==================== ahb_interconnect_flat
### Zoomed window, ahb_interconnect_flat

Region (28, 46) to (58, 76) um. Cells in gray, sequential cells in the stronger gray; small squares are vias.
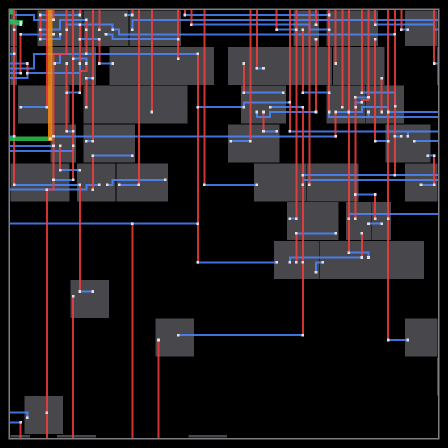

<file path="src/rtl/ahb_interconnect_if.sv">
// ahb_interconnect_if: AHB-Lite bus bundle between one master, the interconnect and N slaves
//  Master side : HADDR, HTRANS, HWRITE (to interconnect/slaves), HRDATA, HREADY, HRESP (to master)
//  Slave side  : S_HSEL (to slaves), S_HRDATA, S_HREADYOUT, S_HRESP (from slaves), slave i at [i] / [32*i+:32]
//  modport slave  : the interconnect's view
//  modport master : the view of whatever drives the master side and models the slaves
interface ahb_interconnect_if #(parameter int N = 4);
  logic [31:0]     HADDR;
  logic [1:0]      HTRANS;
  logic            HWRITE;
  logic [31:0]     HRDATA;
  logic            HREADY;
  logic            HRESP;
  logic [N-1:0]    S_HSEL;
  logic [N*32-1:0] S_HRDATA;
  logic [N-1:0]    S_HREADYOUT;
  logic [N-1:0]    S_HRESP;
  modport slave (
    input  HADDR, HTRANS, HWRITE, S_HRDATA, S_HREADYOUT, S_HRESP,
    output HRDATA, HREADY, HRESP, S_HSEL
  );
  modport master (
    output HADDR, HTRANS, HWRITE, S_HRDATA, S_HREADYOUT, S_HRESP,
    input  HRDATA, HREADY, HRESP, S_HSEL
  );
endinterface

</file>
<file path="src/rtl/ahb_interconnect.sv">
// ahb_interconnect: AHB-Lite single-master decoder, data-phase response mux and default slave
//  Ports:
//   HCLK        in   bus clock
//   HRESETn     in   asynchronous reset, active low
//   bus         ahb_interconnect_if.slave (master address/control in, response out, slave selects/responses)
//   timeout_stb out  one-cycle pulse when a stalled slave is aborted (0 when timeout support is off)
//  Optional feature: define AHB_INTERCONNECT_TIMEOUT_EN to enable the slave stall timeout.
module ahb_interconnect #(
  parameter int                        SLAVE_COUNT    = 4,
  parameter logic [SLAVE_COUNT*32-1:0] ADDR_BASE      = {32'h3000, 32'h2000, 32'h1000, 32'h0},
  parameter logic [SLAVE_COUNT*32-1:0] ADDR_MASK      = {4{32'hFFFF_F000}},
  parameter int                        TIMEOUT_CYCLES = 256
) (
  input  logic                     HCLK,
  input  logic                     HRESETn,
  ahb_interconnect_if.slave        bus,
  output logic                     timeout_stb
);
  typedef enum logic [1:0] {ST_OK, ST_ERR1, ST_ERR2} state_t;
  if (SLAVE_COUNT < 1 || SLAVE_COUNT > 16 || TIMEOUT_CYCLES < 2) begin : g_bad_cfg
    $error("ahb_interconnect: SLAVE_COUNT must be 1..16 and TIMEOUT_CYCLES >= 2");
  end
  state_t                 r_state;
  logic [SLAVE_COUNT-1:0] r_sel;
  logic                   r_def;
  logic [SLAVE_COUNT-1:0] w_hit;
  logic [SLAVE_COUNT-1:0] w_dec;
  logic [SLAVE_COUNT-1:0] w_stalled;
  logic [SLAVE_COUNT-1:0] w_load_sel;
  logic [31:0]            w_s_rdata;
  logic                   w_s_rdy;
  logic                   w_s_resp;
  logic                   w_err_req;
  logic                   w_timeout;
  for (genvar i = 0; i < SLAVE_COUNT; i++) begin : g_hit
    assign w_hit[i] = (bus.HADDR & ADDR_MASK[32*i+:32]) == ADDR_BASE[32*i+:32];
  end
  // Descending scan so the lowest matching index is the one left standing.
  always_comb begin
    w_dec = '0;
    for (int i = SLAVE_COUNT-1; i >= 0; i--) if (w_hit[i]) w_dec = SLAVE_COUNT'(1) << i;
  end
  assign bus.S_HSEL = w_dec;
  // A stalled slave is never handed a data phase; active transfers to it error out instead.
  assign w_load_sel = w_dec & ~w_stalled;
  assign w_err_req  = bus.HTRANS[1] && (w_load_sel == '0);
  always_comb begin
    w_s_rdata = '0;
    w_s_rdy   = 1'b1;
    w_s_resp  = 1'b0;
    for (int i = 0; i < SLAVE_COUNT; i++) if (r_sel[i]) begin
      w_s_rdata = bus.S_HRDATA[32*i+:32];
      w_s_rdy   = bus.S_HREADYOUT[i];
      w_s_resp  = bus.S_HRESP[i];
    end
  end
  assign bus.HREADY = r_def ? (r_state != ST_ERR1) : w_s_rdy;
  assign bus.HRESP  = r_def ? (r_state != ST_OK) : w_s_resp;
  assign bus.HRDATA = r_def ? '0 : w_s_rdata;
`ifdef AHB_INTERCONNECT_TIMEOUT_EN
  localparam int CW = $clog2(TIMEOUT_CYCLES) + 1;
  logic [CW-1:0]          r_cnt;
  logic [SLAVE_COUNT-1:0] r_stalled;
  logic                   r_stb;
  logic                   w_stall_now;
  assign w_stall_now = !r_def && !w_s_rdy;
  assign w_timeout   = w_stall_now && (r_cnt == CW'(TIMEOUT_CYCLES - 1));
  assign w_stalled   = r_stalled;
  assign timeout_stb = r_stb;
  always_ff @(posedge HCLK or negedge HRESETn) begin
    if (!HRESETn) begin
      r_cnt     <= '0;
      r_stalled <= '0;
      r_stb     <= 1'b0;
    end else begin
      r_stb     <= w_timeout;
      r_cnt     <= (w_timeout || !w_stall_now) ? '0 : r_cnt + 1'b1;
      r_stalled <= (r_stalled | (w_timeout ? r_sel : '0)) & ~bus.S_HREADYOUT;
    end
  end
`else
  assign w_timeout   = 1'b0;
  assign w_stalled   = '0;
  assign timeout_stb = 1'b0;
`endif
  // A timeout hijacks the data phase into the default slave's two-cycle ERROR.
  always_ff @(posedge HCLK or negedge HRESETn) begin
    if (!HRESETn) begin
      r_state <= ST_OK;
      r_sel   <= '0;
      r_def   <= 1'b1;
    end else if (w_timeout) begin
      r_state <= ST_ERR1;
      r_sel   <= '0;
      r_def   <= 1'b1;
    end else if (r_state == ST_ERR1) begin
      r_state <= ST_ERR2;
    end else if (bus.HREADY) begin
      r_state <= w_err_req ? ST_ERR1 : ST_OK;
      r_sel   <= w_err_req ? '0 : w_load_sel;
      r_def   <= w_err_req || (w_load_sel == '0);
    end
  end
endmodule

</file>
<file path="src/flat_wrapper.sv">
// flat-port wrapper written by rule: the top's interface ports become plain ports
module ahb_interconnect_flat 
#(
  parameter int                        SLAVE_COUNT    = 4,
  parameter logic [SLAVE_COUNT*32-1:0] ADDR_BASE      = {32'h3000, 32'h2000, 32'h1000, 32'h0},
  parameter logic [SLAVE_COUNT*32-1:0] ADDR_MASK      = {4{32'hFFFF_F000}},
  parameter int                        TIMEOUT_CYCLES = 256
)
  (HCLK, HRESETn, timeout_stb, bus_HADDR, bus_HTRANS, bus_HWRITE, bus_S_HRDATA, bus_S_HREADYOUT, bus_S_HRESP, bus_HRDATA, bus_HREADY, bus_HRESP, bus_S_HSEL);
  ahb_interconnect_if #(.N(4)) bus_i ();
  input  logic HCLK;
  input  logic HRESETn;
  output logic timeout_stb;
  input wire logic [$bits(bus_i.HADDR)-1:0] bus_HADDR;
  input wire logic [$bits(bus_i.HTRANS)-1:0] bus_HTRANS;
  input wire logic [$bits(bus_i.HWRITE)-1:0] bus_HWRITE;
  input wire logic [$bits(bus_i.S_HRDATA)-1:0] bus_S_HRDATA;
  input wire logic [$bits(bus_i.S_HREADYOUT)-1:0] bus_S_HREADYOUT;
  input wire logic [$bits(bus_i.S_HRESP)-1:0] bus_S_HRESP;
  output wire logic [$bits(bus_i.HRDATA)-1:0] bus_HRDATA;
  output wire logic [$bits(bus_i.HREADY)-1:0] bus_HREADY;
  output wire logic [$bits(bus_i.HRESP)-1:0] bus_HRESP;
  output wire logic [$bits(bus_i.S_HSEL)-1:0] bus_S_HSEL;
  assign bus_i.HADDR = bus_HADDR;
  assign bus_i.HTRANS = bus_HTRANS;
  assign bus_i.HWRITE = bus_HWRITE;
  assign bus_i.S_HRDATA = bus_S_HRDATA;
  assign bus_i.S_HREADYOUT = bus_S_HREADYOUT;
  assign bus_i.S_HRESP = bus_S_HRESP;
  assign bus_HRDATA = bus_i.HRDATA;
  assign bus_HREADY = bus_i.HREADY;
  assign bus_HRESP = bus_i.HRESP;
  assign bus_S_HSEL = bus_i.S_HSEL;
  ahb_interconnect #(.SLAVE_COUNT(SLAVE_COUNT), .ADDR_BASE(ADDR_BASE), .ADDR_MASK(ADDR_MASK), .TIMEOUT_CYCLES(TIMEOUT_CYCLES)) u_core (.HCLK(HCLK), .HRESETn(HRESETn), .bus(bus_i), .timeout_stb(timeout_stb));
endmodule
</file>
<file path="config.mk">
export PLATFORM = sky130hd
export DESIGN_NAME = ahb_interconnect_flat
export DESIGN_NICKNAME = d
export VERILOG_FILES = /design/src/rtl/ahb_interconnect_if.sv /design/src/rtl/ahb_interconnect.sv /design/src/flat_wrapper.sv
export SDC_FILE = /design/constraint.sdc
export NUM_CORES = 1
export LEC_CHECK = 0
export CAP_MARGIN = 20
export CORE_AREA = 2 2 83 85
export DETAILED_ROUTE_END_ITERATION = 12
export DIE_AREA = 0 0 85 87
export PLACE_DENSITY = 0.77
export SLEW_MARGIN = 20
export SYNTH_ARGS = -nofsm -noshare
export SYNTH_HDL_FRONTEND = slang
export SYNTH_SLANG_ARGS = --single-unit
</file>
<file path="constraint.sdc">
create_clock -name HCLK -period 2.75 [get_ports HCLK]
set_input_delay 0.4125 -clock HCLK [delete_from_list [all_inputs] [get_ports HCLK]]
set_output_delay 0.4125 -clock HCLK [all_outputs]
set_load 0.05 [all_outputs]
</file>
==================== logic_unit_seq
## src/rtl/logic_unit_seq.sv

```systemverilog
// rtl/logic_unit_seq.sv - multi-cycle chunked bitwise logic unit (AND/OR/XOR/NOR)
// Optional registered zero flag enabled by defining LU_ZERO_FLAG_EN.
module logic_unit_seq #(
    parameter int WIDTH = 32,
    parameter int CHUNK = 8
) (
    input  logic             clk,
    input  logic             rst_n,
    input  logic             in_valid,
    output logic             in_ready,
    input  logic [WIDTH-1:0] a,
    input  logic [WIDTH-1:0] b,
    input  logic [1:0]       op,
    output logic             out_valid,
    input  logic             out_ready,
    output logic [WIDTH-1:0] res
`ifdef LU_ZERO_FLAG_EN
    ,
    output logic             zero
`endif
);

    localparam int NCHUNK = WIDTH / CHUNK;
    localparam int IW     = (NCHUNK > 1) ? $clog2(NCHUNK) : 1;
    localparam logic [IW-1:0] LAST_IDX = IW'(NCHUNK - 1);

    generate
        if (WIDTH <= 0 || CHUNK <= 0 || (WIDTH % CHUNK) != 0) begin : g_param_check
            $error("logic_unit_seq: WIDTH must be >0 and a multiple of CHUNK");
        end
    endgenerate

    typedef enum logic [1:0] {
        S_IDLE = 2'd0,
        S_BUSY = 2'd1,
        S_DONE = 2'd2
    } state_t;

    state_t            state_q, state_d;
    logic [WIDTH-1:0]  a_q, a_d;
    logic [WIDTH-1:0]  b_q, b_d;
    logic [1:0]        op_q, op_d;
    logic [WIDTH-1:0]  res_q, res_d;
    logic [IW-1:0]     idx_q, idx_d;
    logic [CHUNK-1:0]  a_chunk, b_chunk, chunk_res;
`ifdef LU_ZERO_FLAG_EN
    logic              zero_q, zero_d;
`endif

    assign a_chunk = a_q[idx_q*CHUNK +: CHUNK];
    assign b_chunk = b_q[idx_q*CHUNK +: CHUNK];

    always_comb begin
        chunk_res = '0;
        case (op_q)
            2'b00:   chunk_res = a_chunk & b_chunk;
            2'b01:   chunk_res = a_chunk | b_chunk;
            2'b10:   chunk_res = a_chunk ^ b_chunk;
            default: chunk_res = ~(a_chunk | b_chunk);
        endcase
    end

    always_comb begin
        state_d = state_q;
        a_d     = a_q;
        b_d     = b_q;
        op_d    = op_q;
        res_d   = res_q;
        idx_d   = idx_q;
`ifdef LU_ZERO_FLAG_EN
        zero_d  = zero_q;
`endif
        case (state_q)
            S_IDLE: begin
                if (in_valid) begin
                    a_d     = a;
                    b_d     = b;
                    op_d    = op;
                    res_d   = '0;
                    idx_d   = '0;
`ifdef LU_ZERO_FLAG_EN
                    zero_d  = 1'b1;
`endif
                    state_d = S_BUSY;
                end
            end
            S_BUSY: begin
                res_d[idx_q*CHUNK +: CHUNK] = chunk_res;
`ifdef LU_ZERO_FLAG_EN
                zero_d = zero_q & (chunk_res == '0);
`endif
                if (idx_q == LAST_IDX) begin
                    idx_d   = '0;
                    state_d = S_DONE;
                end else begin
                    idx_d = idx_q + IW'(1);
                end
            end
            S_DONE: begin
                // out_ready only matters here; earlier assertion is simply ignored
                if (out_ready) begin
                    state_d = S_IDLE;
                end
            end
            default: state_d = S_IDLE;
        endcase
    end

    always_ff @(posedge clk or negedge rst_n) begin
        if (!rst_n) begin
            state_q <= S_IDLE;
            a_q     <= '0;
            b_q     <= '0;
            op_q    <= '0;
            res_q   <= '0;
            idx_q   <= '0;
`ifdef LU_ZERO_FLAG_EN
            zero_q  <= 1'b0;
`endif
        end else begin
            state_q <= state_d;
            a_q     <= a_d;
            b_q     <= b_d;
            op_q    <= op_d;
            res_q   <= res_d;
            idx_q   <= idx_d;
`ifdef LU_ZERO_FLAG_EN
            zero_q  <= zero_d;
`endif
        end
    end

    assign in_ready  = (state_q == S_IDLE);
    assign out_valid = (state_q == S_DONE);
    assign res       = res_q;
`ifdef LU_ZERO_FLAG_EN
    assign zero      = zero_q;
`endif

endmodule

```

## config.mk

```make
export PLATFORM = sky130hd
export DESIGN_NAME = logic_unit_seq
export DESIGN_NICKNAME = d
export VERILOG_FILES = /design/src/rtl/logic_unit_seq.sv
export SDC_FILE = /design/constraint.sdc
export NUM_CORES = 1
export LEC_CHECK = 0
export ABC_AREA = 0
export CORE_ASPECT_RATIO = 1.2
export CORE_MARGIN = 2
export CORE_UTILIZATION = 51
export CTS_CLUSTER_DIAMETER = 30
export DETAILED_ROUTE_END_ITERATION = 8
export PLACE_DENSITY = 0.82
export SKIP_LAST_GASP = 1
export SLEW_MARGIN = 20
export SYNTH_ARGS = -nofsm -noshare
export SYNTH_HDL_FRONTEND = slang
export SYNTH_SLANG_ARGS = --single-unit
```

## constraint.sdc

```tcl
create_clock -name clk -period 2.5 [get_ports clk]
set_input_delay 0.25 -clock clk [delete_from_list [all_inputs] [get_ports clk]]
set_output_delay 0.25 -clock clk [all_outputs]
set_load 0.1 [all_outputs]
```

### The metal 1 layer, logic_unit_seq

(3 px per um) Supply wires on this layer in gray.
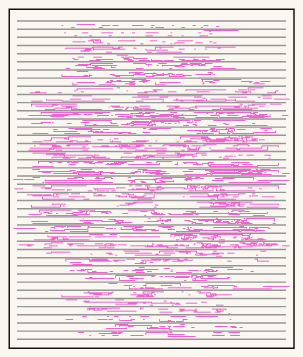
- longest straight run: 23.0 um
- wire length on this layer: 4280 um
- main direction: horizontal
- share of all routed wire: 41%

==> results.txt, logic_unit_seq <==
flow finished, numbers: Placement Setup Slack=0.1918 ns, Final Max-Slew Violation Tally=0, CTS Buf Count=9, Max-slew headroom=between 40 and 50%, pwr/cell area=~1400 mW/mm2, tool warning count=37, reg-to-reg endpoint=res[9], status=finished, final reports clean, Die Size=0.01062 mm2, Top Ports=~100, Area leader share=roughly 51%, largest class=sequential cells, Complex Gates by Area=around 6.7%, Synth top cell by count=dfrtp_1, first-pass GRT wire length=approximately 17000 um
==> logic_unit_seq: layer usage <==
layer | up-vias | wire [um] | GRT usage [%]
met5 | - | 0 | 0
met4 | 0 | 344 | 10.24
met3 | 23 | 490 | 3.221
met2 | 112 | 5226 | 34.90
met1 | 1632 | 4278 | 27.49
li1 | 1497 | - | -
==> logic_unit_seq: worst max-delay path: stages, from the launching register on <==
cell     delay [ns]
dfrtp_1        0.38
buf_12         0.18
mux4_2         0.56
inv_1          0.08
ha_1           0.22
mux2_2         0.26
a21oi_1        0.35
o21ai_0        0.17
### The metal 1 layer, ahb_interconnect_flat

(4 px per um) Supply wires on this layer in gray.
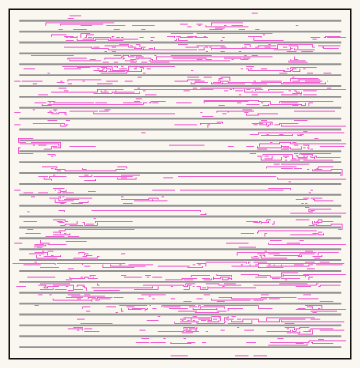
- longest straight run: 29.0 um
- share of all routed wire: 38%

### Logic cells by family, ahb_interconnect_flat

(6 px per um)
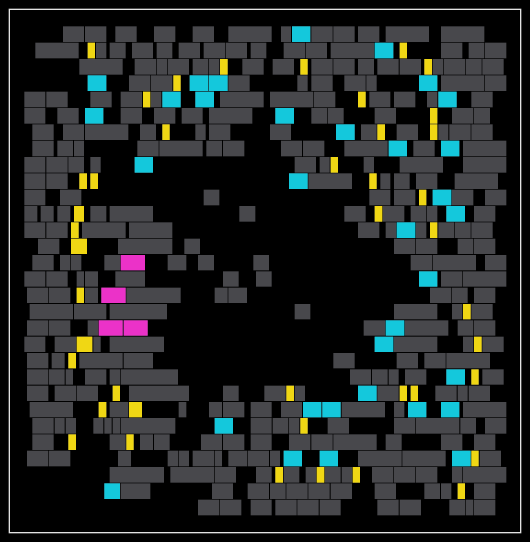
- yellow: nand cells (cells 42; most used nand2_1; where all over the die)
- magenta: mux cells (cells 4; most used mux2_1; where left middle)
- cyan: non-inverting ao/oa cells (cells 33; most used a22o_1)

About 'Zoomed window' of ahb_interconnect_flat:
- red: metal 2
- orange: metal 4
- green: metal 3
- blue: metal 1
- most frequent: clkdlybuf4s50_1 (12), a22o_1 (6), buf_12 (5)
- cells with their middle in the window: 33
- sequential cells in the window: 0

==> results.txt, ahb_interconnect_flat <==
flow finished, numbers: first-pass GRT wire length=~11000 um, post-DR vias/cell=roughly 5, Synth top cells by count=nand2_1 (38), o21ai_0 (33), a22o_1 (31), a22oi_1 (31), clkbuf_1 (16), Final WS setup=about 0.34 ns, Routed Antenna Nets=0, Most common reg cell=dfrtp_1, status=finished, final reports clean, Core Util at FP=21.22%, Post-CTS Hold Buffers=0, yosys xor share=0%, Setup Buffers After CTS=0, power share of the combinational group=54.6%, WP buf/inv=2, Main logic family=AND-OR/OR-AND gates, top flop regs=u_core.r_sel: 4 flops, u_core.r_state: 2 flops, u_core.r_def: 1 flops, largest net degree at the start of global routing=39, most common logic cells in the final layout=clkdlybuf4s50_1 (158), nand2_1 (38), buf_12 (38), synthesized net count=~380, Reg clk slew, reported paths=approximately 0.04 ns, Cell Type Count=31, CP Cell Sequence=clkdlybuf4s50_1 > nor4_1 > nand3_1 > nor4b_2 > buf_12, CTS root buffer=clkbuf_8, Comb gates=173, area fraction in mux cells=between 3 and 4%
[ahb_interconnect_flat: power by group through the flow]
| stage | Clock [mW] | Combinational, mW | Sequential [mW] |
|---|---|---|---|
| 2_1_floorplan | 0 | 0.0582 | 0.113 |
| 3_3_place_gp | 0 | 0.312 | 0.118 |
| 3_5_place_dp | 0 | 0.316 | 0.118 |
| 4_1_cts | 0.147 | 0.317 | 0.117 |
| 5_1_grt | 0.153 | 0.333 | 0.118 |
| 6_report | 0.145 | 0.316 | 0.117 |

==> screenshots <==
Routing congestion.
shot_01.png
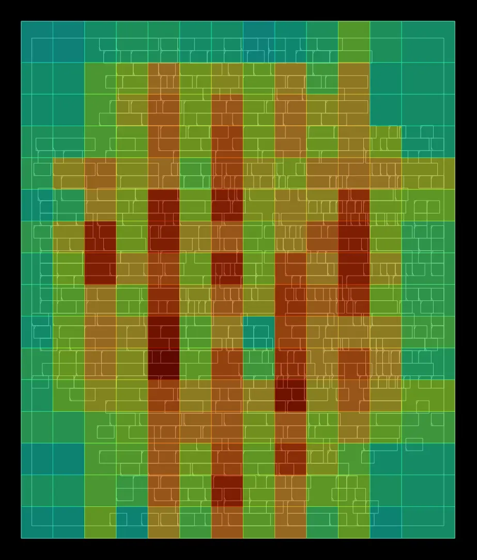
shot_02.png
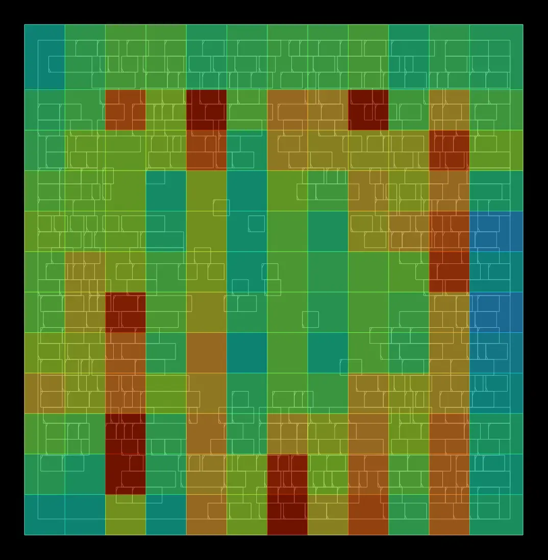
- shot_02.png = ahb_interconnect_flat
- shot_01.png = logic_unit_seq
- highest track usage: shot_01.png


==================== i2c_target_ctrl
$ cat config.mk
export PLATFORM = sky130hd
export DESIGN_NAME = i2c_target_ctrl
export DESIGN_NICKNAME = d
export VERILOG_FILES = /design/src/rtl/i2c_tgt_pkg.sv /design/src/rtl/i2c_line_sync.sv /design/src/rtl/i2c_target_ctrl.sv
export SDC_FILE = /design/constraint.sdc
export NUM_CORES = 1
export LEC_CHECK = 0
export CAP_MARGIN = 20
export CORE_MARGIN = 8
export CORE_UTILIZATION = 31
export DETAILED_ROUTE_END_ITERATION = 10
export PLACE_DENSITY = 0.61
export SLEW_MARGIN = 25
export SYNTH_ARGS = -nofsm -noshare
export SYNTH_HDL_FRONTEND = slang
export SYNTH_SLANG_ARGS = --single-unit
$ cat constraint.sdc
create_clock -name clk -period 1.9 [get_ports clk]
set_clock_uncertainty 0.2 [all_clocks]
set_input_delay 0.19 -clock clk [delete_from_list [all_inputs] [get_ports clk]]
set_output_delay 0.19 -clock clk [all_outputs]
set_load 0.02 [all_outputs]
$ cat src/rtl/i2c_tgt_pkg.sv
// I2C target controller shared types.
// State encoding and byte framing constants.
package i2c_tgt_pkg;

  localparam int BYTE_W = 8;
  localparam int RW_BIT = 0;

  typedef enum logic [3:0] {
    IDLE,
    ADDR,
    ADDR_ACK,
    PTR,
    PTR_ACK,
    WDATA,
    WDATA_ACK,
    RD_FETCH,
    RDATA,
    RD_ACKCHK
  } state_t;

endpackage

$ cat src/rtl/i2c_line_sync.sv
// SCL/SDA synchronizers and bus event detection.
// Emits one-cycle pulses for SCL edges, START and STOP.
module i2c_line_sync #(
  parameter int SYNC_STAGES = 2
) (
  input  logic clk,
  input  logic rst_n,
  input  logic scl_i,
  input  logic sda_i,
  output logic sda,
  output logic scl_rise,
  output logic scl_fall,
  output logic start_det,
  output logic stop_det
);

  logic [SYNC_STAGES-1:0] scl_sync;
  logic [SYNC_STAGES-1:0] sda_sync;
  logic                   scl_q;
  logic                   sda_q;
  logic                   scl;

  assign scl = scl_sync[SYNC_STAGES-1];
  assign sda = sda_sync[SYNC_STAGES-1];

  // Idle bus is high, so the chain resets to 1 to avoid false edges.
  always_ff @(posedge clk) begin
    if (!rst_n) begin
      scl_sync <= '1;
      sda_sync <= '1;
      scl_q    <= 1'b1;
      sda_q    <= 1'b1;
    end else begin
      scl_sync <= {scl_sync[SYNC_STAGES-2:0], scl_i};
      sda_sync <= {sda_sync[SYNC_STAGES-2:0], sda_i};
      scl_q    <= scl;
      sda_q    <= sda;
    end
  end

  assign scl_rise  = scl & ~scl_q;
  assign scl_fall  = ~scl & scl_q;
  assign start_det = scl & scl_q & sda_q & ~sda;
  assign stop_det  = scl & scl_q & ~sda_q & sda;

endmodule

$ cat src/rtl/i2c_target_ctrl.sv
// I2C target protocol controller with register pointer.
// Drives register bank strobes; stretches SCL on reads.
module i2c_target_ctrl
  import i2c_tgt_pkg::*;
#(
  parameter logic [6:0] DEV_ADDR    = 7'h2A,
  parameter int         SYNC_STAGES = 2
) (
  input  logic       clk,
  input  logic       rst_n,
  input  logic       scl_i,
  input  logic       sda_i,
  output logic       scl_o,
  output logic       sda_o,
  output logic [7:0] reg_addr,
  output logic [7:0] reg_wdata,
  output logic       reg_we,
  output logic       reg_re,
  input  logic [7:0] reg_rdata,
  input  logic       reg_rvalid,
  output logic       busy
);

  logic sda, scl_rise, scl_fall, start_det, stop_det;

  i2c_line_sync #(.SYNC_STAGES(SYNC_STAGES)) u_sync (
    .clk      (clk),
    .rst_n    (rst_n),
    .scl_i    (scl_i),
    .sda_i    (sda_i),
    .sda      (sda),
    .scl_rise (scl_rise),
    .scl_fall (scl_fall),
    .start_det(start_det),
    .stop_det (stop_det)
  );

  state_t            state, state_n;
  logic [3:0]        cnt, cnt_n;
  logic [BYTE_W-1:0] sh, sh_n;
  logic              rw, rw_n;
  logic [7:0]        addr_n, wdata_n;
  logic              we_n, re_n, scl_n, sda_n, busy_n;

  // State and datapath registers.
  always_ff @(posedge clk) begin
    if (!rst_n) begin
      state     <= IDLE;
      cnt       <= '0;
      sh        <= '0;
      rw        <= 1'b0;
      reg_addr  <= '0;
      reg_wdata <= '0;
      reg_we    <= 1'b0;
      reg_re    <= 1'b0;
      scl_o     <= 1'b1;
      sda_o     <= 1'b1;
      busy      <= 1'b0;
    end else begin
      state     <= state_n;
      cnt       <= cnt_n;
      sh        <= sh_n;
      rw        <= rw_n;
      reg_addr  <= addr_n;
      reg_wdata <= wdata_n;
      reg_we    <= we_n;
      reg_re    <= re_n;
      scl_o     <= scl_n;
      sda_o     <= sda_n;
      busy      <= busy_n;
    end
  end

  // Next-state and output decode; bus events override everything.
  always_comb begin
    state_n = state;
    cnt_n   = cnt;
    sh_n    = sh;
    rw_n    = rw;
    addr_n  = reg_addr;
    wdata_n = reg_wdata;
    we_n    = 1'b0;
    re_n    = 1'b0;
    scl_n   = scl_o;
    sda_n   = sda_o;
    busy_n  = busy;
    if (stop_det) begin
      state_n = IDLE;
      cnt_n   = '0;
      scl_n   = 1'b1;
      sda_n   = 1'b1;
      busy_n  = 1'b0;
    end else if (start_det) begin
      state_n = ADDR;
      cnt_n   = '0;
      scl_n   = 1'b1;
      sda_n   = 1'b1;
    end else begin
      unique case (state)
        IDLE: ;
        ADDR: begin
          if (scl_rise) begin
            sh_n  = {sh[BYTE_W-2:0], sda};
            cnt_n = cnt + 4'd1;
          end else if (scl_fall && cnt == 4'd8) begin
            cnt_n = '0;
            if (sh[BYTE_W-1:1] == DEV_ADDR) begin
              state_n = ADDR_ACK;
              sda_n   = 1'b0;
              busy_n  = 1'b1;
              rw_n    = sh[RW_BIT];
            end else begin
              state_n = IDLE;
              busy_n  = 1'b0;
            end
          end
        end
        ADDR_ACK: begin
          if (scl_fall) begin
            sda_n = 1'b1;
            cnt_n = '0;
            if (rw) begin
              state_n = RD_FETCH;
              scl_n   = 1'b0;
              re_n    = 1'b1;
            end else begin
              state_n = PTR;
            end
          end
        end
        PTR: begin
          if (scl_rise) begin
            sh_n  = {sh[BYTE_W-2:0], sda};
            cnt_n = cnt + 4'd1;
          end else if (scl_fall && cnt == 4'd8) begin
            addr_n  = sh;
            state_n = PTR_ACK;
            sda_n   = 1'b0;
            cnt_n   = '0;
          end
        end
        PTR_ACK: begin
          if (scl_fall) begin
            sda_n   = 1'b1;
            state_n = WDATA;
          end
        end
        WDATA: begin
          if (cnt == 4'd8) begin
            wdata_n = sh;
            we_n    = 1'b1;
            state_n = WDATA_ACK;
          end else if (scl_rise) begin
            sh_n  = {sh[BYTE_W-2:0], sda};
            cnt_n = cnt + 4'd1;
          end
        end
        // cnt==8 marks the 8th falling edge still pending.
        WDATA_ACK: begin
          if (scl_fall) begin
            if (cnt == 4'd8) begin
              sda_n = 1'b0;
              cnt_n = '0;
            end else begin
              sda_n   = 1'b1;
              addr_n  = reg_addr + 8'd1;
              state_n = WDATA;
            end
          end
        end
        RD_FETCH: begin
          if (reg_rvalid) begin
            sh_n    = reg_rdata;
            sda_n   = reg_rdata[BYTE_W-1];
            scl_n   = 1'b1;
            cnt_n   = '0;
            state_n = RDATA;
          end
        end
        RDATA: begin
          if (scl_rise) begin
            cnt_n = cnt + 4'd1;
          end else if (scl_fall) begin
            if (cnt == 4'd8) begin
              sda_n   = 1'b1;
              cnt_n   = '0;
              state_n = RD_ACKCHK;
            end else begin
              sh_n  = {sh[BYTE_W-2:0], 1'b0};
              sda_n = sh[BYTE_W-2];
            end
          end
        end
        // cnt==1 records that the controller ACKed this byte.
        RD_ACKCHK: begin
          if (scl_rise) begin
            if (!sda) begin
              addr_n = reg_addr + 8'd1;
              cnt_n  = 4'd1;
            end else begin
              state_n = IDLE;
              busy_n  = 1'b0;
            end
          end else if (scl_fall && cnt == 4'd1) begin
            state_n = RD_FETCH;
            scl_n   = 1'b0;
            re_n    = 1'b1;
            cnt_n   = '0;
          end
        end
        default: state_n = IDLE;
      endcase
    end
  end

endmodule
==================== pipeline_muldiv_unit_flat
File: config.mk
export PLATFORM = sky130hd
export DESIGN_NAME = pipeline_muldiv_unit_flat
export DESIGN_NICKNAME = d
export VERILOG_FILES = /design/src/rtl/pipeline_muldiv_unit_if.sv /design/src/rtl/pipeline_muldiv_unit.sv /design/src/flat_wrapper.sv
export SDC_FILE = /design/constraint.sdc
export NUM_CORES = 1
export LEC_CHECK = 0
export ABC_AREA = 1
export CORE_MARGIN = 5
export CORE_UTILIZATION = 55
export CTS_CLUSTER_SIZE = 24
export DETAILED_ROUTE_END_ITERATION = 6
export PLACE_DENSITY = 0.76
export SKIP_LAST_GASP = 1
export SYNTH_ARGS = -nofsm -noshare
export SYNTH_HDL_FRONTEND = slang
export SYNTH_SLANG_ARGS = --single-unit
export TNS_END_PERCENT = 1
File: constraint.sdc
create_clock -name clock -period 2.8 [get_ports clock]
set_input_delay 0.42 -clock clock [delete_from_list [all_inputs] [get_ports clock]]
set_output_delay 0.42 -clock clock [all_outputs]
set_load 0.005 [all_outputs]
File: src/rtl/pipeline_muldiv_unit_if.sv
`default_nettype none
// ============================================================================
// Module  : pipeline_muldiv_unit_if
// Brief   : Issue/result bundle between the EX stage and the mul/div unit.
// Revision: 1.0 - initial release
// ============================================================================
interface pipeline_muldiv_unit_if #(
    parameter int WIDTH = 32
);
    logic             start;
    logic [1:0]       op;
    logic [WIDTH-1:0] operand_a;
    logic [WIDTH-1:0] operand_b;
    logic             rd_hilo;
    logic             flush;
    logic             busy;
    logic             stall_req;
    logic             done;
    logic [WIDTH-1:0] hi;
    logic [WIDTH-1:0] lo;

    modport master (
        output start, op, operand_a, operand_b, rd_hilo, flush,
        input  busy, stall_req, done, hi, lo
    );

    modport slave (
        input  start, op, operand_a, operand_b, rd_hilo, flush,
        output busy, stall_req, done, hi, lo
    );
endinterface
`default_nettype wire

File: src/rtl/pipeline_muldiv_unit.sv
`default_nettype none
// ============================================================================
// Module  : pipeline_muldiv_unit
// Brief   : Bit-serial MULT/MULTU/DIV/DIVU into private HI/LO, with pipeline stall.
// Revision: 1.0 - initial release
// ============================================================================
module pipeline_muldiv_unit #(
    parameter int               WIDTH      = 32,
    parameter logic [WIDTH-1:0] HILO_RESET = '0
) (
    input  wire logic             clock,
    input  wire logic             reset,
    pipeline_muldiv_unit_if.slave bus
);
    localparam int               c_CW   = $clog2(WIDTH + 1);
    localparam logic [c_CW-1:0]  c_LAST = c_CW'(WIDTH - 1);
    localparam logic [c_CW-1:0]  c_ONE  = c_CW'(1);

    localparam logic [1:0] c_ST_IDLE = 2'd0;
    localparam logic [1:0] c_ST_RUN  = 2'd1;
    localparam logic [1:0] c_ST_FIX  = 2'd2;

    logic [1:0]       r_state;
    logic [1:0]       w_next;
    logic [c_CW-1:0]  r_count;

    // Shared datapath: r_acc/r_work form the running {hi,lo} pair,
    // r_mcand is the multiplicand (multiply) or divisor (divide) magnitude.
    logic [WIDTH-1:0] r_acc;
    logic [WIDTH-1:0] r_work;
    logic [WIDTH-1:0] r_mcand;
    logic             r_is_div;
    logic             r_neg_q;
    logic             r_neg_r;
    logic             r_div_zero;
    logic [WIDTH-1:0] r_hi;
    logic [WIDTH-1:0] r_lo;
    logic             r_done;

    logic             w_busy;
    logic             w_accept;
    logic             w_step;
    logic             w_commit;
    logic             w_stall;

    logic             w_a_neg;
    logic             w_b_neg;
    logic [WIDTH-1:0] w_a_mag;
    logic [WIDTH-1:0] w_b_mag;

    logic [WIDTH:0]   w_msum;
    logic [WIDTH:0]   w_shift;
    logic             w_ge;
    logic [WIDTH-1:0] w_sub;
    logic [WIDTH-1:0] w_step_acc;
    logic [WIDTH-1:0] w_step_work;

    logic [2*WIDTH-1:0] w_prod_mag;
    logic [2*WIDTH-1:0] w_prod_res;
    logic [WIDTH-1:0]   w_quot_res;
    logic [WIDTH-1:0]   w_rem_res;

    // ------------------------------------------------------------------
    // FSM: state register
    // ------------------------------------------------------------------
    always_ff @(posedge clock) begin
        if (reset) begin
            r_state <= c_ST_IDLE;
        end else begin
            r_state <= w_next;
        end
    end

    // FSM: next state
    always_comb begin
        w_next = r_state;
        case (r_state)
            c_ST_IDLE: if (bus.start && !bus.flush) w_next = c_ST_RUN;
            c_ST_RUN: begin
                if (bus.flush)             w_next = c_ST_IDLE;
                else if (r_count == c_LAST) w_next = c_ST_FIX;
            end
            c_ST_FIX:  w_next = c_ST_IDLE;
            default:   w_next = c_ST_IDLE;
        endcase
    end

    // FSM: decoded controls
    always_comb begin
        w_busy   = (r_state != c_ST_IDLE);
        w_accept = (r_state == c_ST_IDLE) && bus.start && !bus.flush;
        w_step   = (r_state == c_ST_RUN) && !bus.flush;
        w_commit = (r_state == c_ST_FIX) && !bus.flush;
        w_stall  = w_busy && (bus.start || bus.rd_hilo);
    end

    // ------------------------------------------------------------------
    // Operand magnitudes and per-step arithmetic
    // ------------------------------------------------------------------
    always_comb begin
        w_a_neg = bus.op[0] && bus.operand_a[WIDTH-1];
        w_b_neg = bus.op[0] && bus.operand_b[WIDTH-1];
        w_a_mag = w_a_neg ? -bus.operand_a : bus.operand_a;
        w_b_mag = w_b_neg ? -bus.operand_b : bus.operand_b;
    end

    always_comb begin
        w_msum  = r_work[0] ? ({1'b0, r_acc} + {1'b0, r_mcand}) : {1'b0, r_acc};
        // Restoring divide: the partial remainder never reaches 2^WIDTH
        // once stored, so only the shifted value needs the extra bit.
        w_shift = {r_acc, r_work[WIDTH-1]};
        w_ge    = (w_shift >= {1'b0, r_mcand});
        w_sub   = w_shift[WIDTH-1:0] - r_mcand;
        if (r_is_div) begin
            w_step_acc  = w_ge ? w_sub : w_shift[WIDTH-1:0];
            w_step_work = {r_work[WIDTH-2:0], w_ge};
        end else begin
            w_step_acc  = w_msum[WIDTH:1];
            w_step_work = {w_msum[0], r_work[WIDTH-1:1]};
        end
    end

    // Sign correction; a zero divisor leaves the all-ones quotient untouched
    // while the remainder path regenerates the dividend as issued.
    always_comb begin
        w_prod_mag = {r_acc, r_work};
        w_prod_res = r_neg_q ? -w_prod_mag : w_prod_mag;
        w_quot_res = (r_neg_q && !r_div_zero) ? -r_work : r_work;
        w_rem_res  = r_neg_r ? -r_acc : r_acc;
    end

    // ------------------------------------------------------------------
    // Datapath and result registers
    // ------------------------------------------------------------------
    always_ff @(posedge clock) begin
        if (reset) begin
            r_count    <= '0;
            r_acc      <= '0;
            r_work     <= '0;
            r_mcand    <= '0;
            r_is_div   <= 1'b0;
            r_neg_q    <= 1'b0;
            r_neg_r    <= 1'b0;
            r_div_zero <= 1'b0;
            r_hi       <= HILO_RESET;
            r_lo       <= HILO_RESET;
            r_done     <= 1'b0;
        end else begin
            r_done <= w_commit;
            if (w_accept) begin
                r_count    <= '0;
                r_acc      <= '0;
                r_is_div   <= bus.op[1];
                r_neg_q    <= w_a_neg ^ w_b_neg;
                r_neg_r    <= w_a_neg;
                r_div_zero <= (bus.operand_b == '0);
                r_work     <= bus.op[1] ? w_a_mag : w_b_mag;
                r_mcand    <= bus.op[1] ? w_b_mag : w_a_mag;
            end else if (w_step) begin
                r_count <= r_count + c_ONE;
                r_acc   <= w_step_acc;
                r_work  <= w_step_work;
            end
            if (w_commit) begin
                if (r_is_div) begin
                    r_hi <= w_rem_res;
                    r_lo <= w_quot_res;
                end else begin
                    r_hi <= w_prod_res[2*WIDTH-1:WIDTH];
                    r_lo <= w_prod_res[WIDTH-1:0];
                end
            end
        end
    end

    assign bus.busy      = w_busy;
    assign bus.stall_req = w_stall;
    assign bus.done      = r_done;
    assign bus.hi        = r_hi;
    assign bus.lo        = r_lo;
endmodule
`default_nettype wire

File: src/flat_wrapper.sv
// flat-port wrapper written by rule: the top's interface ports become plain ports
module pipeline_muldiv_unit_flat 
#(
    parameter int               WIDTH      = 32,
    parameter logic [WIDTH-1:0] HILO_RESET = '0
)
  (clock, reset, bus_start, bus_op, bus_operand_a, bus_operand_b, bus_rd_hilo, bus_flush, bus_busy, bus_stall_req, bus_done, bus_hi, bus_lo);
  pipeline_muldiv_unit_if #(.WIDTH(WIDTH)) bus_i ();
  input  wire logic clock;
  input  wire logic reset;
  input wire logic [$bits(bus_i.start)-1:0] bus_start;
  input wire logic [$bits(bus_i.op)-1:0] bus_op;
  input wire logic [$bits(bus_i.operand_a)-1:0] bus_operand_a;
  input wire logic [$bits(bus_i.operand_b)-1:0] bus_operand_b;
  input wire logic [$bits(bus_i.rd_hilo)-1:0] bus_rd_hilo;
  input wire logic [$bits(bus_i.flush)-1:0] bus_flush;
  output wire logic [$bits(bus_i.busy)-1:0] bus_busy;
  output wire logic [$bits(bus_i.stall_req)-1:0] bus_stall_req;
  output wire logic [$bits(bus_i.done)-1:0] bus_done;
  output wire logic [$bits(bus_i.hi)-1:0] bus_hi;
  output wire logic [$bits(bus_i.lo)-1:0] bus_lo;
  assign bus_i.start = bus_start;
  assign bus_i.op = bus_op;
  assign bus_i.operand_a = bus_operand_a;
  assign bus_i.operand_b = bus_operand_b;
  assign bus_i.rd_hilo = bus_rd_hilo;
  assign bus_i.flush = bus_flush;
  assign bus_busy = bus_i.busy;
  assign bus_stall_req = bus_i.stall_req;
  assign bus_done = bus_i.done;
  assign bus_hi = bus_i.hi;
  assign bus_lo = bus_i.lo;
  pipeline_muldiv_unit #(.WIDTH(WIDTH), .HILO_RESET(HILO_RESET)) u_core (.clock(clock), .reset(reset), .bus(bus_i));
endmodule
==================== sine_freq_meter
===== src/rtl/sine_freq_meter.sv =====
// sine_freq_meter
//   Recovers the phase increment of a sampled sine tone. Rising midpoint
//   crossings (with hysteresis) bound windows of NUM_PERIODS waveform cycles;
//   each window length is divided into 512*NUM_PERIODS by a 13-step restoring
//   divider to give p1_est.
//
// Ports
//   clock          system clock, rising edge
//   reset          asynchronous, active-high; clears all state
//   sample_in      10-bit offset-binary sample (midpoint 512), one per clock
//   p1_est         estimated phase increment, held until the next estimate
//   period_cycles  cycle count of the last completed window
//   est_valid      one-cycle pulse when p1_est / period_cycles update
//   locked         high after the first estimate; cleared by timeout/reset
//   timeout        one-cycle pulse when a window overruns the counter
module sine_freq_meter #(
  parameter int NUM_PERIODS = 8,
  parameter int HYST        = 16,
  parameter int CNT_W       = 20
) (
  input  logic             clock,
  input  logic             reset,
  input  logic [9:0]       sample_in,
  output logic [12:0]      p1_est,
  output logic [CNT_W-1:0] period_cycles,
  output logic             est_valid,
  output logic             locked,
  output logic             timeout
);

  localparam int LOGN  = $clog2(NUM_PERIODS);
  // Dividend 512*NUM_PERIODS split into the 13 bits the divider walks through
  // and the high part that pre-loads the remainder.
  localparam int DVD_W = 13 + LOGN;
  localparam logic [DVD_W-1:0] DIVIDEND = DVD_W'(512 * NUM_PERIODS);
  localparam logic [12:0]      DVD_LO   = DIVIDEND[12:0];
  localparam logic [LOGN-1:0]  DVD_HI   = DIVIDEND[DVD_W-1:13];

  localparam logic [9:0]       MID_LVL   = 10'd512;
  localparam logic [9:0]       ARM_LVL   = 10'(512 - HYST);
  // Timeout is decided in the cycle before cnt would reach 2^CNT_W-1, so the
  // pulse is visible in the cycle the count reaches it.
  localparam logic [CNT_W-1:0] CNT_LAST  = {{(CNT_W-1){1'b1}}, 1'b0};
  localparam logic [LOGN-1:0]  XCNT_LAST = LOGN'(NUM_PERIODS - 1);

  typedef enum logic {SEEK, MEASURE} state_e;

  state_e           state_q;
  logic             armed_q;
  logic [CNT_W-1:0] cnt_q;
  logic [LOGN-1:0]  xcnt_q;

  logic             div_busy_q;
  logic [3:0]       div_idx_q;
  logic [CNT_W:0]   rem_q;
  logic [12:0]      quo_q;
  logic [CNT_W-1:0] divisor_q;
  logic             ovf_q;

  logic [12:0]      p1_est_q;
  logic [CNT_W-1:0] period_q;
  logic             est_valid_q;
  logic             locked_q;
  logic             timeout_q;

  logic             crossing;
  logic             timeout_hit;
  logic             window_end;
  logic [CNT_W-1:0] cnt_inc;
  logic [CNT_W:0]   rem_shift;
  logic             rem_ge;
  logic [CNT_W:0]   rem_d;
  logic [12:0]      quo_d;

  // NOTE: every signal here is assigned on every pass, so no latch can form.
  always_comb begin
    crossing    = armed_q && (sample_in >= MID_LVL);
    timeout_hit = (state_q == MEASURE) && (cnt_q == CNT_LAST);
    // Timeout outranks a window-ending crossing in the same cycle.
    window_end  = (state_q == MEASURE) && crossing && (xcnt_q == XCNT_LAST) && !timeout_hit;
    cnt_inc     = cnt_q + 1'b1;
    // Remainder stays below the divisor, so the shift never loses its MSB.
    rem_shift   = {rem_q[CNT_W-1:0], DVD_LO[div_idx_q]};
    rem_ge      = (rem_shift >= {1'b0, divisor_q});
    rem_d       = rem_ge ? (rem_shift - {1'b0, divisor_q}) : rem_shift;
    quo_d       = {quo_q[11:0], rem_ge};
  end

  // NOTE: state uses non-blocking assignments so every register samples
  // pre-edge values regardless of statement order.
  always_ff @(posedge clock or posedge reset) begin
    if (reset) begin
      state_q     <= SEEK;
      armed_q     <= 1'b0;
      cnt_q       <= '0;
      xcnt_q      <= '0;
      div_busy_q  <= 1'b0;
      div_idx_q   <= '0;
      rem_q       <= '0;
      quo_q       <= '0;
      divisor_q   <= '0;
      ovf_q       <= 1'b0;
      p1_est_q    <= '0;
      period_q    <= '0;
      est_valid_q <= 1'b0;
      locked_q    <= 1'b0;
      timeout_q   <= 1'b0;
    end else begin
      est_valid_q <= 1'b0;
      timeout_q   <= 1'b0;

      // A low sample arms; the first arming-followed sample at/above midpoint
      // is the crossing and disarms. The two conditions are mutually exclusive.
      if (sample_in < ARM_LVL) begin
        armed_q <= 1'b1;
      end else if (crossing) begin
        armed_q <= 1'b0;
      end

      unique case (state_q)
        SEEK: begin
          if (crossing) begin
            state_q <= MEASURE;
            cnt_q   <= '0;
            xcnt_q  <= '0;
          end
        end
        MEASURE: begin
          if (timeout_hit) begin
            state_q   <= SEEK;
            timeout_q <= 1'b1;
            locked_q  <= 1'b0;
            cnt_q     <= '0;
            xcnt_q    <= '0;
          end else if (window_end) begin
            // The ending crossing opens the next window.
            cnt_q  <= '0;
            xcnt_q <= '0;
          end else begin
            cnt_q <= cnt_inc;
            if (crossing) begin
              xcnt_q <= xcnt_q + 1'b1;
            end
          end
        end
        default: state_q <= SEEK;
      endcase

      // Divider: a new window restarts it (dropping any result in flight);
      // a timeout discards it.
      if (window_end) begin
        divisor_q  <= cnt_inc;
        rem_q      <= (CNT_W+1)'(DVD_HI);
        ovf_q      <= (CNT_W'(DVD_HI) >= cnt_inc);
        quo_q      <= '0;
        div_idx_q  <= 4'd12;
        div_busy_q <= 1'b1;
      end else if (timeout_hit) begin
        div_busy_q <= 1'b0;
      end else if (div_busy_q) begin
        rem_q     <= rem_d;
        quo_q     <= quo_d;
        div_idx_q <= div_idx_q - 1'b1;
        if (div_idx_q == 4'd0) begin
          div_busy_q  <= 1'b0;
          p1_est_q    <= ovf_q ? 13'h1FFF : quo_d;
          period_q    <= divisor_q;
          est_valid_q <= 1'b1;
          locked_q    <= 1'b1;
        end
      end
    end
  end

  assign p1_est        = p1_est_q;
  assign period_cycles = period_q;
  assign est_valid     = est_valid_q;
  assign locked        = locked_q;
  assign timeout       = timeout_q;

endmodule


===== config.mk =====
export PLATFORM = sky130hd
export DESIGN_NAME = sine_freq_meter
export DESIGN_NICKNAME = d
export VERILOG_FILES = /design/src/rtl/sine_freq_meter.sv
export SDC_FILE = /design/constraint.sdc
export NUM_CORES = 1
export LEC_CHECK = 0
export CAP_MARGIN = 20
export CORE_ASPECT_RATIO = 1.25
export CORE_MARGIN = 3
export CORE_UTILIZATION = 53
export DETAILED_ROUTE_END_ITERATION = 16
export PLACE_DENSITY = 0.75
export SLEW_MARGIN = 5
export SYNTH_ARGS = -nofsm -noshare
export SYNTH_HDL_FRONTEND = slang
export SYNTH_SLANG_ARGS = --single-unit

===== constraint.sdc =====
create_clock -name clock -period 3.9 [get_ports clock]
set_clock_uncertainty 0.15 [all_clocks]
set_input_delay 0.585 -clock clock [delete_from_list [all_inputs] [get_ports clock]]
set_output_delay 0.585 -clock clock [all_outputs]
set_load 0.005 [all_outputs]

==================== ctrl_sequencer
===== src/rtl/ctrl_pkg.sv =====
// Shared encodings for the control sequencer and the output-signal decoder.
// CTRL_SINGLE_STEP_EN adds the PAUSE state code.
package ctrl_pkg;

  localparam int OPW  = 23;
  localparam int STW  = 5;
  localparam int CNTW = 16;

  localparam int CLS_HI = 22;
  localparam int CLS_LO = 20;
  localparam int RX_HI  = 19;
  localparam int RX_LO  = 16;
  localparam int RY_HI  = 15;
  localparam int RY_LO  = 12;

  localparam logic [2:0] CLS_LOAD = 3'b000;
  localparam logic [2:0] CLS_MOV  = 3'b001;
  localparam logic [2:0] CLS_ADD  = 3'b010;
  localparam logic [2:0] CLS_SUB  = 3'b011;
  localparam logic [2:0] CLS_XOR  = 3'b100;
  localparam logic [2:0] CLS_HALT = 3'b111;

  typedef enum logic [STW-1:0] {
    ST_IDLE     = 5'b00000,
    ST_LOAD     = 5'b00001,
    ST_MOV      = 5'b00010,
    ST_ARITH_A  = 5'b00011,
    ST_ARITH_G  = 5'b00100,
    ST_ARITH_WB = 5'b00101,
    ST_FETCH    = 5'b00110,
`ifdef CTRL_SINGLE_STEP_EN
    ST_HALT     = 5'b00111,
    ST_PAUSE    = 5'b01000
`else
    ST_HALT     = 5'b00111
`endif
  } state_t;

endpackage


===== src/rtl/op_classify.sv =====
// Maps an instruction class to its first execute state and flags
// illegal and HALT classes.
module op_classify
  import ctrl_pkg::*;
(
  input  logic [2:0]     cls,
  output logic [STW-1:0] first_state,
  output logic           is_illegal,
  output logic           is_halt
);

  always_comb begin
    first_state = ST_FETCH;
    is_illegal  = 1'b0;
    is_halt     = 1'b0;
    case (cls)
      CLS_LOAD:                  first_state = ST_LOAD;
      CLS_MOV:                   first_state = ST_MOV;
      CLS_ADD, CLS_SUB, CLS_XOR: first_state = ST_ARITH_A;
      CLS_HALT: begin
        first_state = ST_HALT;
        is_halt     = 1'b1;
      end
      default:                   is_illegal = 1'b1;
    endcase
  end

endmodule


===== src/rtl/ctrl_sequencer.sv =====
// Fetch/execute control FSM feeding the output-signal decoder.
// Optional CTRL_SINGLE_STEP_EN adds a step input and a PAUSE state after each retirement.
//
// Fetch handshake: instr_req is high for every cycle spent in FETCH; the word on
// instr is accepted on the first cycle where instr_req and instr_valid are both high.
module ctrl_sequencer
  import ctrl_pkg::*;
(
  input  logic            clk,
  input  logic            reset,
  input  logic            run,
  input  logic [OPW-1:0]  instr,
  input  logic            instr_valid,
`ifdef CTRL_SINGLE_STEP_EN
  input  logic            step,
`endif
  output logic            instr_req,
  output logic [STW-1:0]  state,
  output logic [OPW-1:0]  opcode,
  output logic [2:0]      alu_op,
  output logic            done,
  output logic            illegal,
  output logic            halted,
  output logic [CNTW-1:0] instr_count
);

  state_t          state_q, state_d, retire_next;
  logic [OPW-1:0]  ir_q, ir_d;
  logic [2:0]      alu_q, alu_d;
  logic            done_q, done_d;
  logic            illegal_q, illegal_d;
  logic            armed_q, armed_d;
  logic [CNTW-1:0] count_q;
  logic [STW-1:0]  first_state;
  logic            cls_illegal, cls_halt;

  op_classify u_classify (
    .cls         (instr[CLS_HI:CLS_LO]),
    .first_state (first_state),
    .is_illegal  (cls_illegal),
    .is_halt     (cls_halt)
  );

  always_comb begin
    state_d   = state_q;
    ir_d      = ir_q;
    illegal_d = 1'b0;
    armed_d   = armed_q;
`ifdef CTRL_SINGLE_STEP_EN
    retire_next = run ? ST_PAUSE : ST_IDLE;
`else
    retire_next = run ? ST_FETCH : ST_IDLE;
`endif
    case (state_q)
      ST_IDLE:    if (run) state_d = ST_FETCH;
      ST_FETCH: begin
        if (instr_valid) begin
          ir_d = instr;
          if (cls_illegal) begin
            illegal_d = 1'b1;
            if (!run) state_d = ST_IDLE;
          end else begin
            state_d = state_t'(first_state);
            if (cls_halt) armed_d = 1'b0;
          end
        end else if (!run) begin
          state_d = ST_IDLE;
        end
      end
      ST_LOAD, ST_MOV, ST_ARITH_WB: state_d = retire_next;
      ST_ARITH_A: state_d = ST_ARITH_G;
      ST_ARITH_G: state_d = ST_ARITH_WB;
      // Leaving HALT needs run low at some point, then high again.
      ST_HALT: begin
        if (!run) begin
          armed_d = 1'b1;
        end else if (armed_q) begin
          armed_d = 1'b0;
          state_d = ST_FETCH;
        end
      end
`ifdef CTRL_SINGLE_STEP_EN
      ST_PAUSE: begin
        if (!run)      state_d = ST_IDLE;
        else if (step) state_d = ST_FETCH;
      end
`endif
      default:    state_d = ST_IDLE;
    endcase

    done_d = (state_d == ST_LOAD) || (state_d == ST_MOV) || (state_d == ST_ARITH_WB) ||
             ((state_d == ST_HALT) && (state_q != ST_HALT));
    alu_d  = ((state_d == ST_ARITH_A) || (state_d == ST_ARITH_G) || (state_d == ST_ARITH_WB))
             ? ir_d[CLS_HI:CLS_LO] : 3'b000;
  end

  always_ff @(posedge clk or posedge reset) begin
    if (reset) begin
      state_q   <= ST_IDLE;
      ir_q      <= '0;
      alu_q     <= '0;
      done_q    <= 1'b0;
      illegal_q <= 1'b0;
      armed_q   <= 1'b0;
      count_q   <= '0;
    end else begin
      state_q   <= state_d;
      ir_q      <= ir_d;
      alu_q     <= alu_d;
      done_q    <= done_d;
      illegal_q <= illegal_d;
      armed_q   <= armed_d;
      // Retirement is counted at the end of the done cycle.
      if (done_q) count_q <= count_q + 1'b1;
    end
  end

  assign instr_req   = (state_q == ST_FETCH);
  assign state       = state_q;
  assign opcode      = ir_q;
  assign alu_op      = alu_q;
  assign done        = done_q;
  assign illegal     = illegal_q;
  assign halted      = (state_q == ST_HALT);
  assign instr_count = count_q;

endmodule


===== config.mk =====
export PLATFORM = sky130hd
export DESIGN_NAME = ctrl_sequencer
export DESIGN_NICKNAME = d
export VERILOG_FILES = /design/src/rtl/ctrl_pkg.sv /design/src/rtl/op_classify.sv /design/src/rtl/ctrl_sequencer.sv
export SDC_FILE = /design/constraint.sdc
export NUM_CORES = 1
export LEC_CHECK = 0
export CORE_UTILIZATION = 48
export CTS_CLUSTER_SIZE = 16
export DETAILED_ROUTE_END_ITERATION = 6
export GPL_TIMING_DRIVEN = 1
export PLACE_DENSITY = 0.93
export SLEW_MARGIN = 20
export SYNTH_ARGS = -nofsm -noshare
export SYNTH_HDL_FRONTEND = slang
export SYNTH_SLANG_ARGS = --single-unit

===== constraint.sdc =====
create_clock -name clk -period 2.65 [get_ports clk]
set_input_delay 0.53 -clock clk [delete_from_list [all_inputs] [get_ports clk]]
set_output_delay 0.53 -clock clk [all_outputs]
set_load 0.01 [all_outputs]


==> notes/layouts.md <==
Pictures saved along the way, in no particular order.

Zoomed window.
panel A
Region (20, 34) to (50, 64) um. Cells in gray, sequential cells in the stronger gray; small squares are vias.
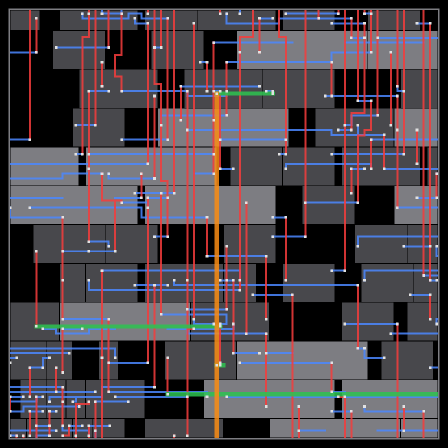
panel B
Region (38, 76) to (68, 106) um. Cells in gray, sequential cells in the stronger gray; small squares are vias.
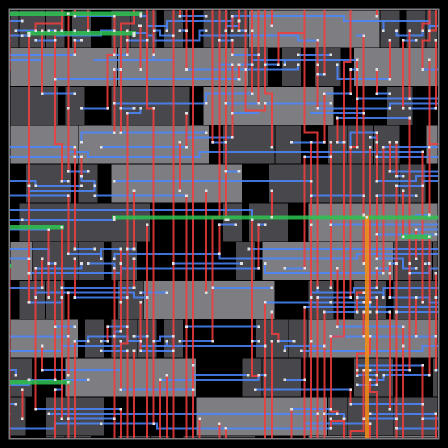
panel C
Region (40, 62) to (70, 92) um. Cells in gray, sequential cells in the stronger gray; small squares are vias.
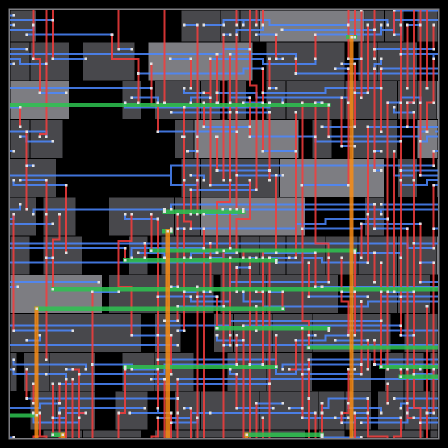
panel D
Region (82, 121) to (112, 151) um. Cells in gray, sequential cells in the stronger gray; small squares are vias.
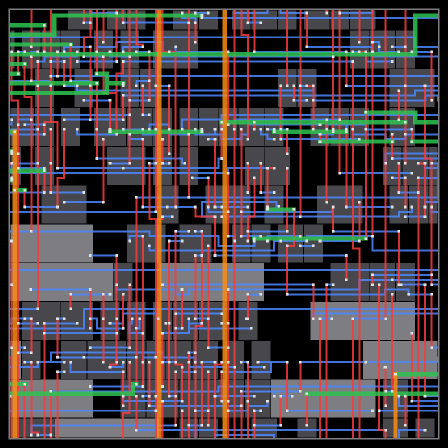
For i2c_target_ctrl, see panel C.
For sine_freq_meter, see panel B.
For pipeline_muldiv_unit_flat, see panel D.
For ctrl_sequencer, see panel A.

Key to panel B:
- orange: metal 4
- red: metal 2
- blue: metal 1
- green: metal 3
- most frequent: nand2_1 (16), dfrtp_1 (15), a21oi_1 (7)
- netlist names of flops here include: `quo_q` (4), `divisor_q` (3), `p1_est` (2)
- sequential cells in the window: 15
- cells with their middle in the window: 69

### The metal 1 layer, pipeline_muldiv_unit_flat

(2 px per um) Supply wires on this layer in gray.
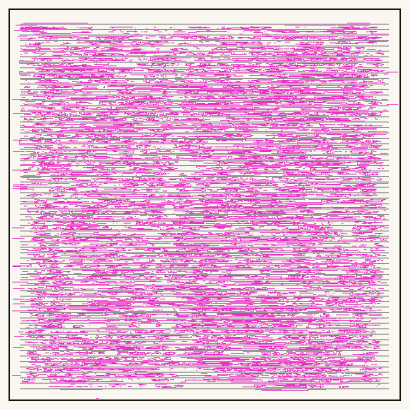
- nets with wire on the layer: 3479
- main direction: horizontal
- share of all routed wire: 37%
- longest straight run: 65.8 um

### Routing congestion, pipeline_muldiv_unit_flat

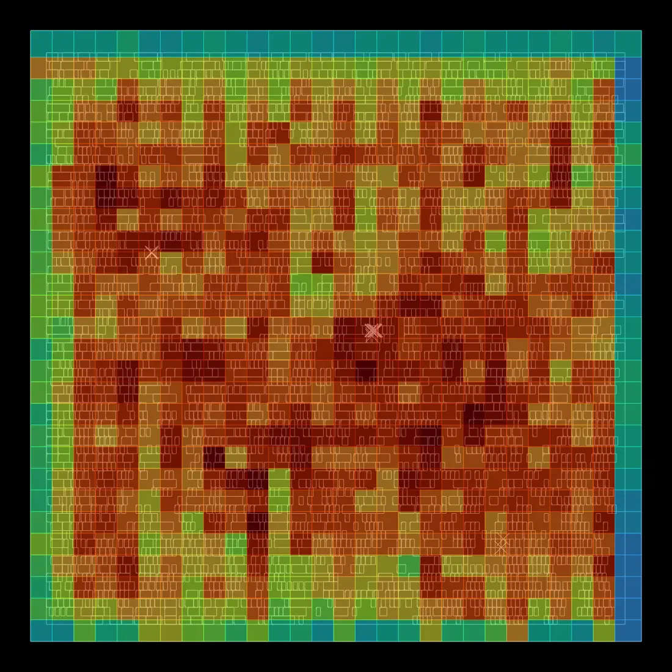
met3 Use GR: 10.35%
met2 Resource Use GR: 64.96%
WL/cell: 20.66 um
GRT busiest layer: met2

==> results.txt, pipeline_muldiv_unit_flat <==
flow finished, numbers: largest net degree at the start of global routing=between 60 and 70, CTS root buffer=clkbuf_16, hold depth=1, Crit path max-delay family=simple AND/OR/NAND/NOR gates, hold path startpoint=u_core.r_count[4], row cnt=67, area grow syn2layout=15.39%, GP Congestion=between 1 and 1.5, Yosys reg bits=173, Final Max-Slew Violation Tally=0, startpoint types=register, status=complete, but fails checks, Mapped Cells=approximately 3.4k, first-pass GRT wire length=between 100000 and 150000 um, Yosys Chip Area=0.01878 mm2, leakage power total=between 10 and 15 nW, nets=between 3k and 4k, DRC viols=38, WP buf/inv=1, Synth Area in Simple Gates=roughly two fifths, Detailed Routing Iterations Pass 1=7, failing checks=DRC, Total GRT Usage=41.59%, Setup Buffers After CTS=0, post-DR vias/cell=between 5 and 6, non-filler cells, final=3982, placed cells=~4.0k, Die W=194.8 um, slowest CP cell=dfxtp_1
==> pipeline_muldiv_unit_flat: final cells by class <==
class	count	share of cell area, %
Clock buffer	18	2.079
Sequential cell	173	16.01
Tap cell	448	2.587
Multi-Input combinational cell	2543	58.66
Inverter	550	9.563
Timing Repair Buffer	236	10.22
Clock inverter	14	0.8836
==> pipeline_muldiv_unit_flat: power breakdown <==
part	switching (mW)	internal (mW)	total (mW)	leakage [nW]
clock network	1.28	1.35	2.63	0.312
registers	0.164	2.55	2.71	1.41
logic	2.68	1.24	3.92	9.43
total	4.12	5.14	9.26	11.1
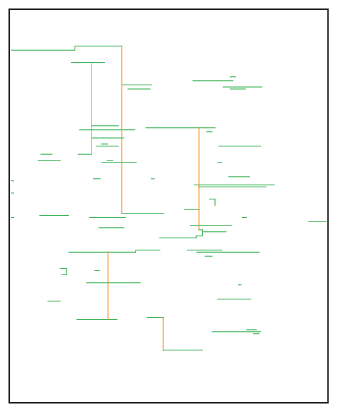
*Signal wires by layer, sine_freq_meter*
(3 px per um) Only two layers are drawn.
- orange: metal 4 (wire length 154 um)
- green: metal 3 (wire length 536 um)

==> results.txt, sine_freq_meter <==
flow finished, numbers: status=finished, final reports clean, largest class=multi-input combinational cells, Data buffer area share=~6.7%, FF/Latch Area=0.002978 mm2, H-tree depth=4, Fmax=approximately 320 MHz, Routed Antenna Nets=0, Die Size=around 0.014 mm2, cycle use final=slightly above 80%, flip-flops with a built-in enable=0, largest net degree at the start of global routing=just over 70, drt total wl=approximately 15000 um, yosys xor share=approximately 4.5%, Die W=105.8 um, Crit path required time=between 4 and 5 ns, slowest CP cell=nor2_4, NetSw=between 2 and 2.5 mW, Crit path max-delay family=AND-OR/OR-AND gates, CTS resizes=0, combinational fraction of the cell area=roughly 43%
## sine_freq_meter: sequential cells by signal (all words and copies together), names as in the netlist
signal / flops
cnt_q: 20
divisor_q: 20
period_cycles: 20
rem_q: 20
p1_est: 13
quo_q: 12
div_idx_q: 4
xcnt_q: 3
armed_q: 1
div_busy_q: 1
est_valid: 1
locked: 1
ovf_q: 1
state_q: 1
timeout: 1
## sine_freq_meter: tightest hold or removal path, delay by kind of cell, from the launching register on
family           cells  cell delay (ns)
AND-OR/OR-AND        1             0.06
flip-flops           1             0.34
AND/OR/NAND/NOR      1             0.04
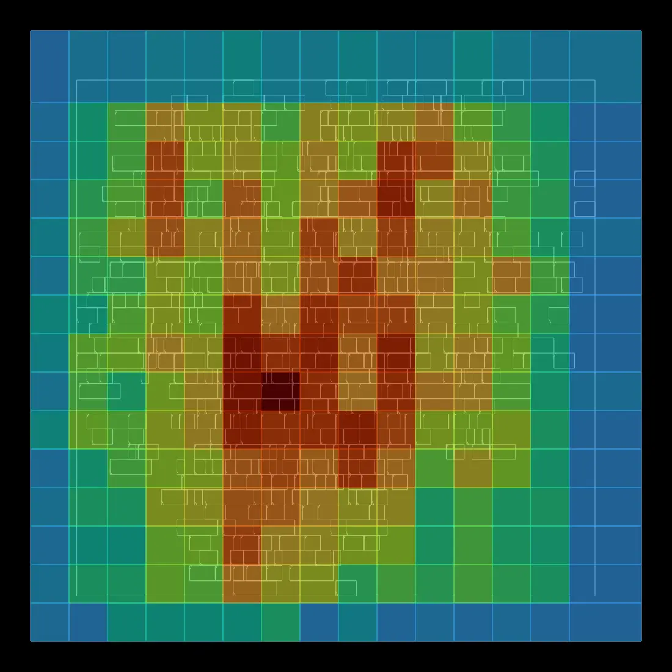
*Routing congestion, i2c_target_ctrl*
GRT busiest layer: met2
Total GRT Usage: 15.94%
met3 Use GR: 2.403%
WL/cell: 17.13 um
post-layout util: 52.04%

==> results.txt, i2c_target_ctrl <==
flow finished, numbers: dominant logic cell type in the layout=buf_4, DP Wirelength=between 7000 and 8000 um, Worst path max stage delay=~0.33 ns, highest routed layer=met4, top flop regs=reg_addr: 8 flops, reg_wdata: 8 flops, sh: 8 flops, asr flop ratio synth=0%, cycle use final=113.7%, endpoints failing setup=32, Crit path max-delay family=AND-OR/OR-AND gates, DRC viols=0, slowest CP cell=dfxtp_2, M1 GR Usage=between 20% and 30%, Core Util at FP=between 30% and 40%, Starting DRT DRC Count=219, Mapped Area=~0.0027 mm2, top power group=registers, share of cells above drive strength 1=a little over two fifths, placed cells=~550, status=complete, but fails checks, Avg Cell Area, Syn=8.022 um2, failing checks=setup timing, area fraction in mux cells=4.061%, RSZ-0062 raised after global routing=yes, final tally of hold violations=0, Synth top cell by count=dfxtp_1, Post-CTS Hold Buffers=0, Final WS setup=-0.2599 ns
i2c_target_ctrl: stage by stage:
step	instance area, um2	utilization [%]	setup slack [ns]
floorplan	2773	-	-0.1036
global placement	3821	44.47	-0.3393
detailed placement	3821	44.47	-0.3344
CTS	4173	48.56	-0.2210
global route	4472	52.04	-0.3393
finish	4472	52.04	-0.2599
i2c_target_ctrl: layout make-up:
type                       count  area (um2)
clock buffer                   6       72.57
inverter                       7       26.28
clock inverter                 1       5.005
sequential                    44       900.9
tap                          108       135.1
multi-input combinational    265        2028
fill                         778        4121
timing repair buffer         147        1304
### Logic cells by family, ctrl_sequencer

(6 px per um)
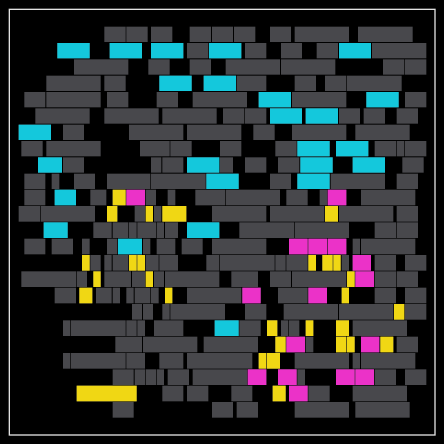
- cyan: mux cells (cells 25; most used mux2_4)
- magenta: xor and xnor cells (cells 16; most used xnor2_1)
- yellow: nand cells (cells 29; most used nand2_1)

==> results.txt, ctrl_sequencer <==
flow finished, numbers: status=complete, but fails checks, failing checks=DRC, Reg clk slew, reported paths=about 0.090 ns, Detailed Routing Iterations Pass 1=6, Area leader share=between 50% and 60%, post-layout util=between 70% and 80%, Hold Path Sink=instr_count[15], kind of critical path=reg -> out, first-pass GRT wire length=7728 um, Worst Tran Pin Value=about 0.57 ns, GRT busiest layer=met2, Core Util at FP=between 50% and 60%, clk buf depth=2, Via Count=~1.6k, most common logic cells in the final layout=clkdlybuf4s50_1 (77), dfrtp_1 (50), mux2_4 (20), Worst path max stage delay=roughly 0.60 ns, DRC viols=16, placed cells=305, Final WS setup=between 0.2 and 0.3 ns
[ctrl_sequencer: report_power, final]
part | internal [mW] | switching [mW] | leakage [nW]
sequential | 0.809 | 0.0576 | 0.683
combinational | 0.170 | 0.104 | 0.723
clock | 0.278 | 0.240 | 0.0579
[ctrl_sequencer: cell type report]
cell class                 count  area [um2]
clock buffer                   5       68.82
tap                           52       65.06
inverter                       6       22.52
timing repair buffer          78       790.8
sequential                    50        1251
multi-input combinational    119       949.7
clock inverter                 3       40.04
fill                         311        1256

==================== updown_counter
### config.mk
export PLATFORM = sky130hd
export DESIGN_NAME = updown_counter
export DESIGN_NICKNAME = d
export VERILOG_FILES = /design/src/rtl/updown_counter.sv
export SDC_FILE = /design/constraint.sdc
export NUM_CORES = 1
export LEC_CHECK = 0
export CORE_UTILIZATION = 47
export CTS_BUF_LIST = sky130_fd_sc_hd__clkbuf_2 sky130_fd_sc_hd__clkbuf_4 sky130_fd_sc_hd__clkbuf_8
export DETAILED_ROUTE_END_ITERATION = 10
export GPL_TIMING_DRIVEN = 1
export PLACE_DENSITY = 0.9
export SYNTH_ARGS = -nofsm -noshare
export SYNTH_HDL_FRONTEND = slang
export SYNTH_SLANG_ARGS = --single-unit
### constraint.sdc
create_clock -name clk -period 2.47 [get_ports clk]
set_input_delay 0.3705 -clock clk [delete_from_list [all_inputs] [get_ports clk]]
set_output_delay 0.3705 -clock clk [all_outputs]
set_load 0.01 [all_outputs]
### src/rtl/updown_counter.sv
// Up/down counter over 0..MAX_VAL with wrap or saturate behaviour at the range ends.
// The count, wrap and sat outputs are registered. The terminal-count flag tc is combinational.
module updown_counter #(
    parameter int          WIDTH    = 8,
    parameter int unsigned MAX_VAL  = 255,
    parameter bit          SATURATE = 1'b0
) (
    input  logic             clk,
    input  logic             rb,
    input  logic             clr,
    input  logic             load,
    input  logic [WIDTH-1:0] load_val,
    input  logic             en,
    input  logic             up,
    output logic [WIDTH-1:0] count,
    output logic             tc,
    output logic             wrap,
    output logic             sat
);

    localparam logic [WIDTH-1:0] MAX_W = WIDTH'(MAX_VAL);

    logic [WIDTH-1:0] count_q, count_d;
    logic             wrap_q, wrap_d;
    logic             sat_q, sat_d;
    logic             at_max, at_zero;

    // Ripple half-adder chain with a constant carry-in of one.
    function automatic logic [WIDTH-1:0] inc_f(input logic [WIDTH-1:0] a);
        logic [WIDTH-1:0] s;
        logic             c;
        s[0] = ~a[0];
        c    = a[0];
        for (int i = 1; i < WIDTH; i++) begin
            s[i] = a[i] ^ c;
            c    = a[i] & c;
        end
        return s;
    endfunction

    // Half-subtractor chain: the borrow continues while the lower bits are zero.
    function automatic logic [WIDTH-1:0] dec_f(input logic [WIDTH-1:0] a);
        logic [WIDTH-1:0] s;
        logic             b;
        s[0] = ~a[0];
        b    = ~a[0];
        for (int i = 1; i < WIDTH; i++) begin
            s[i] = a[i] ^ b;
            b    = ~a[i] & b;
        end
        return s;
    endfunction

    assign at_max  = (count_q == MAX_W);
    assign at_zero = (count_q == '0);

    always_comb begin
        count_d = count_q;
        wrap_d  = 1'b0;
        sat_d   = 1'b0;
        if (clr) begin
            count_d = '0;
        end else if (load) begin
            count_d = (load_val > MAX_W) ? MAX_W : load_val;
        end else if (en) begin
            if (up) begin
                if (!at_max) begin
                    count_d = inc_f(count_q);
                end else if (SATURATE) begin
                    sat_d = 1'b1;
                end else begin
                    count_d = '0;
                    wrap_d  = 1'b1;
                end
            end else begin
                if (!at_zero) begin
                    count_d = dec_f(count_q);
                end else if (SATURATE) begin
                    sat_d = 1'b1;
                end else begin
                    count_d = MAX_W;
                    wrap_d  = 1'b1;
                end
            end
        end
    end

    always_ff @(posedge clk or negedge rb) begin
        if (!rb) begin
            count_q <= '0;
            wrap_q  <= 1'b0;
            sat_q   <= 1'b0;
        end else begin
            count_q <= count_d;
            wrap_q  <= wrap_d;
            sat_q   <= sat_d;
        end
    end

    // While reset holds count_q at zero, tc follows the live inputs against a count of zero.
    assign tc    = en & (up ? at_max : at_zero);
    assign count = count_q;
    assign wrap  = wrap_q;
    assign sat   = sat_q;

endmodule

==================== ad9833_bus_rx
## config.mk

```make
export PLATFORM = sky130hd
export DESIGN_NAME = ad9833_bus_rx
export DESIGN_NICKNAME = d
export VERILOG_FILES = /design/src/rtl/ad9833_pkg.sv /design/src/rtl/ad9833_bit_deser.sv /design/src/rtl/ad9833_bus_rx.sv
export SDC_FILE = /design/constraint.sdc
export NUM_CORES = 1
export LEC_CHECK = 0
export CORE_ASPECT_RATIO = 1.4
export CORE_UTILIZATION = 40
export CTS_BUF_LIST = sky130_fd_sc_hd__clkbuf_4 sky130_fd_sc_hd__clkbuf_8 sky130_fd_sc_hd__clkbuf_16
export DETAILED_ROUTE_END_ITERATION = 16
export PLACE_DENSITY_LB_ADDON = 0.15
export RECOVER_POWER = 25
export SETUP_SLACK_MARGIN = 0.15
export SYNTH_ARGS = -nofsm -noshare
export SYNTH_HDL_FRONTEND = slang
export SYNTH_HIERARCHICAL = 1
export SYNTH_SLANG_ARGS = --single-unit
export TNS_END_PERCENT = 20
```

## constraint.sdc

```tcl
create_clock -name sys_clk_i -period 4.1 [get_ports sys_clk_i]
set_clock_uncertainty 0.15 [all_clocks]
set_input_delay 0.82 -clock sys_clk_i [delete_from_list [all_inputs] [get_ports sys_clk_i]]
set_output_delay 0.82 -clock sys_clk_i [all_outputs]
set_load 0.05 [all_outputs]
```

## src/rtl/ad9833_pkg.sv

```systemverilog
// Shared constants for the AD9833 serial-bus receiver.
// Address codes, control-bit positions and update-strobe indices.
package ad9833_pkg;

    localparam int WORD_W  = 16;
    localparam int FREQ_W  = 28;
    localparam int HALF_W  = 14;
    localparam int PHASE_W = 12;

    localparam int B28_BIT   = 13;
    localparam int HLB_BIT   = 12;
    localparam int RESET_BIT = 8;
    localparam int PSEL_BIT  = 13;

    localparam int UPD_CTRL = 0;
    localparam int UPD_F0   = 1;
    localparam int UPD_F1   = 2;
    localparam int UPD_PH0  = 3;
    localparam int UPD_PH1  = 4;
    localparam int UPD_W    = 5;

    typedef enum logic [1:0] {
        ADDR_CTRL  = 2'b00,
        ADDR_FREQ0 = 2'b01,
        ADDR_FREQ1 = 2'b10,
        ADDR_PHASE = 2'b11
    } addr_e;

    typedef enum logic {
        ST_IDLE,
        ST_SHIFT
    } deser_state_e;

endpackage

```

## src/rtl/ad9833_bit_deser.sv

```systemverilog
// Pin synchroniser, edge detect and 16-bit MSB-first deserialiser
// for the AD9833 SCLK/FSYNC/SDATA bus.
module ad9833_bit_deser
    import ad9833_pkg::*;
#(
    parameter int SYNC_STAGES = 2
) (
    input  logic              clk_i,
    input  logic              rst_n_i,
    input  logic              sclk_i,
    input  logic              fsync_i,
    input  logic              sdata_i,
    output logic              word_valid_o,
    output logic [WORD_W-1:0] word_o,
    output logic              frame_err_o
);

    logic [SYNC_STAGES-1:0] sclk_sync_q;
    logic [SYNC_STAGES-1:0] fsync_sync_q;
    logic [SYNC_STAGES-1:0] sdata_sync_q;
    logic                   sclk_prev_q;
    logic                   fsync_prev_q;

    deser_state_e      state_q, state_d;
    logic [3:0]        bit_cnt_q, bit_cnt_d;
    logic [WORD_W-2:0] shift_q, shift_d;
    logic [WORD_W-1:0] word_q, word_d;
    logic              valid_q, valid_d;
    logic              err_q, err_d;

    logic sclk_s, fsync_s, sdata_s;
    logic sclk_fall, fsync_fall, fsync_rise;

    assign sclk_s  = sclk_sync_q[SYNC_STAGES-1];
    assign fsync_s = fsync_sync_q[SYNC_STAGES-1];
    assign sdata_s = sdata_sync_q[SYNC_STAGES-1];

    assign sclk_fall  = sclk_prev_q & ~sclk_s;
    assign fsync_fall = fsync_prev_q & ~fsync_s;
    assign fsync_rise = ~fsync_prev_q & fsync_s;

    // Chains reset low so a frame already in flight at reset release is never entered.
    always_ff @(posedge clk_i or negedge rst_n_i) begin
        if (!rst_n_i) begin
            sclk_sync_q  <= '0;
            fsync_sync_q <= '0;
            sdata_sync_q <= '0;
            sclk_prev_q  <= 1'b0;
            fsync_prev_q <= 1'b0;
        end else begin
            sclk_sync_q  <= {sclk_sync_q[SYNC_STAGES-2:0], sclk_i};
            fsync_sync_q <= {fsync_sync_q[SYNC_STAGES-2:0], fsync_i};
            sdata_sync_q <= {sdata_sync_q[SYNC_STAGES-2:0], sdata_i};
            sclk_prev_q  <= sclk_s;
            fsync_prev_q <= fsync_s;
        end
    end

    always_comb begin
        state_d   = state_q;
        bit_cnt_d = bit_cnt_q;
        shift_d   = shift_q;
        word_d    = word_q;
        valid_d   = 1'b0;
        err_d     = 1'b0;
        unique case (state_q)
            ST_IDLE: begin
                if (fsync_fall) begin
                    state_d   = ST_SHIFT;
                    bit_cnt_d = 4'd0;
                end
            end
            ST_SHIFT: begin
                // Bit is taken before a coincident FSYNC rise is judged.
                if (sclk_fall) begin
                    shift_d   = {shift_q[WORD_W-3:0], sdata_s};
                    bit_cnt_d = bit_cnt_q + 4'd1;
                    if (bit_cnt_q == 4'd15) begin
                        valid_d = 1'b1;
                        word_d  = {shift_q, sdata_s};
                    end
                end
                if (fsync_rise) begin
                    state_d   = ST_IDLE;
                    err_d     = (bit_cnt_d != 4'd0);
                    bit_cnt_d = 4'd0;
                end
            end
            default: state_d = ST_IDLE;
        endcase
    end

    always_ff @(posedge clk_i or negedge rst_n_i) begin
        if (!rst_n_i) begin
            state_q   <= ST_IDLE;
            bit_cnt_q <= '0;
            shift_q   <= '0;
            word_q    <= '0;
            valid_q   <= 1'b0;
            err_q     <= 1'b0;
        end else begin
            state_q   <= state_d;
            bit_cnt_q <= bit_cnt_d;
            shift_q   <= shift_d;
            word_q    <= word_d;
            valid_q   <= valid_d;
            err_q     <= err_d;
        end
    end

    assign word_valid_o = valid_q;
    assign word_o       = word_q;
    assign frame_err_o  = err_q;

endmodule

```

## src/rtl/ad9833_bus_rx.sv

```systemverilog
// AD9833 bus receiver: deserialised words decoded into a shadow of
// the device registers (CTRL, FREQ0/1, PHASE0/1).
module ad9833_bus_rx
    import ad9833_pkg::*;
#(
    parameter int          SYNC_STAGES = 2,
    parameter logic [15:0] CTRL_INIT   = 16'h0100
) (
    input  logic               sys_clk_i,
    input  logic               rst_n_i,
    input  logic               sclk_i,
    input  logic               fsync_i,
    input  logic               sdata_i,
    output logic               word_valid_o,
    output logic [WORD_W-1:0]  word_o,
    output logic [UPD_W-1:0]   reg_update_o,
    output logic [WORD_W-1:0]  ctrl_o,
    output logic [FREQ_W-1:0]  freq0_o,
    output logic [FREQ_W-1:0]  freq1_o,
    output logic [PHASE_W-1:0] phase0_o,
    output logic [PHASE_W-1:0] phase1_o,
    output logic               frame_err_o,
    output logic [15:0]        word_cnt_o
);

    logic              word_valid;
    logic [WORD_W-1:0] word;
    addr_e             addr;
    logic              fsel;

    logic [WORD_W-1:0]             ctrl_q, ctrl_d;
    logic [1:0][FREQ_W-1:0]        freq_q, freq_d;
    logic [1:0][HALF_W-1:0]        lsb_q, lsb_d;
    logic [1:0]                    pend_q, pend_d;
    logic [PHASE_W-1:0]            phase0_q, phase0_d;
    logic [PHASE_W-1:0]            phase1_q, phase1_d;
    logic [15:0]                   word_cnt_q, word_cnt_d;
    logic [UPD_W-1:0]              upd;

    ad9833_bit_deser #(
        .SYNC_STAGES (SYNC_STAGES)
    ) u_deser (
        .clk_i        (sys_clk_i),
        .rst_n_i      (rst_n_i),
        .sclk_i       (sclk_i),
        .fsync_i      (fsync_i),
        .sdata_i      (sdata_i),
        .word_valid_o (word_valid),
        .word_o       (word),
        .frame_err_o  (frame_err_o)
    );

    assign addr = addr_e'(word[15:14]);
    assign fsel = word[15];

    always_comb begin
        ctrl_d     = ctrl_q;
        freq_d     = freq_q;
        lsb_d      = lsb_q;
        pend_d     = pend_q;
        phase0_d   = phase0_q;
        phase1_d   = phase1_q;
        word_cnt_d = word_cnt_q;
        upd        = '0;
        if (word_valid) begin
            word_cnt_d = word_cnt_q + 16'd1;
            unique case (addr)
                ADDR_CTRL: begin
                    ctrl_d         = word;
                    pend_d         = '0;
                    upd[UPD_CTRL]  = 1'b1;
                end
                ADDR_FREQ0, ADDR_FREQ1: begin
                    if (ctrl_q[B28_BIT]) begin
                        // 28-bit mode: first write parks the LSBs, second completes.
                        if (!pend_q[fsel]) begin
                            lsb_d[fsel]  = word[HALF_W-1:0];
                            pend_d[fsel] = 1'b1;
                        end else begin
                            freq_d[fsel] = {word[HALF_W-1:0], lsb_q[fsel]};
                            pend_d[fsel] = 1'b0;
                            upd[UPD_F0]  = ~fsel;
                            upd[UPD_F1]  = fsel;
                        end
                    end else begin
                        if (ctrl_q[HLB_BIT]) begin
                            freq_d[fsel][FREQ_W-1:HALF_W] = word[HALF_W-1:0];
                        end else begin
                            freq_d[fsel][HALF_W-1:0] = word[HALF_W-1:0];
                        end
                        upd[UPD_F0] = ~fsel;
                        upd[UPD_F1] = fsel;
                    end
                end
                ADDR_PHASE: begin
                    if (word[PSEL_BIT]) begin
                        phase1_d     = word[PHASE_W-1:0];
                        upd[UPD_PH1] = 1'b1;
                    end else begin
                        phase0_d     = word[PHASE_W-1:0];
                        upd[UPD_PH0] = 1'b1;
                    end
                end
                default: ;
            endcase
        end
    end

    always_ff @(posedge sys_clk_i or negedge rst_n_i) begin
        if (!rst_n_i) begin
            ctrl_q     <= CTRL_INIT;
            freq_q     <= '0;
            lsb_q      <= '0;
            pend_q     <= '0;
            phase0_q   <= '0;
            phase1_q   <= '0;
            word_cnt_q <= '0;
        end else begin
            ctrl_q     <= ctrl_d;
            freq_q     <= freq_d;
            lsb_q      <= lsb_d;
            pend_q     <= pend_d;
            phase0_q   <= phase0_d;
            phase1_q   <= phase1_d;
            word_cnt_q <= word_cnt_d;
        end
    end

    assign word_valid_o = word_valid;
    assign word_o       = word;
    assign reg_update_o = upd;
    assign ctrl_o       = ctrl_q;
    assign freq0_o      = freq_q[0];
    assign freq1_o      = freq_q[1];
    assign phase0_o     = phase0_q;
    assign phase1_o     = phase1_q;
    assign word_cnt_o   = word_cnt_q;

endmodule

```

==================== operand_loader_flat
**src/rtl/operand_loader_if.sv**
```systemverilog
// Operand word stream: a producer presents valid/data, the loader answers with ready.
// A word transfers on any rising edge where valid and ready are both high.
interface operand_loader_if #(
    parameter int WORD_W = 16
);
    logic              valid;
    logic              ready;
    logic [WORD_W-1:0] data;

    modport master (
        output valid,
        output data,
        input  ready
    );

    modport slave (
        input  valid,
        input  data,
        output ready
    );
endinterface

```
**src/rtl/operand_loader.sv**
```systemverilog
// Write side of the approximate-multiplier input memory: packs a batch of DEPTH stream words
// into sequential addresses, kicks the controller with start, then waits for done.
module operand_loader #(
    parameter int WORD_W = 16,
    parameter int ADDR_W = 4,
    parameter int DEPTH  = 16
) (
    input  logic              clk,
    input  logic              rst,
    input  logic              clear,
    operand_loader_if.slave   stream,
    output logic              mem_we,
    output logic [ADDR_W-1:0] mem_addr,
    output logic [WORD_W-1:0] mem_wdata,
    output logic              start,
    input  logic              done,
    output logic              busy,
    output logic [7:0]        batch_cnt
);

    typedef enum logic [1:0] {
        ST_FILL  = 2'd0,
        ST_START = 2'd1,
        ST_RUN   = 2'd2
    } state_t;

    localparam logic [ADDR_W-1:0] LAST_ADDR = ADDR_W'(DEPTH - 1);

    state_t            state_reg,     state_next;
    logic [ADDR_W-1:0] wr_cnt_reg,    wr_cnt_next;
    logic [7:0]        batch_cnt_reg, batch_cnt_next;
    logic              accept;

    always_ff @(posedge clk or posedge rst) begin
        if (rst) begin
            state_reg     <= ST_FILL;
            wr_cnt_reg    <= '0;
            batch_cnt_reg <= '0;
        end else begin
            state_reg     <= state_next;
            wr_cnt_reg    <= wr_cnt_next;
            batch_cnt_reg <= batch_cnt_next;
        end
    end

    // clear outranks everything: it also blocks the write because ready drops with it
    always_comb begin
        state_next     = state_reg;
        wr_cnt_next    = wr_cnt_reg;
        batch_cnt_next = batch_cnt_reg;
        if (clear) begin
            state_next  = ST_FILL;
            wr_cnt_next = '0;
        end else begin
            case (state_reg)
                ST_FILL: begin
                    if (accept) begin
                        if (wr_cnt_reg == LAST_ADDR) begin
                            state_next  = ST_START;
                            wr_cnt_next = '0;
                        end else begin
                            wr_cnt_next = wr_cnt_reg + 1'b1;
                        end
                    end
                end
                ST_START: begin
                    state_next = ST_RUN;
                end
                ST_RUN: begin
                    if (done) begin
                        state_next     = ST_FILL;
                        batch_cnt_next = batch_cnt_reg + 8'd1;
                    end
                end
                default: begin
                    state_next  = ST_FILL;
                    wr_cnt_next = '0;
                end
            endcase
        end
    end

    always_comb begin
        stream.ready = (state_reg == ST_FILL) && !clear;
        accept       = stream.valid && stream.ready;
        mem_we       = accept;
        mem_addr     = wr_cnt_reg;
        mem_wdata    = stream.data;
        start        = (state_reg == ST_START) && !clear;
        busy         = (state_reg != ST_FILL);
        batch_cnt    = batch_cnt_reg;
    end

    a_start_only_in_start : assert property (
        @(posedge clk) disable iff (rst) start |-> (state_reg == ST_START));

    a_addr_in_range : assert property (
        @(posedge clk) disable iff (rst) mem_we |-> (int'(mem_addr) < DEPTH));

endmodule
```
**src/flat_wrapper.sv**
```systemverilog
// flat-port wrapper written by rule: the top's interface ports become plain ports
module operand_loader_flat 
#(
    parameter int WORD_W = 16,
    parameter int ADDR_W = 4,
    parameter int DEPTH  = 16
)
  (clk, rst, clear, mem_we, mem_addr, mem_wdata, start, done, busy, batch_cnt, stream_valid, stream_data, stream_ready);
  operand_loader_if #(.WORD_W(WORD_W)) stream_i ();
  input  logic clk;
  input  logic rst;
  input  logic clear;
  output logic mem_we;
  output logic [ADDR_W-1:0] mem_addr;
  output logic [WORD_W-1:0] mem_wdata;
  output logic start;
  input  logic done;
  output logic busy;
  output logic [7:0] batch_cnt;
  input wire logic [$bits(stream_i.valid)-1:0] stream_valid;
  input wire logic [$bits(stream_i.data)-1:0] stream_data;
  output wire logic [$bits(stream_i.ready)-1:0] stream_ready;
  assign stream_i.valid = stream_valid;
  assign stream_i.data = stream_data;
  assign stream_ready = stream_i.ready;
  operand_loader #(.WORD_W(WORD_W), .ADDR_W(ADDR_W), .DEPTH(DEPTH)) u_core (.clk(clk), .rst(rst), .clear(clear), .stream(stream_i), .mem_we(mem_we), .mem_addr(mem_addr), .mem_wdata(mem_wdata), .start(start), .done(done), .busy(busy), .batch_cnt(batch_cnt));
endmodule
```
**config.mk**
```make
export PLATFORM = sky130hd
export DESIGN_NAME = operand_loader_flat
export DESIGN_NICKNAME = d
export VERILOG_FILES = /design/src/rtl/operand_loader_if.sv /design/src/rtl/operand_loader.sv /design/src/flat_wrapper.sv
export SDC_FILE = /design/constraint.sdc
export NUM_CORES = 1
export LEC_CHECK = 0
export ABC_AREA = 1
export CAP_MARGIN = 20
export CORE_ASPECT_RATIO = 1.4
export CORE_MARGIN = 3
export CORE_UTILIZATION = 30
export DETAILED_ROUTE_END_ITERATION = 8
export GPL_TIMING_DRIVEN = 0
export PLACE_DENSITY = 0.73
export SLEW_MARGIN = 25
export SYNTH_ARGS = -nofsm -noshare
export SYNTH_HDL_FRONTEND = slang
export SYNTH_SLANG_ARGS = --single-unit
export TNS_END_PERCENT = 50
```
**constraint.sdc**
```tcl
create_clock -name clk -period 1.4 [get_ports clk]
set_input_delay 0.21 -clock clk [delete_from_list [all_inputs] [get_ports clk]]
set_output_delay 0.21 -clock clk [all_outputs]
set_load 0.005 [all_outputs]
```
==================== ibex_rf_wb_buffer
### src/rtl/ibex_rf_wb_buffer.sv
// Register-file write-side arbiter: EX results win, LSU loads bypass or queue in order.
// Optional ID-read forwarding is built only when IBEX_RF_WB_FWD_EN is defined.
module ibex_rf_wb_buffer #(
   parameter int unsigned DataWidth = 32,
   parameter bit          RV32E     = 1'b0,
   parameter int unsigned Depth     = 2
) (
   input  logic                 clk_i,
   input  logic                 rst_i,
   input  logic                 ex_we_i,
   input  logic [4:0]           ex_waddr_i,
   input  logic [DataWidth-1:0] ex_wdata_i,
   input  logic                 lsu_valid_i,
   output logic                 lsu_ready_o,
   input  logic [4:0]           lsu_waddr_i,
   input  logic [DataWidth-1:0] lsu_wdata_i,
   output logic                 rf_we_o,
   output logic [4:0]           rf_waddr_o,
   output logic [DataWidth-1:0] rf_wdata_o,
   input  logic [4:0]           raddr_a_i,
   input  logic [4:0]           raddr_b_i,
   output logic                 hazard_a_o,
   output logic                 hazard_b_o,
   output logic [DataWidth-1:0] fwd_a_o,
   output logic [DataWidth-1:0] fwd_b_o,
   output logic                 empty_o,
   output logic                 err_o
);

   localparam int unsigned     PtrW     = (Depth > 1) ? $clog2(Depth) : 1;
   localparam int unsigned     CntW     = $clog2(Depth + 1);
   localparam logic [PtrW-1:0] LastPtr  = PtrW'(Depth - 1);
   localparam logic [CntW-1:0] DepthCnt = CntW'(Depth);

   function automatic logic [PtrW-1:0] ptr_inc(input logic [PtrW-1:0] p);
      logic [PtrW-1:0] r;
      if (p == LastPtr) begin
         r = PtrW'(0);
      end else begin
         r = p + PtrW'(1);
      end
      return r;
   endfunction

   logic [Depth-1:0]     valid_q, valid_d;
   logic [4:0]           waddr_q [Depth];
   logic [4:0]           waddr_d [Depth];
   logic [DataWidth-1:0] wdata_q [Depth];
   logic [DataWidth-1:0] wdata_d [Depth];
   logic [PtrW-1:0]      head_q, head_d;
   logic [PtrW-1:0]      tail_q, tail_d;
   logic [CntW-1:0]      count_q, count_d;
   logic                 rf_we_q, rf_we_d;
   logic [4:0]           rf_waddr_q, rf_waddr_d;
   logic [DataWidth-1:0] rf_wdata_q, rf_wdata_d;
   logic                 err_q, err_d;

   logic ex_illegal_s, ex_write_s;
   logic lsu_ready_s, lsu_fire_s, lsu_illegal_s, lsu_write_s;
   logic buf_empty_s, pop_s, bypass_s, push_s, push_squash_s;
   logic [4:0] raddr_s [2];
   logic [1:0] hazard_s;

   // Writes to x0 and (in RV32E) to x16..x31 are dropped but still complete the handshake.
   assign ex_illegal_s  = RV32E & ex_we_i & ex_waddr_i[4];
   assign ex_write_s    = ex_we_i & (ex_waddr_i != 5'd0) & ~ex_illegal_s;
   assign lsu_ready_s   = (count_q < DepthCnt);
   assign lsu_fire_s    = lsu_valid_i & lsu_ready_s;
   assign lsu_illegal_s = RV32E & lsu_fire_s & lsu_waddr_i[4];
   assign lsu_write_s   = lsu_fire_s & (lsu_waddr_i != 5'd0) & ~lsu_illegal_s;
   assign buf_empty_s   = (count_q == CntW'(0));
   assign pop_s         = ~ex_we_i & ~buf_empty_s;
   assign bypass_s      = ~ex_we_i & buf_empty_s & lsu_fire_s;
   assign push_s        = lsu_write_s & ~bypass_s;
   assign push_squash_s = ex_write_s & (lsu_waddr_i == ex_waddr_i);
   assign err_d         = err_q | ex_illegal_s | lsu_illegal_s;

   // Output-stage arbitration: EX, then buffer head, then LSU bypass.
   always_comb begin
      if (ex_we_i) begin
         rf_we_d    = ex_write_s;
         rf_waddr_d = ex_waddr_i;
         rf_wdata_d = ex_wdata_i;
      end else if (pop_s) begin
         rf_we_d    = valid_q[head_q];
         rf_waddr_d = waddr_q[head_q];
         rf_wdata_d = wdata_q[head_q];
      end else if (bypass_s) begin
         rf_we_d    = lsu_write_s;
         rf_waddr_d = lsu_waddr_i;
         rf_wdata_d = lsu_wdata_i;
      end else begin
         rf_we_d    = 1'b0;
         rf_waddr_d = 5'd0;
         rf_wdata_d = '0;
      end
   end

   // Buffer update: EX squashes older entries to the same register, then pop, then push.
   always_comb begin
      waddr_d = waddr_q;
      wdata_d = wdata_q;
      for (int unsigned i = 0; i < Depth; i++) begin
         valid_d[i] = valid_q[i] & ~(ex_write_s & (waddr_q[i] == ex_waddr_i));
      end
      if (pop_s) begin
         valid_d[head_q] = 1'b0;
         head_d          = ptr_inc(head_q);
      end else begin
         head_d = head_q;
      end
      if (push_s) begin
         valid_d[tail_q] = ~push_squash_s;
         waddr_d[tail_q] = lsu_waddr_i;
         wdata_d[tail_q] = lsu_wdata_i;
         tail_d          = ptr_inc(tail_q);
      end else begin
         tail_d = tail_q;
      end
      case ({push_s, pop_s})
         2'b10:   count_d = count_q + CntW'(1);
         2'b01:   count_d = count_q - CntW'(1);
         default: count_d = count_q;
      endcase
   end

   assign raddr_s[0] = raddr_a_i;
   assign raddr_s[1] = raddr_b_i;

   // A read address is hazardous while any pending write to it is buffered or staged.
   always_comb begin
      for (int unsigned p = 0; p < 2; p++) begin
         hazard_s[p] = rf_we_q & (rf_waddr_q == raddr_s[p]);
         for (int unsigned i = 0; i < Depth; i++) begin
            hazard_s[p] = hazard_s[p] | (valid_q[i] & (waddr_q[i] == raddr_s[p]));
         end
         hazard_s[p] = hazard_s[p] & (raddr_s[p] != 5'd0);
      end
   end

   assign hazard_a_o = hazard_s[0];
   assign hazard_b_o = hazard_s[1];

`ifdef IBEX_RF_WB_FWD_EN
   logic [DataWidth-1:0] fwd_s [2];
   logic [PtrW-1:0]      fwd_idx_s;

   // Forward the newest pending value: walk the buffer oldest to newest over the stage value.
   always_comb begin
      fwd_idx_s = head_q;
      for (int unsigned p = 0; p < 2; p++) begin
         if (rf_we_q && (rf_waddr_q == raddr_s[p])) begin
            fwd_s[p] = rf_wdata_q;
         end else begin
            fwd_s[p] = '0;
         end
         fwd_idx_s = head_q;
         for (int unsigned k = 0; k < Depth; k++) begin
            if (valid_q[fwd_idx_s] && (waddr_q[fwd_idx_s] == raddr_s[p])) begin
               fwd_s[p] = wdata_q[fwd_idx_s];
            end else begin
               fwd_s[p] = fwd_s[p];
            end
            fwd_idx_s = ptr_inc(fwd_idx_s);
         end
      end
   end

   assign fwd_a_o = fwd_s[0];
   assign fwd_b_o = fwd_s[1];
`else
   assign fwd_a_o = '0;
   assign fwd_b_o = '0;
`endif

   // State registers; reset discards every buffered and staged write.
   always_ff @(posedge clk_i or posedge rst_i) begin
      if (rst_i) begin
         valid_q <= '0;
         for (int unsigned i = 0; i < Depth; i++) begin
            waddr_q[i] <= 5'd0;
            wdata_q[i] <= '0;
         end
         head_q     <= PtrW'(0);
         tail_q     <= PtrW'(0);
         count_q    <= CntW'(0);
         rf_we_q    <= 1'b0;
         rf_waddr_q <= 5'd0;
         rf_wdata_q <= '0;
         err_q      <= 1'b0;
      end else begin
         valid_q    <= valid_d;
         waddr_q    <= waddr_d;
         wdata_q    <= wdata_d;
         head_q     <= head_d;
         tail_q     <= tail_d;
         count_q    <= count_d;
         rf_we_q    <= rf_we_d;
         rf_waddr_q <= rf_waddr_d;
         rf_wdata_q <= rf_wdata_d;
         err_q      <= err_d;
      end
   end

   assign lsu_ready_o = lsu_ready_s;
   assign rf_we_o     = rf_we_q;
   assign rf_waddr_o  = rf_waddr_q;
   assign rf_wdata_o  = rf_wdata_q;
   assign empty_o     = buf_empty_s & ~rf_we_q;
   assign err_o       = err_q;

endmodule

### config.mk
export PLATFORM = sky130hd
export DESIGN_NAME = ibex_rf_wb_buffer
export DESIGN_NICKNAME = d
export VERILOG_FILES = /design/src/rtl/ibex_rf_wb_buffer.sv
export SDC_FILE = /design/constraint.sdc
export NUM_CORES = 1
export LEC_CHECK = 0
export ABC_CLOCK_PERIOD_IN_PS = 5700
export CAP_MARGIN = 10
export CORE_MARGIN = 4
export CORE_UTILIZATION = 40
export CTS_CLUSTER_SIZE = 24
export DETAILED_ROUTE_END_ITERATION = 16
export DONT_BUFFER_PORTS = 1
export PLACE_DENSITY = 0.64
export REMOVE_ABC_BUFFERS = 1
export SYNTH_ARGS = -nofsm -noshare
export SYNTH_HDL_FRONTEND = slang
export SYNTH_SLANG_ARGS = --single-unit
### constraint.sdc
create_clock -name clk_i -period 5.7 [get_ports clk_i]
set_clock_uncertainty 0.05 [all_clocks]
set_input_delay 1.14 -clock clk_i [delete_from_list [all_inputs] [get_ports clk_i]]
set_output_delay 1.14 -clock clk_i [all_outputs]
set_load 0.01 [all_outputs]
### Clock network drawn from the DEF, updown_counter

(10 px per um)
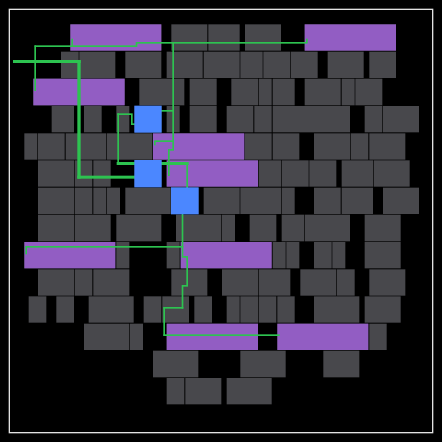
- purple: flip-flops (count 9)
- blue: clock drivers (count 3)
- green: clock wires (length 139 um)
- routed clock nets: 4

==> results.txt, updown_counter <==
flow finished, numbers: Gate Area=around 480 um2, CTS tree=done, final instance area=roughly 0.0011 mm2, final worst path period need=about 2.3 ns, yosys xor share=approximately 2.3%, status=finished, final reports clean, area fraction in mux cells=around 2.8%, Final WS setup=slightly above 0.2 ns, Setup Buffers After CTS=2, Post-CTS Hold Buffers=0, dominant logic cell type in the layout=clkdlybuf4s50_1, H-tree depth=1, total of warnings raised by yosys=0, cycle use final=91.60%, WL/cell=15.83 um, grt ovf=0, CP max FO=2, tool warning count=27, Arrival @ worst endpoint=1.89 ns, Synth Area in Simple Gates=a little over an eighth, Data buffer area share=between 20% and 30%, reg-to-reg endpoint=count[7], Core ar.=0.001506 mm2, largest net degree at the start of global routing=17, FF-to-FF path depth=9, final tally of hold violations=0, Reg-to-Reg Start=count[0], GP Congestion=approximately 0.83
==> updown_counter: per-layer routing <==
metal / GRT usage (%) / routed length, um
met5: 0 / 0
met4: 8.750 / 24
met3: 2.586 / 125
met2: 45.85 / 1011
met1: 33.79 / 945
==> updown_counter: power by group through the flow <==
stage / sequential, mW / combinational (mW) / clock [mW]
after floorplan: 0.178 / 0.0758 / 0
after global placement: 0.171 / 0.153 / 0
after detailed placement: 0.173 / 0.160 / 0
after CTS: 0.168 / 0.171 / 0.127
after global routing: 0.170 / 0.190 / 0.138
final: 0.169 / 0.171 / 0.129
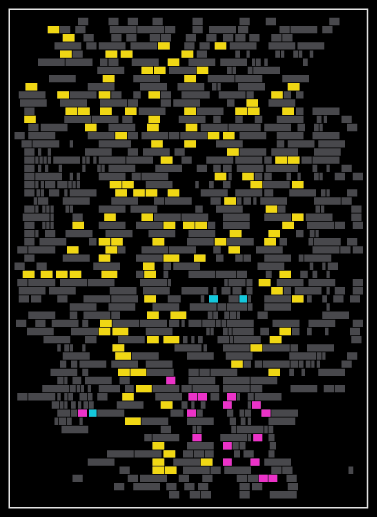
*Logic cells by family, ad9833_bus_rx*
(3 px per um)
- cyan: non-inverting ao/oa cells (cells 3; most used a21o_1)
- yellow: mux cells (cells 114; most used mux2_2)
- magenta: xor and xnor cells (cells 16; most used xnor2_1; where bottom middle)

### Routing congestion, ad9833_bus_rx

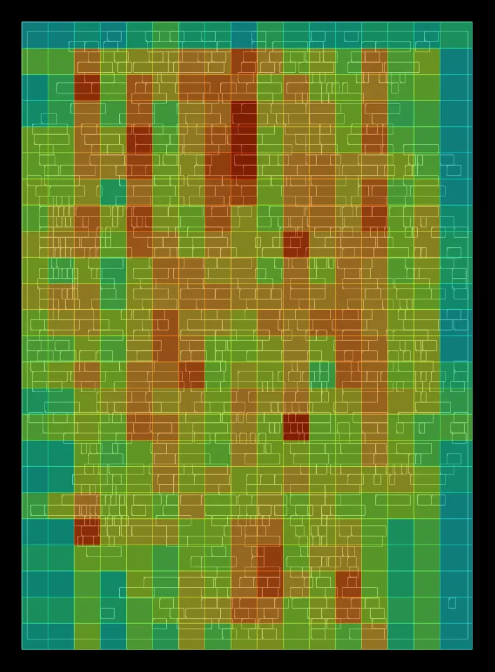
post-layout util: 52.53%
WL/cell: 18.34 um
GRT busiest layer: met2

==> results.txt, ad9833_bus_rx <==
flow finished, numbers: status=complete, but fails checks, failing checks=capacitance limit, slew limit, Setup Buffers After CTS=0, endpoints failing setup=0, total of warnings raised by yosys=6, Reg power frac=51.2%, placed cells=roughly 940, area fraction in mux cells=approximately 17%, pwr/cell area=387.0 mW/mm2, Final Max-Slew Violation Tally=between 100 and 150, RSZ-0062 raised after global routing=no, Total GRT Usage=about a fifth, Mapped Cells=582, nets=a little over 700, Buffers excl. clock=149, Seq share, synth=about three fifths, slowest CP cell=clkdlybuf4s50_1, GP Congestion=approximately 0.75, Hold WC Path Type=reg -> reg, Detailed Routing Iterations Pass 1=4, total power=about 3.8 mW, port bufs=~140, highest routed layer=met4, Main logic family=multiplexers, Max-cap violations=1, Worst Tran Pin Value=about 2.7 ns, met2 WL=between 9000 and 10000 um, tool warning count=29
## ad9833_bus_rx: registers in the layout, indices dropped and copies added (netlist names), 4 cells and up
register,flops
phase0_o,12
u_deser/word_o,16
freq1_o,28
freq0_o,28
lsb_q,28
u_deser/shift_q,15
word_cnt_o,16
phase1_o,12
ctrl_o,16
u_deser/bit_cnt_q,4
## ad9833_bus_rx: cells by family after synthesis
| logic type | count (synthesis) |
|---|---|
| AND-OR/OR-AND | 81 |
| multiplexers | 114 |
| AND/OR/NAND/NOR | 131 |
| adder cells (fa/ha/maj) | 5 |
| flip-flops | 188 |
| XOR/XNOR | 16 |
| buffers and inverters | 47 |
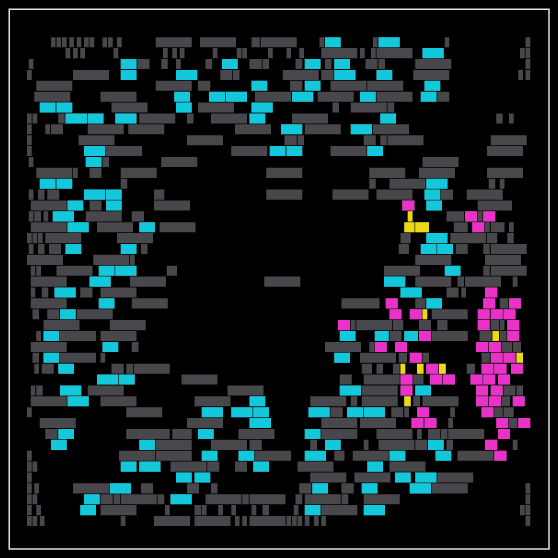
*Logic cells by family, ibex_rf_wb_buffer*
(4 px per um)
- magenta: xor and xnor cells (cells 50; most used xor2_1)
- cyan: mux cells (cells 114; most used mux2_2; where all over the die)
- yellow: nand cells (cells 10; most used nand3_1)

### Signal wires by layer, ibex_rf_wb_buffer

(3 px per um) Only two layers are drawn.
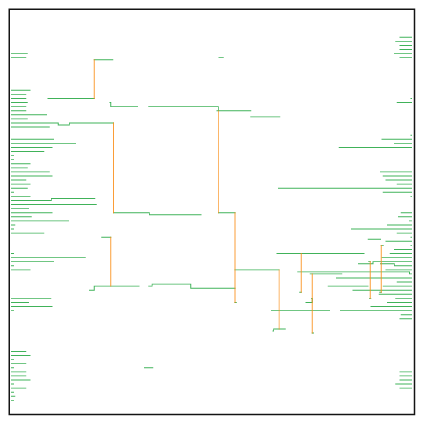
- orange: metal 4 (wire length 203 um)
- green: metal 3 (wire length 1190 um)

==> results.txt, ibex_rf_wb_buffer <==
flow finished, numbers: hold path startpoint=wdata_q[44], Mapped Area=around 0.0064 mm2, Core Util at FP=between 40 and 50%, power share of the combinational group=between 30% and 40%, asr flop ratio synth=100.0%, most common logic cells in the final layout=dfrtp_1 (117), mux2_2 (74), conb_1 (65), Crit path required time=~4.5 ns, met3 routed WL=about 1200 um, M1 GR Usage=between 15 and 20%, Gate Area=0.002902 mm2, Worst Tran Pin Value=1.124 ns, Yosys reg bits=between 100 and 150, met2 Resource Use GR=between 20% and 30%, Die H=134.6 um, Reg-to-Reg Start=count_q[1], top power group=registers, CP Cell Sequence=xor2_1 > nor4_1 > nand3_1 > a21oi_1, row cnt=45, FF-to-FF path depth=5, grt ovf=0, Comb group=~1.1 mW, leakage power total=3.182 nW, reg-to-reg endpoint=waddr_q[1], slowest CP cell=nor4_1, highest routed layer=met4, switch share=just over 30%, Reg clk slew, reported paths=about 0.050 ns, status=finished, final reports clean
## ibex_rf_wb_buffer: worst reg2reg max path: stages (launching register included)
cell and delay, ns:
dfrtp_1 0.43, inv_1 0.18, o211a_1 0.23, nand3_2 0.52, buf_4 0.51, mux2_4 0.34
## ibex_rf_wb_buffer: through the flow
stage	util (%)	setup WS [ns]	instance area (um2)	hold slack (ns)
after floorplan	-	1.381	5991	0.4082
after CTS	44.35	2.442	6842	0.4518
final	44.35	2.440	6842	0.4502
after global placement	40.90	2.490	6310	0.4311
after detailed placement	40.90	2.446	6310	0.4381
after global routing	44.35	2.440	6842	0.4629
### Signal wires by layer, operand_loader_flat

(4 px per um) Only two layers are drawn.
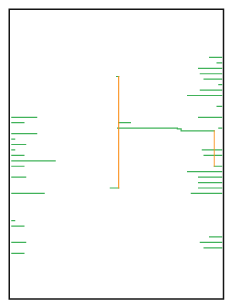
- green: metal 3 (wire length 187 um)
- orange: metal 4 (wire length 36.7 um)

==> results.txt, operand_loader_flat <==
flow finished, numbers: RSZ-0062 raised after global routing=yes, clk sinks=14, Complex Gates by Area=about 2.1%, FILL cells=278, met3 Use GR=about 3.1%, Cell Type Count=22, nets=196, endpoints failing setup=6, reg-to-reg endpoint=u_core.mem_addr[0], Detailed Routing Iterations Pass 1=4, setup TNS=-0.2175 ns, grt ovf=0, status=complete, but fails checks, Max-cap violations=0, CTS tree=done, synthesized net count=143, Crit path required time=between 1 and 1.5 ns, Crit path max-delay family=flip-flops, row cnt=23, final instance area=approximately 0.0016 mm2, failing checks=setup timing, DRC viols=0, Final WS setup=-0.06347 ns, final hold slack=around 0.31 ns
[operand_loader_flat: area by class of cell]
class	count	share of cell area [%]
plain buffers	16	7.607
clock buffers	4	3.487
inverters	15	3.883
multi-input cells	72	30.74
flip-flops and latches	14	22.19
well taps	37	2.932
repair buffers	48	29.16
[operand_loader_flat: power by group]
group	switching, mW	internal [mW]
registers	0.0851	0.485
clock network	0.147	0.249
logic	0.449	0.560
total	0.681	1.29
[operand_loader_flat: timing repair]
item,in CTS,in global routing
hold endpoints to repair,0,0
pin swaps,4,7
setup endpoints to repair,9,21
setup buffers,10,3
resized,27,20

==> screenshots <==
Zoomed window.
picture 1
Region (52, 79) to (82, 109) um. Cells in gray, sequential cells in the stronger gray; small squares are vias.
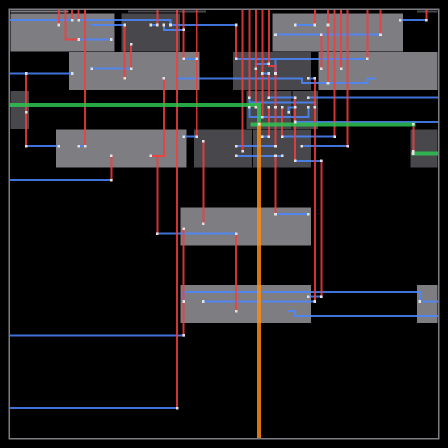
picture 2
Region (12, 35) to (42, 65) um. Cells in gray, sequential cells in the stronger gray; small squares are vias.
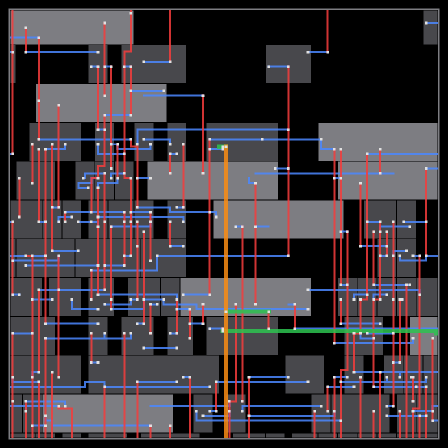
picture 3
Region (44, 101) to (74, 131) um. Cells in gray, sequential cells in the stronger gray; small squares are vias.
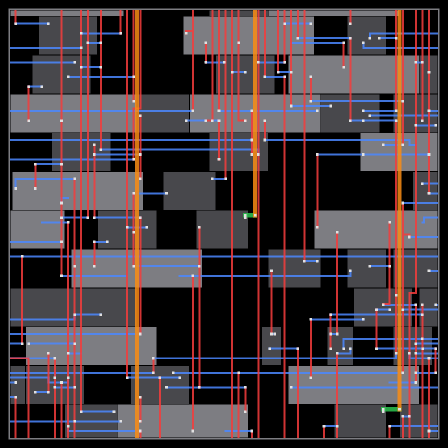
ibex_rf_wb_buffer is picture 1.
ad9833_bus_rx is picture 3.
operand_loader_flat is picture 2.

Key to picture 2:
- blue: metal 1
- red: metal 2
- orange: metal 4
- green: metal 3
- most frequent: nand2_1 (22), dfrtp_1 (8)
- netlist names of flops here include: `u_core.mem_addr` (4), `u_core.batch_cnt` (3)
- sequential cells in the window: 8
- cells with their middle in the window: 62



==> layout pictures side by side <==
Logic cells by family.
Plate I
(4 px per um)
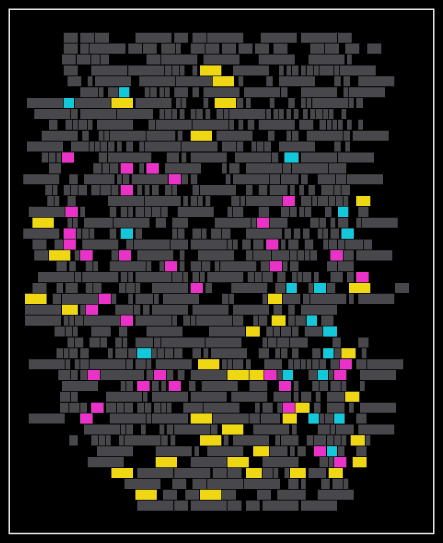
Plate II
(4 px per um)
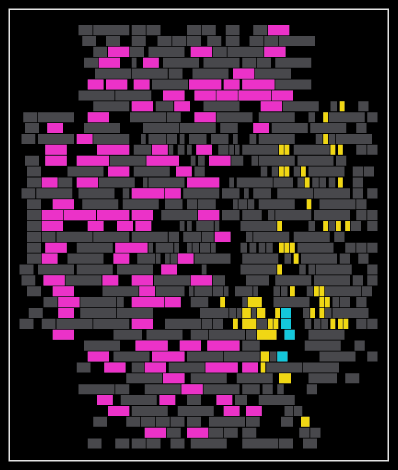
Plate III
(2 px per um)
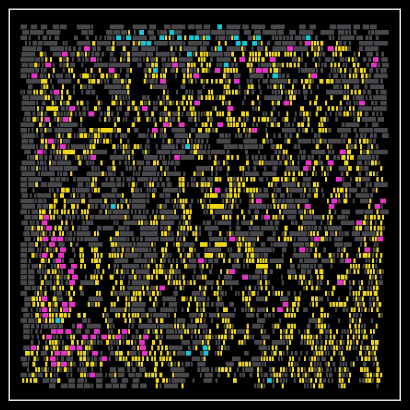
Plate IV
(4 px per um)
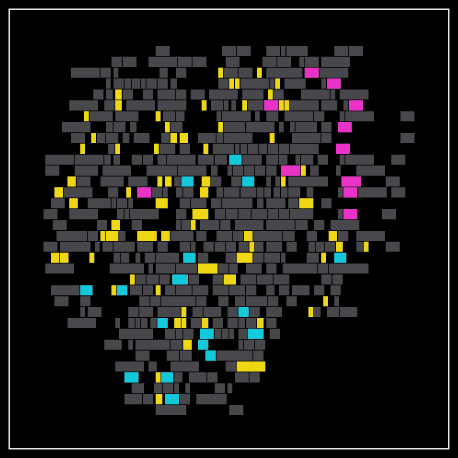
Plate V
(6 px per um)
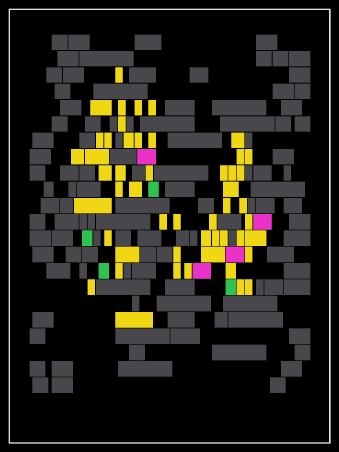
Plate VI
(12 px per um)
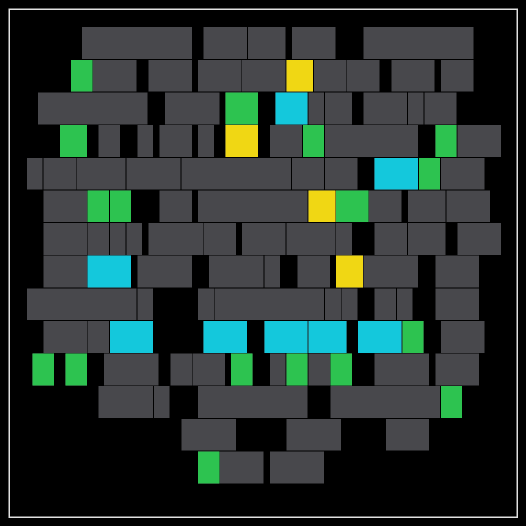
- updown_counter = Plate VI
- i2c_target_ctrl = Plate IV
- sine_freq_meter = Plate I
- pipeline_muldiv_unit_flat = Plate III
- operand_loader_flat = Plate V
- logic_unit_seq = Plate II


==> gallery <==
The metal 1 layer.
image #1
(10 px per um) Supply wires on this layer in gray.
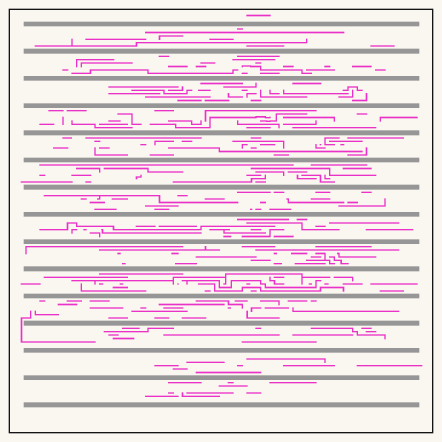
image #2
(3 px per um) Supply wires on this layer in gray.
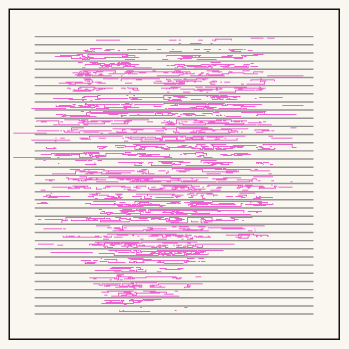
image #3
(3 px per um) Supply wires on this layer in gray.
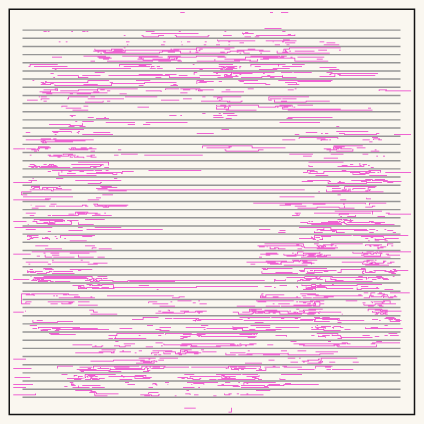
image #4
(3 px per um) Supply wires on this layer in gray.
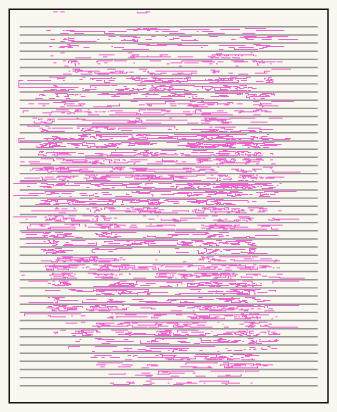
image #5
(4 px per um) Supply wires on this layer in gray.
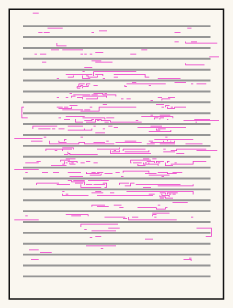
image #6
(2 px per um) Supply wires on this layer in gray.
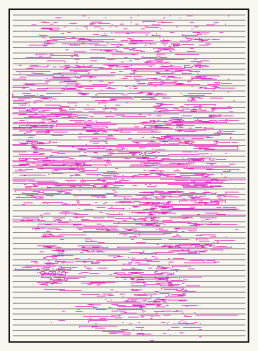
| picture | from |
|---|---|
| image #3 | ibex_rf_wb_buffer |
| image #2 | i2c_target_ctrl |
| image #4 | sine_freq_meter |
| image #5 | operand_loader_flat |
| image #6 | ad9833_bus_rx |
| image #1 | updown_counter |
Of these, smallest die: image #1

Power is estimated from default activity; no workload was simulated.
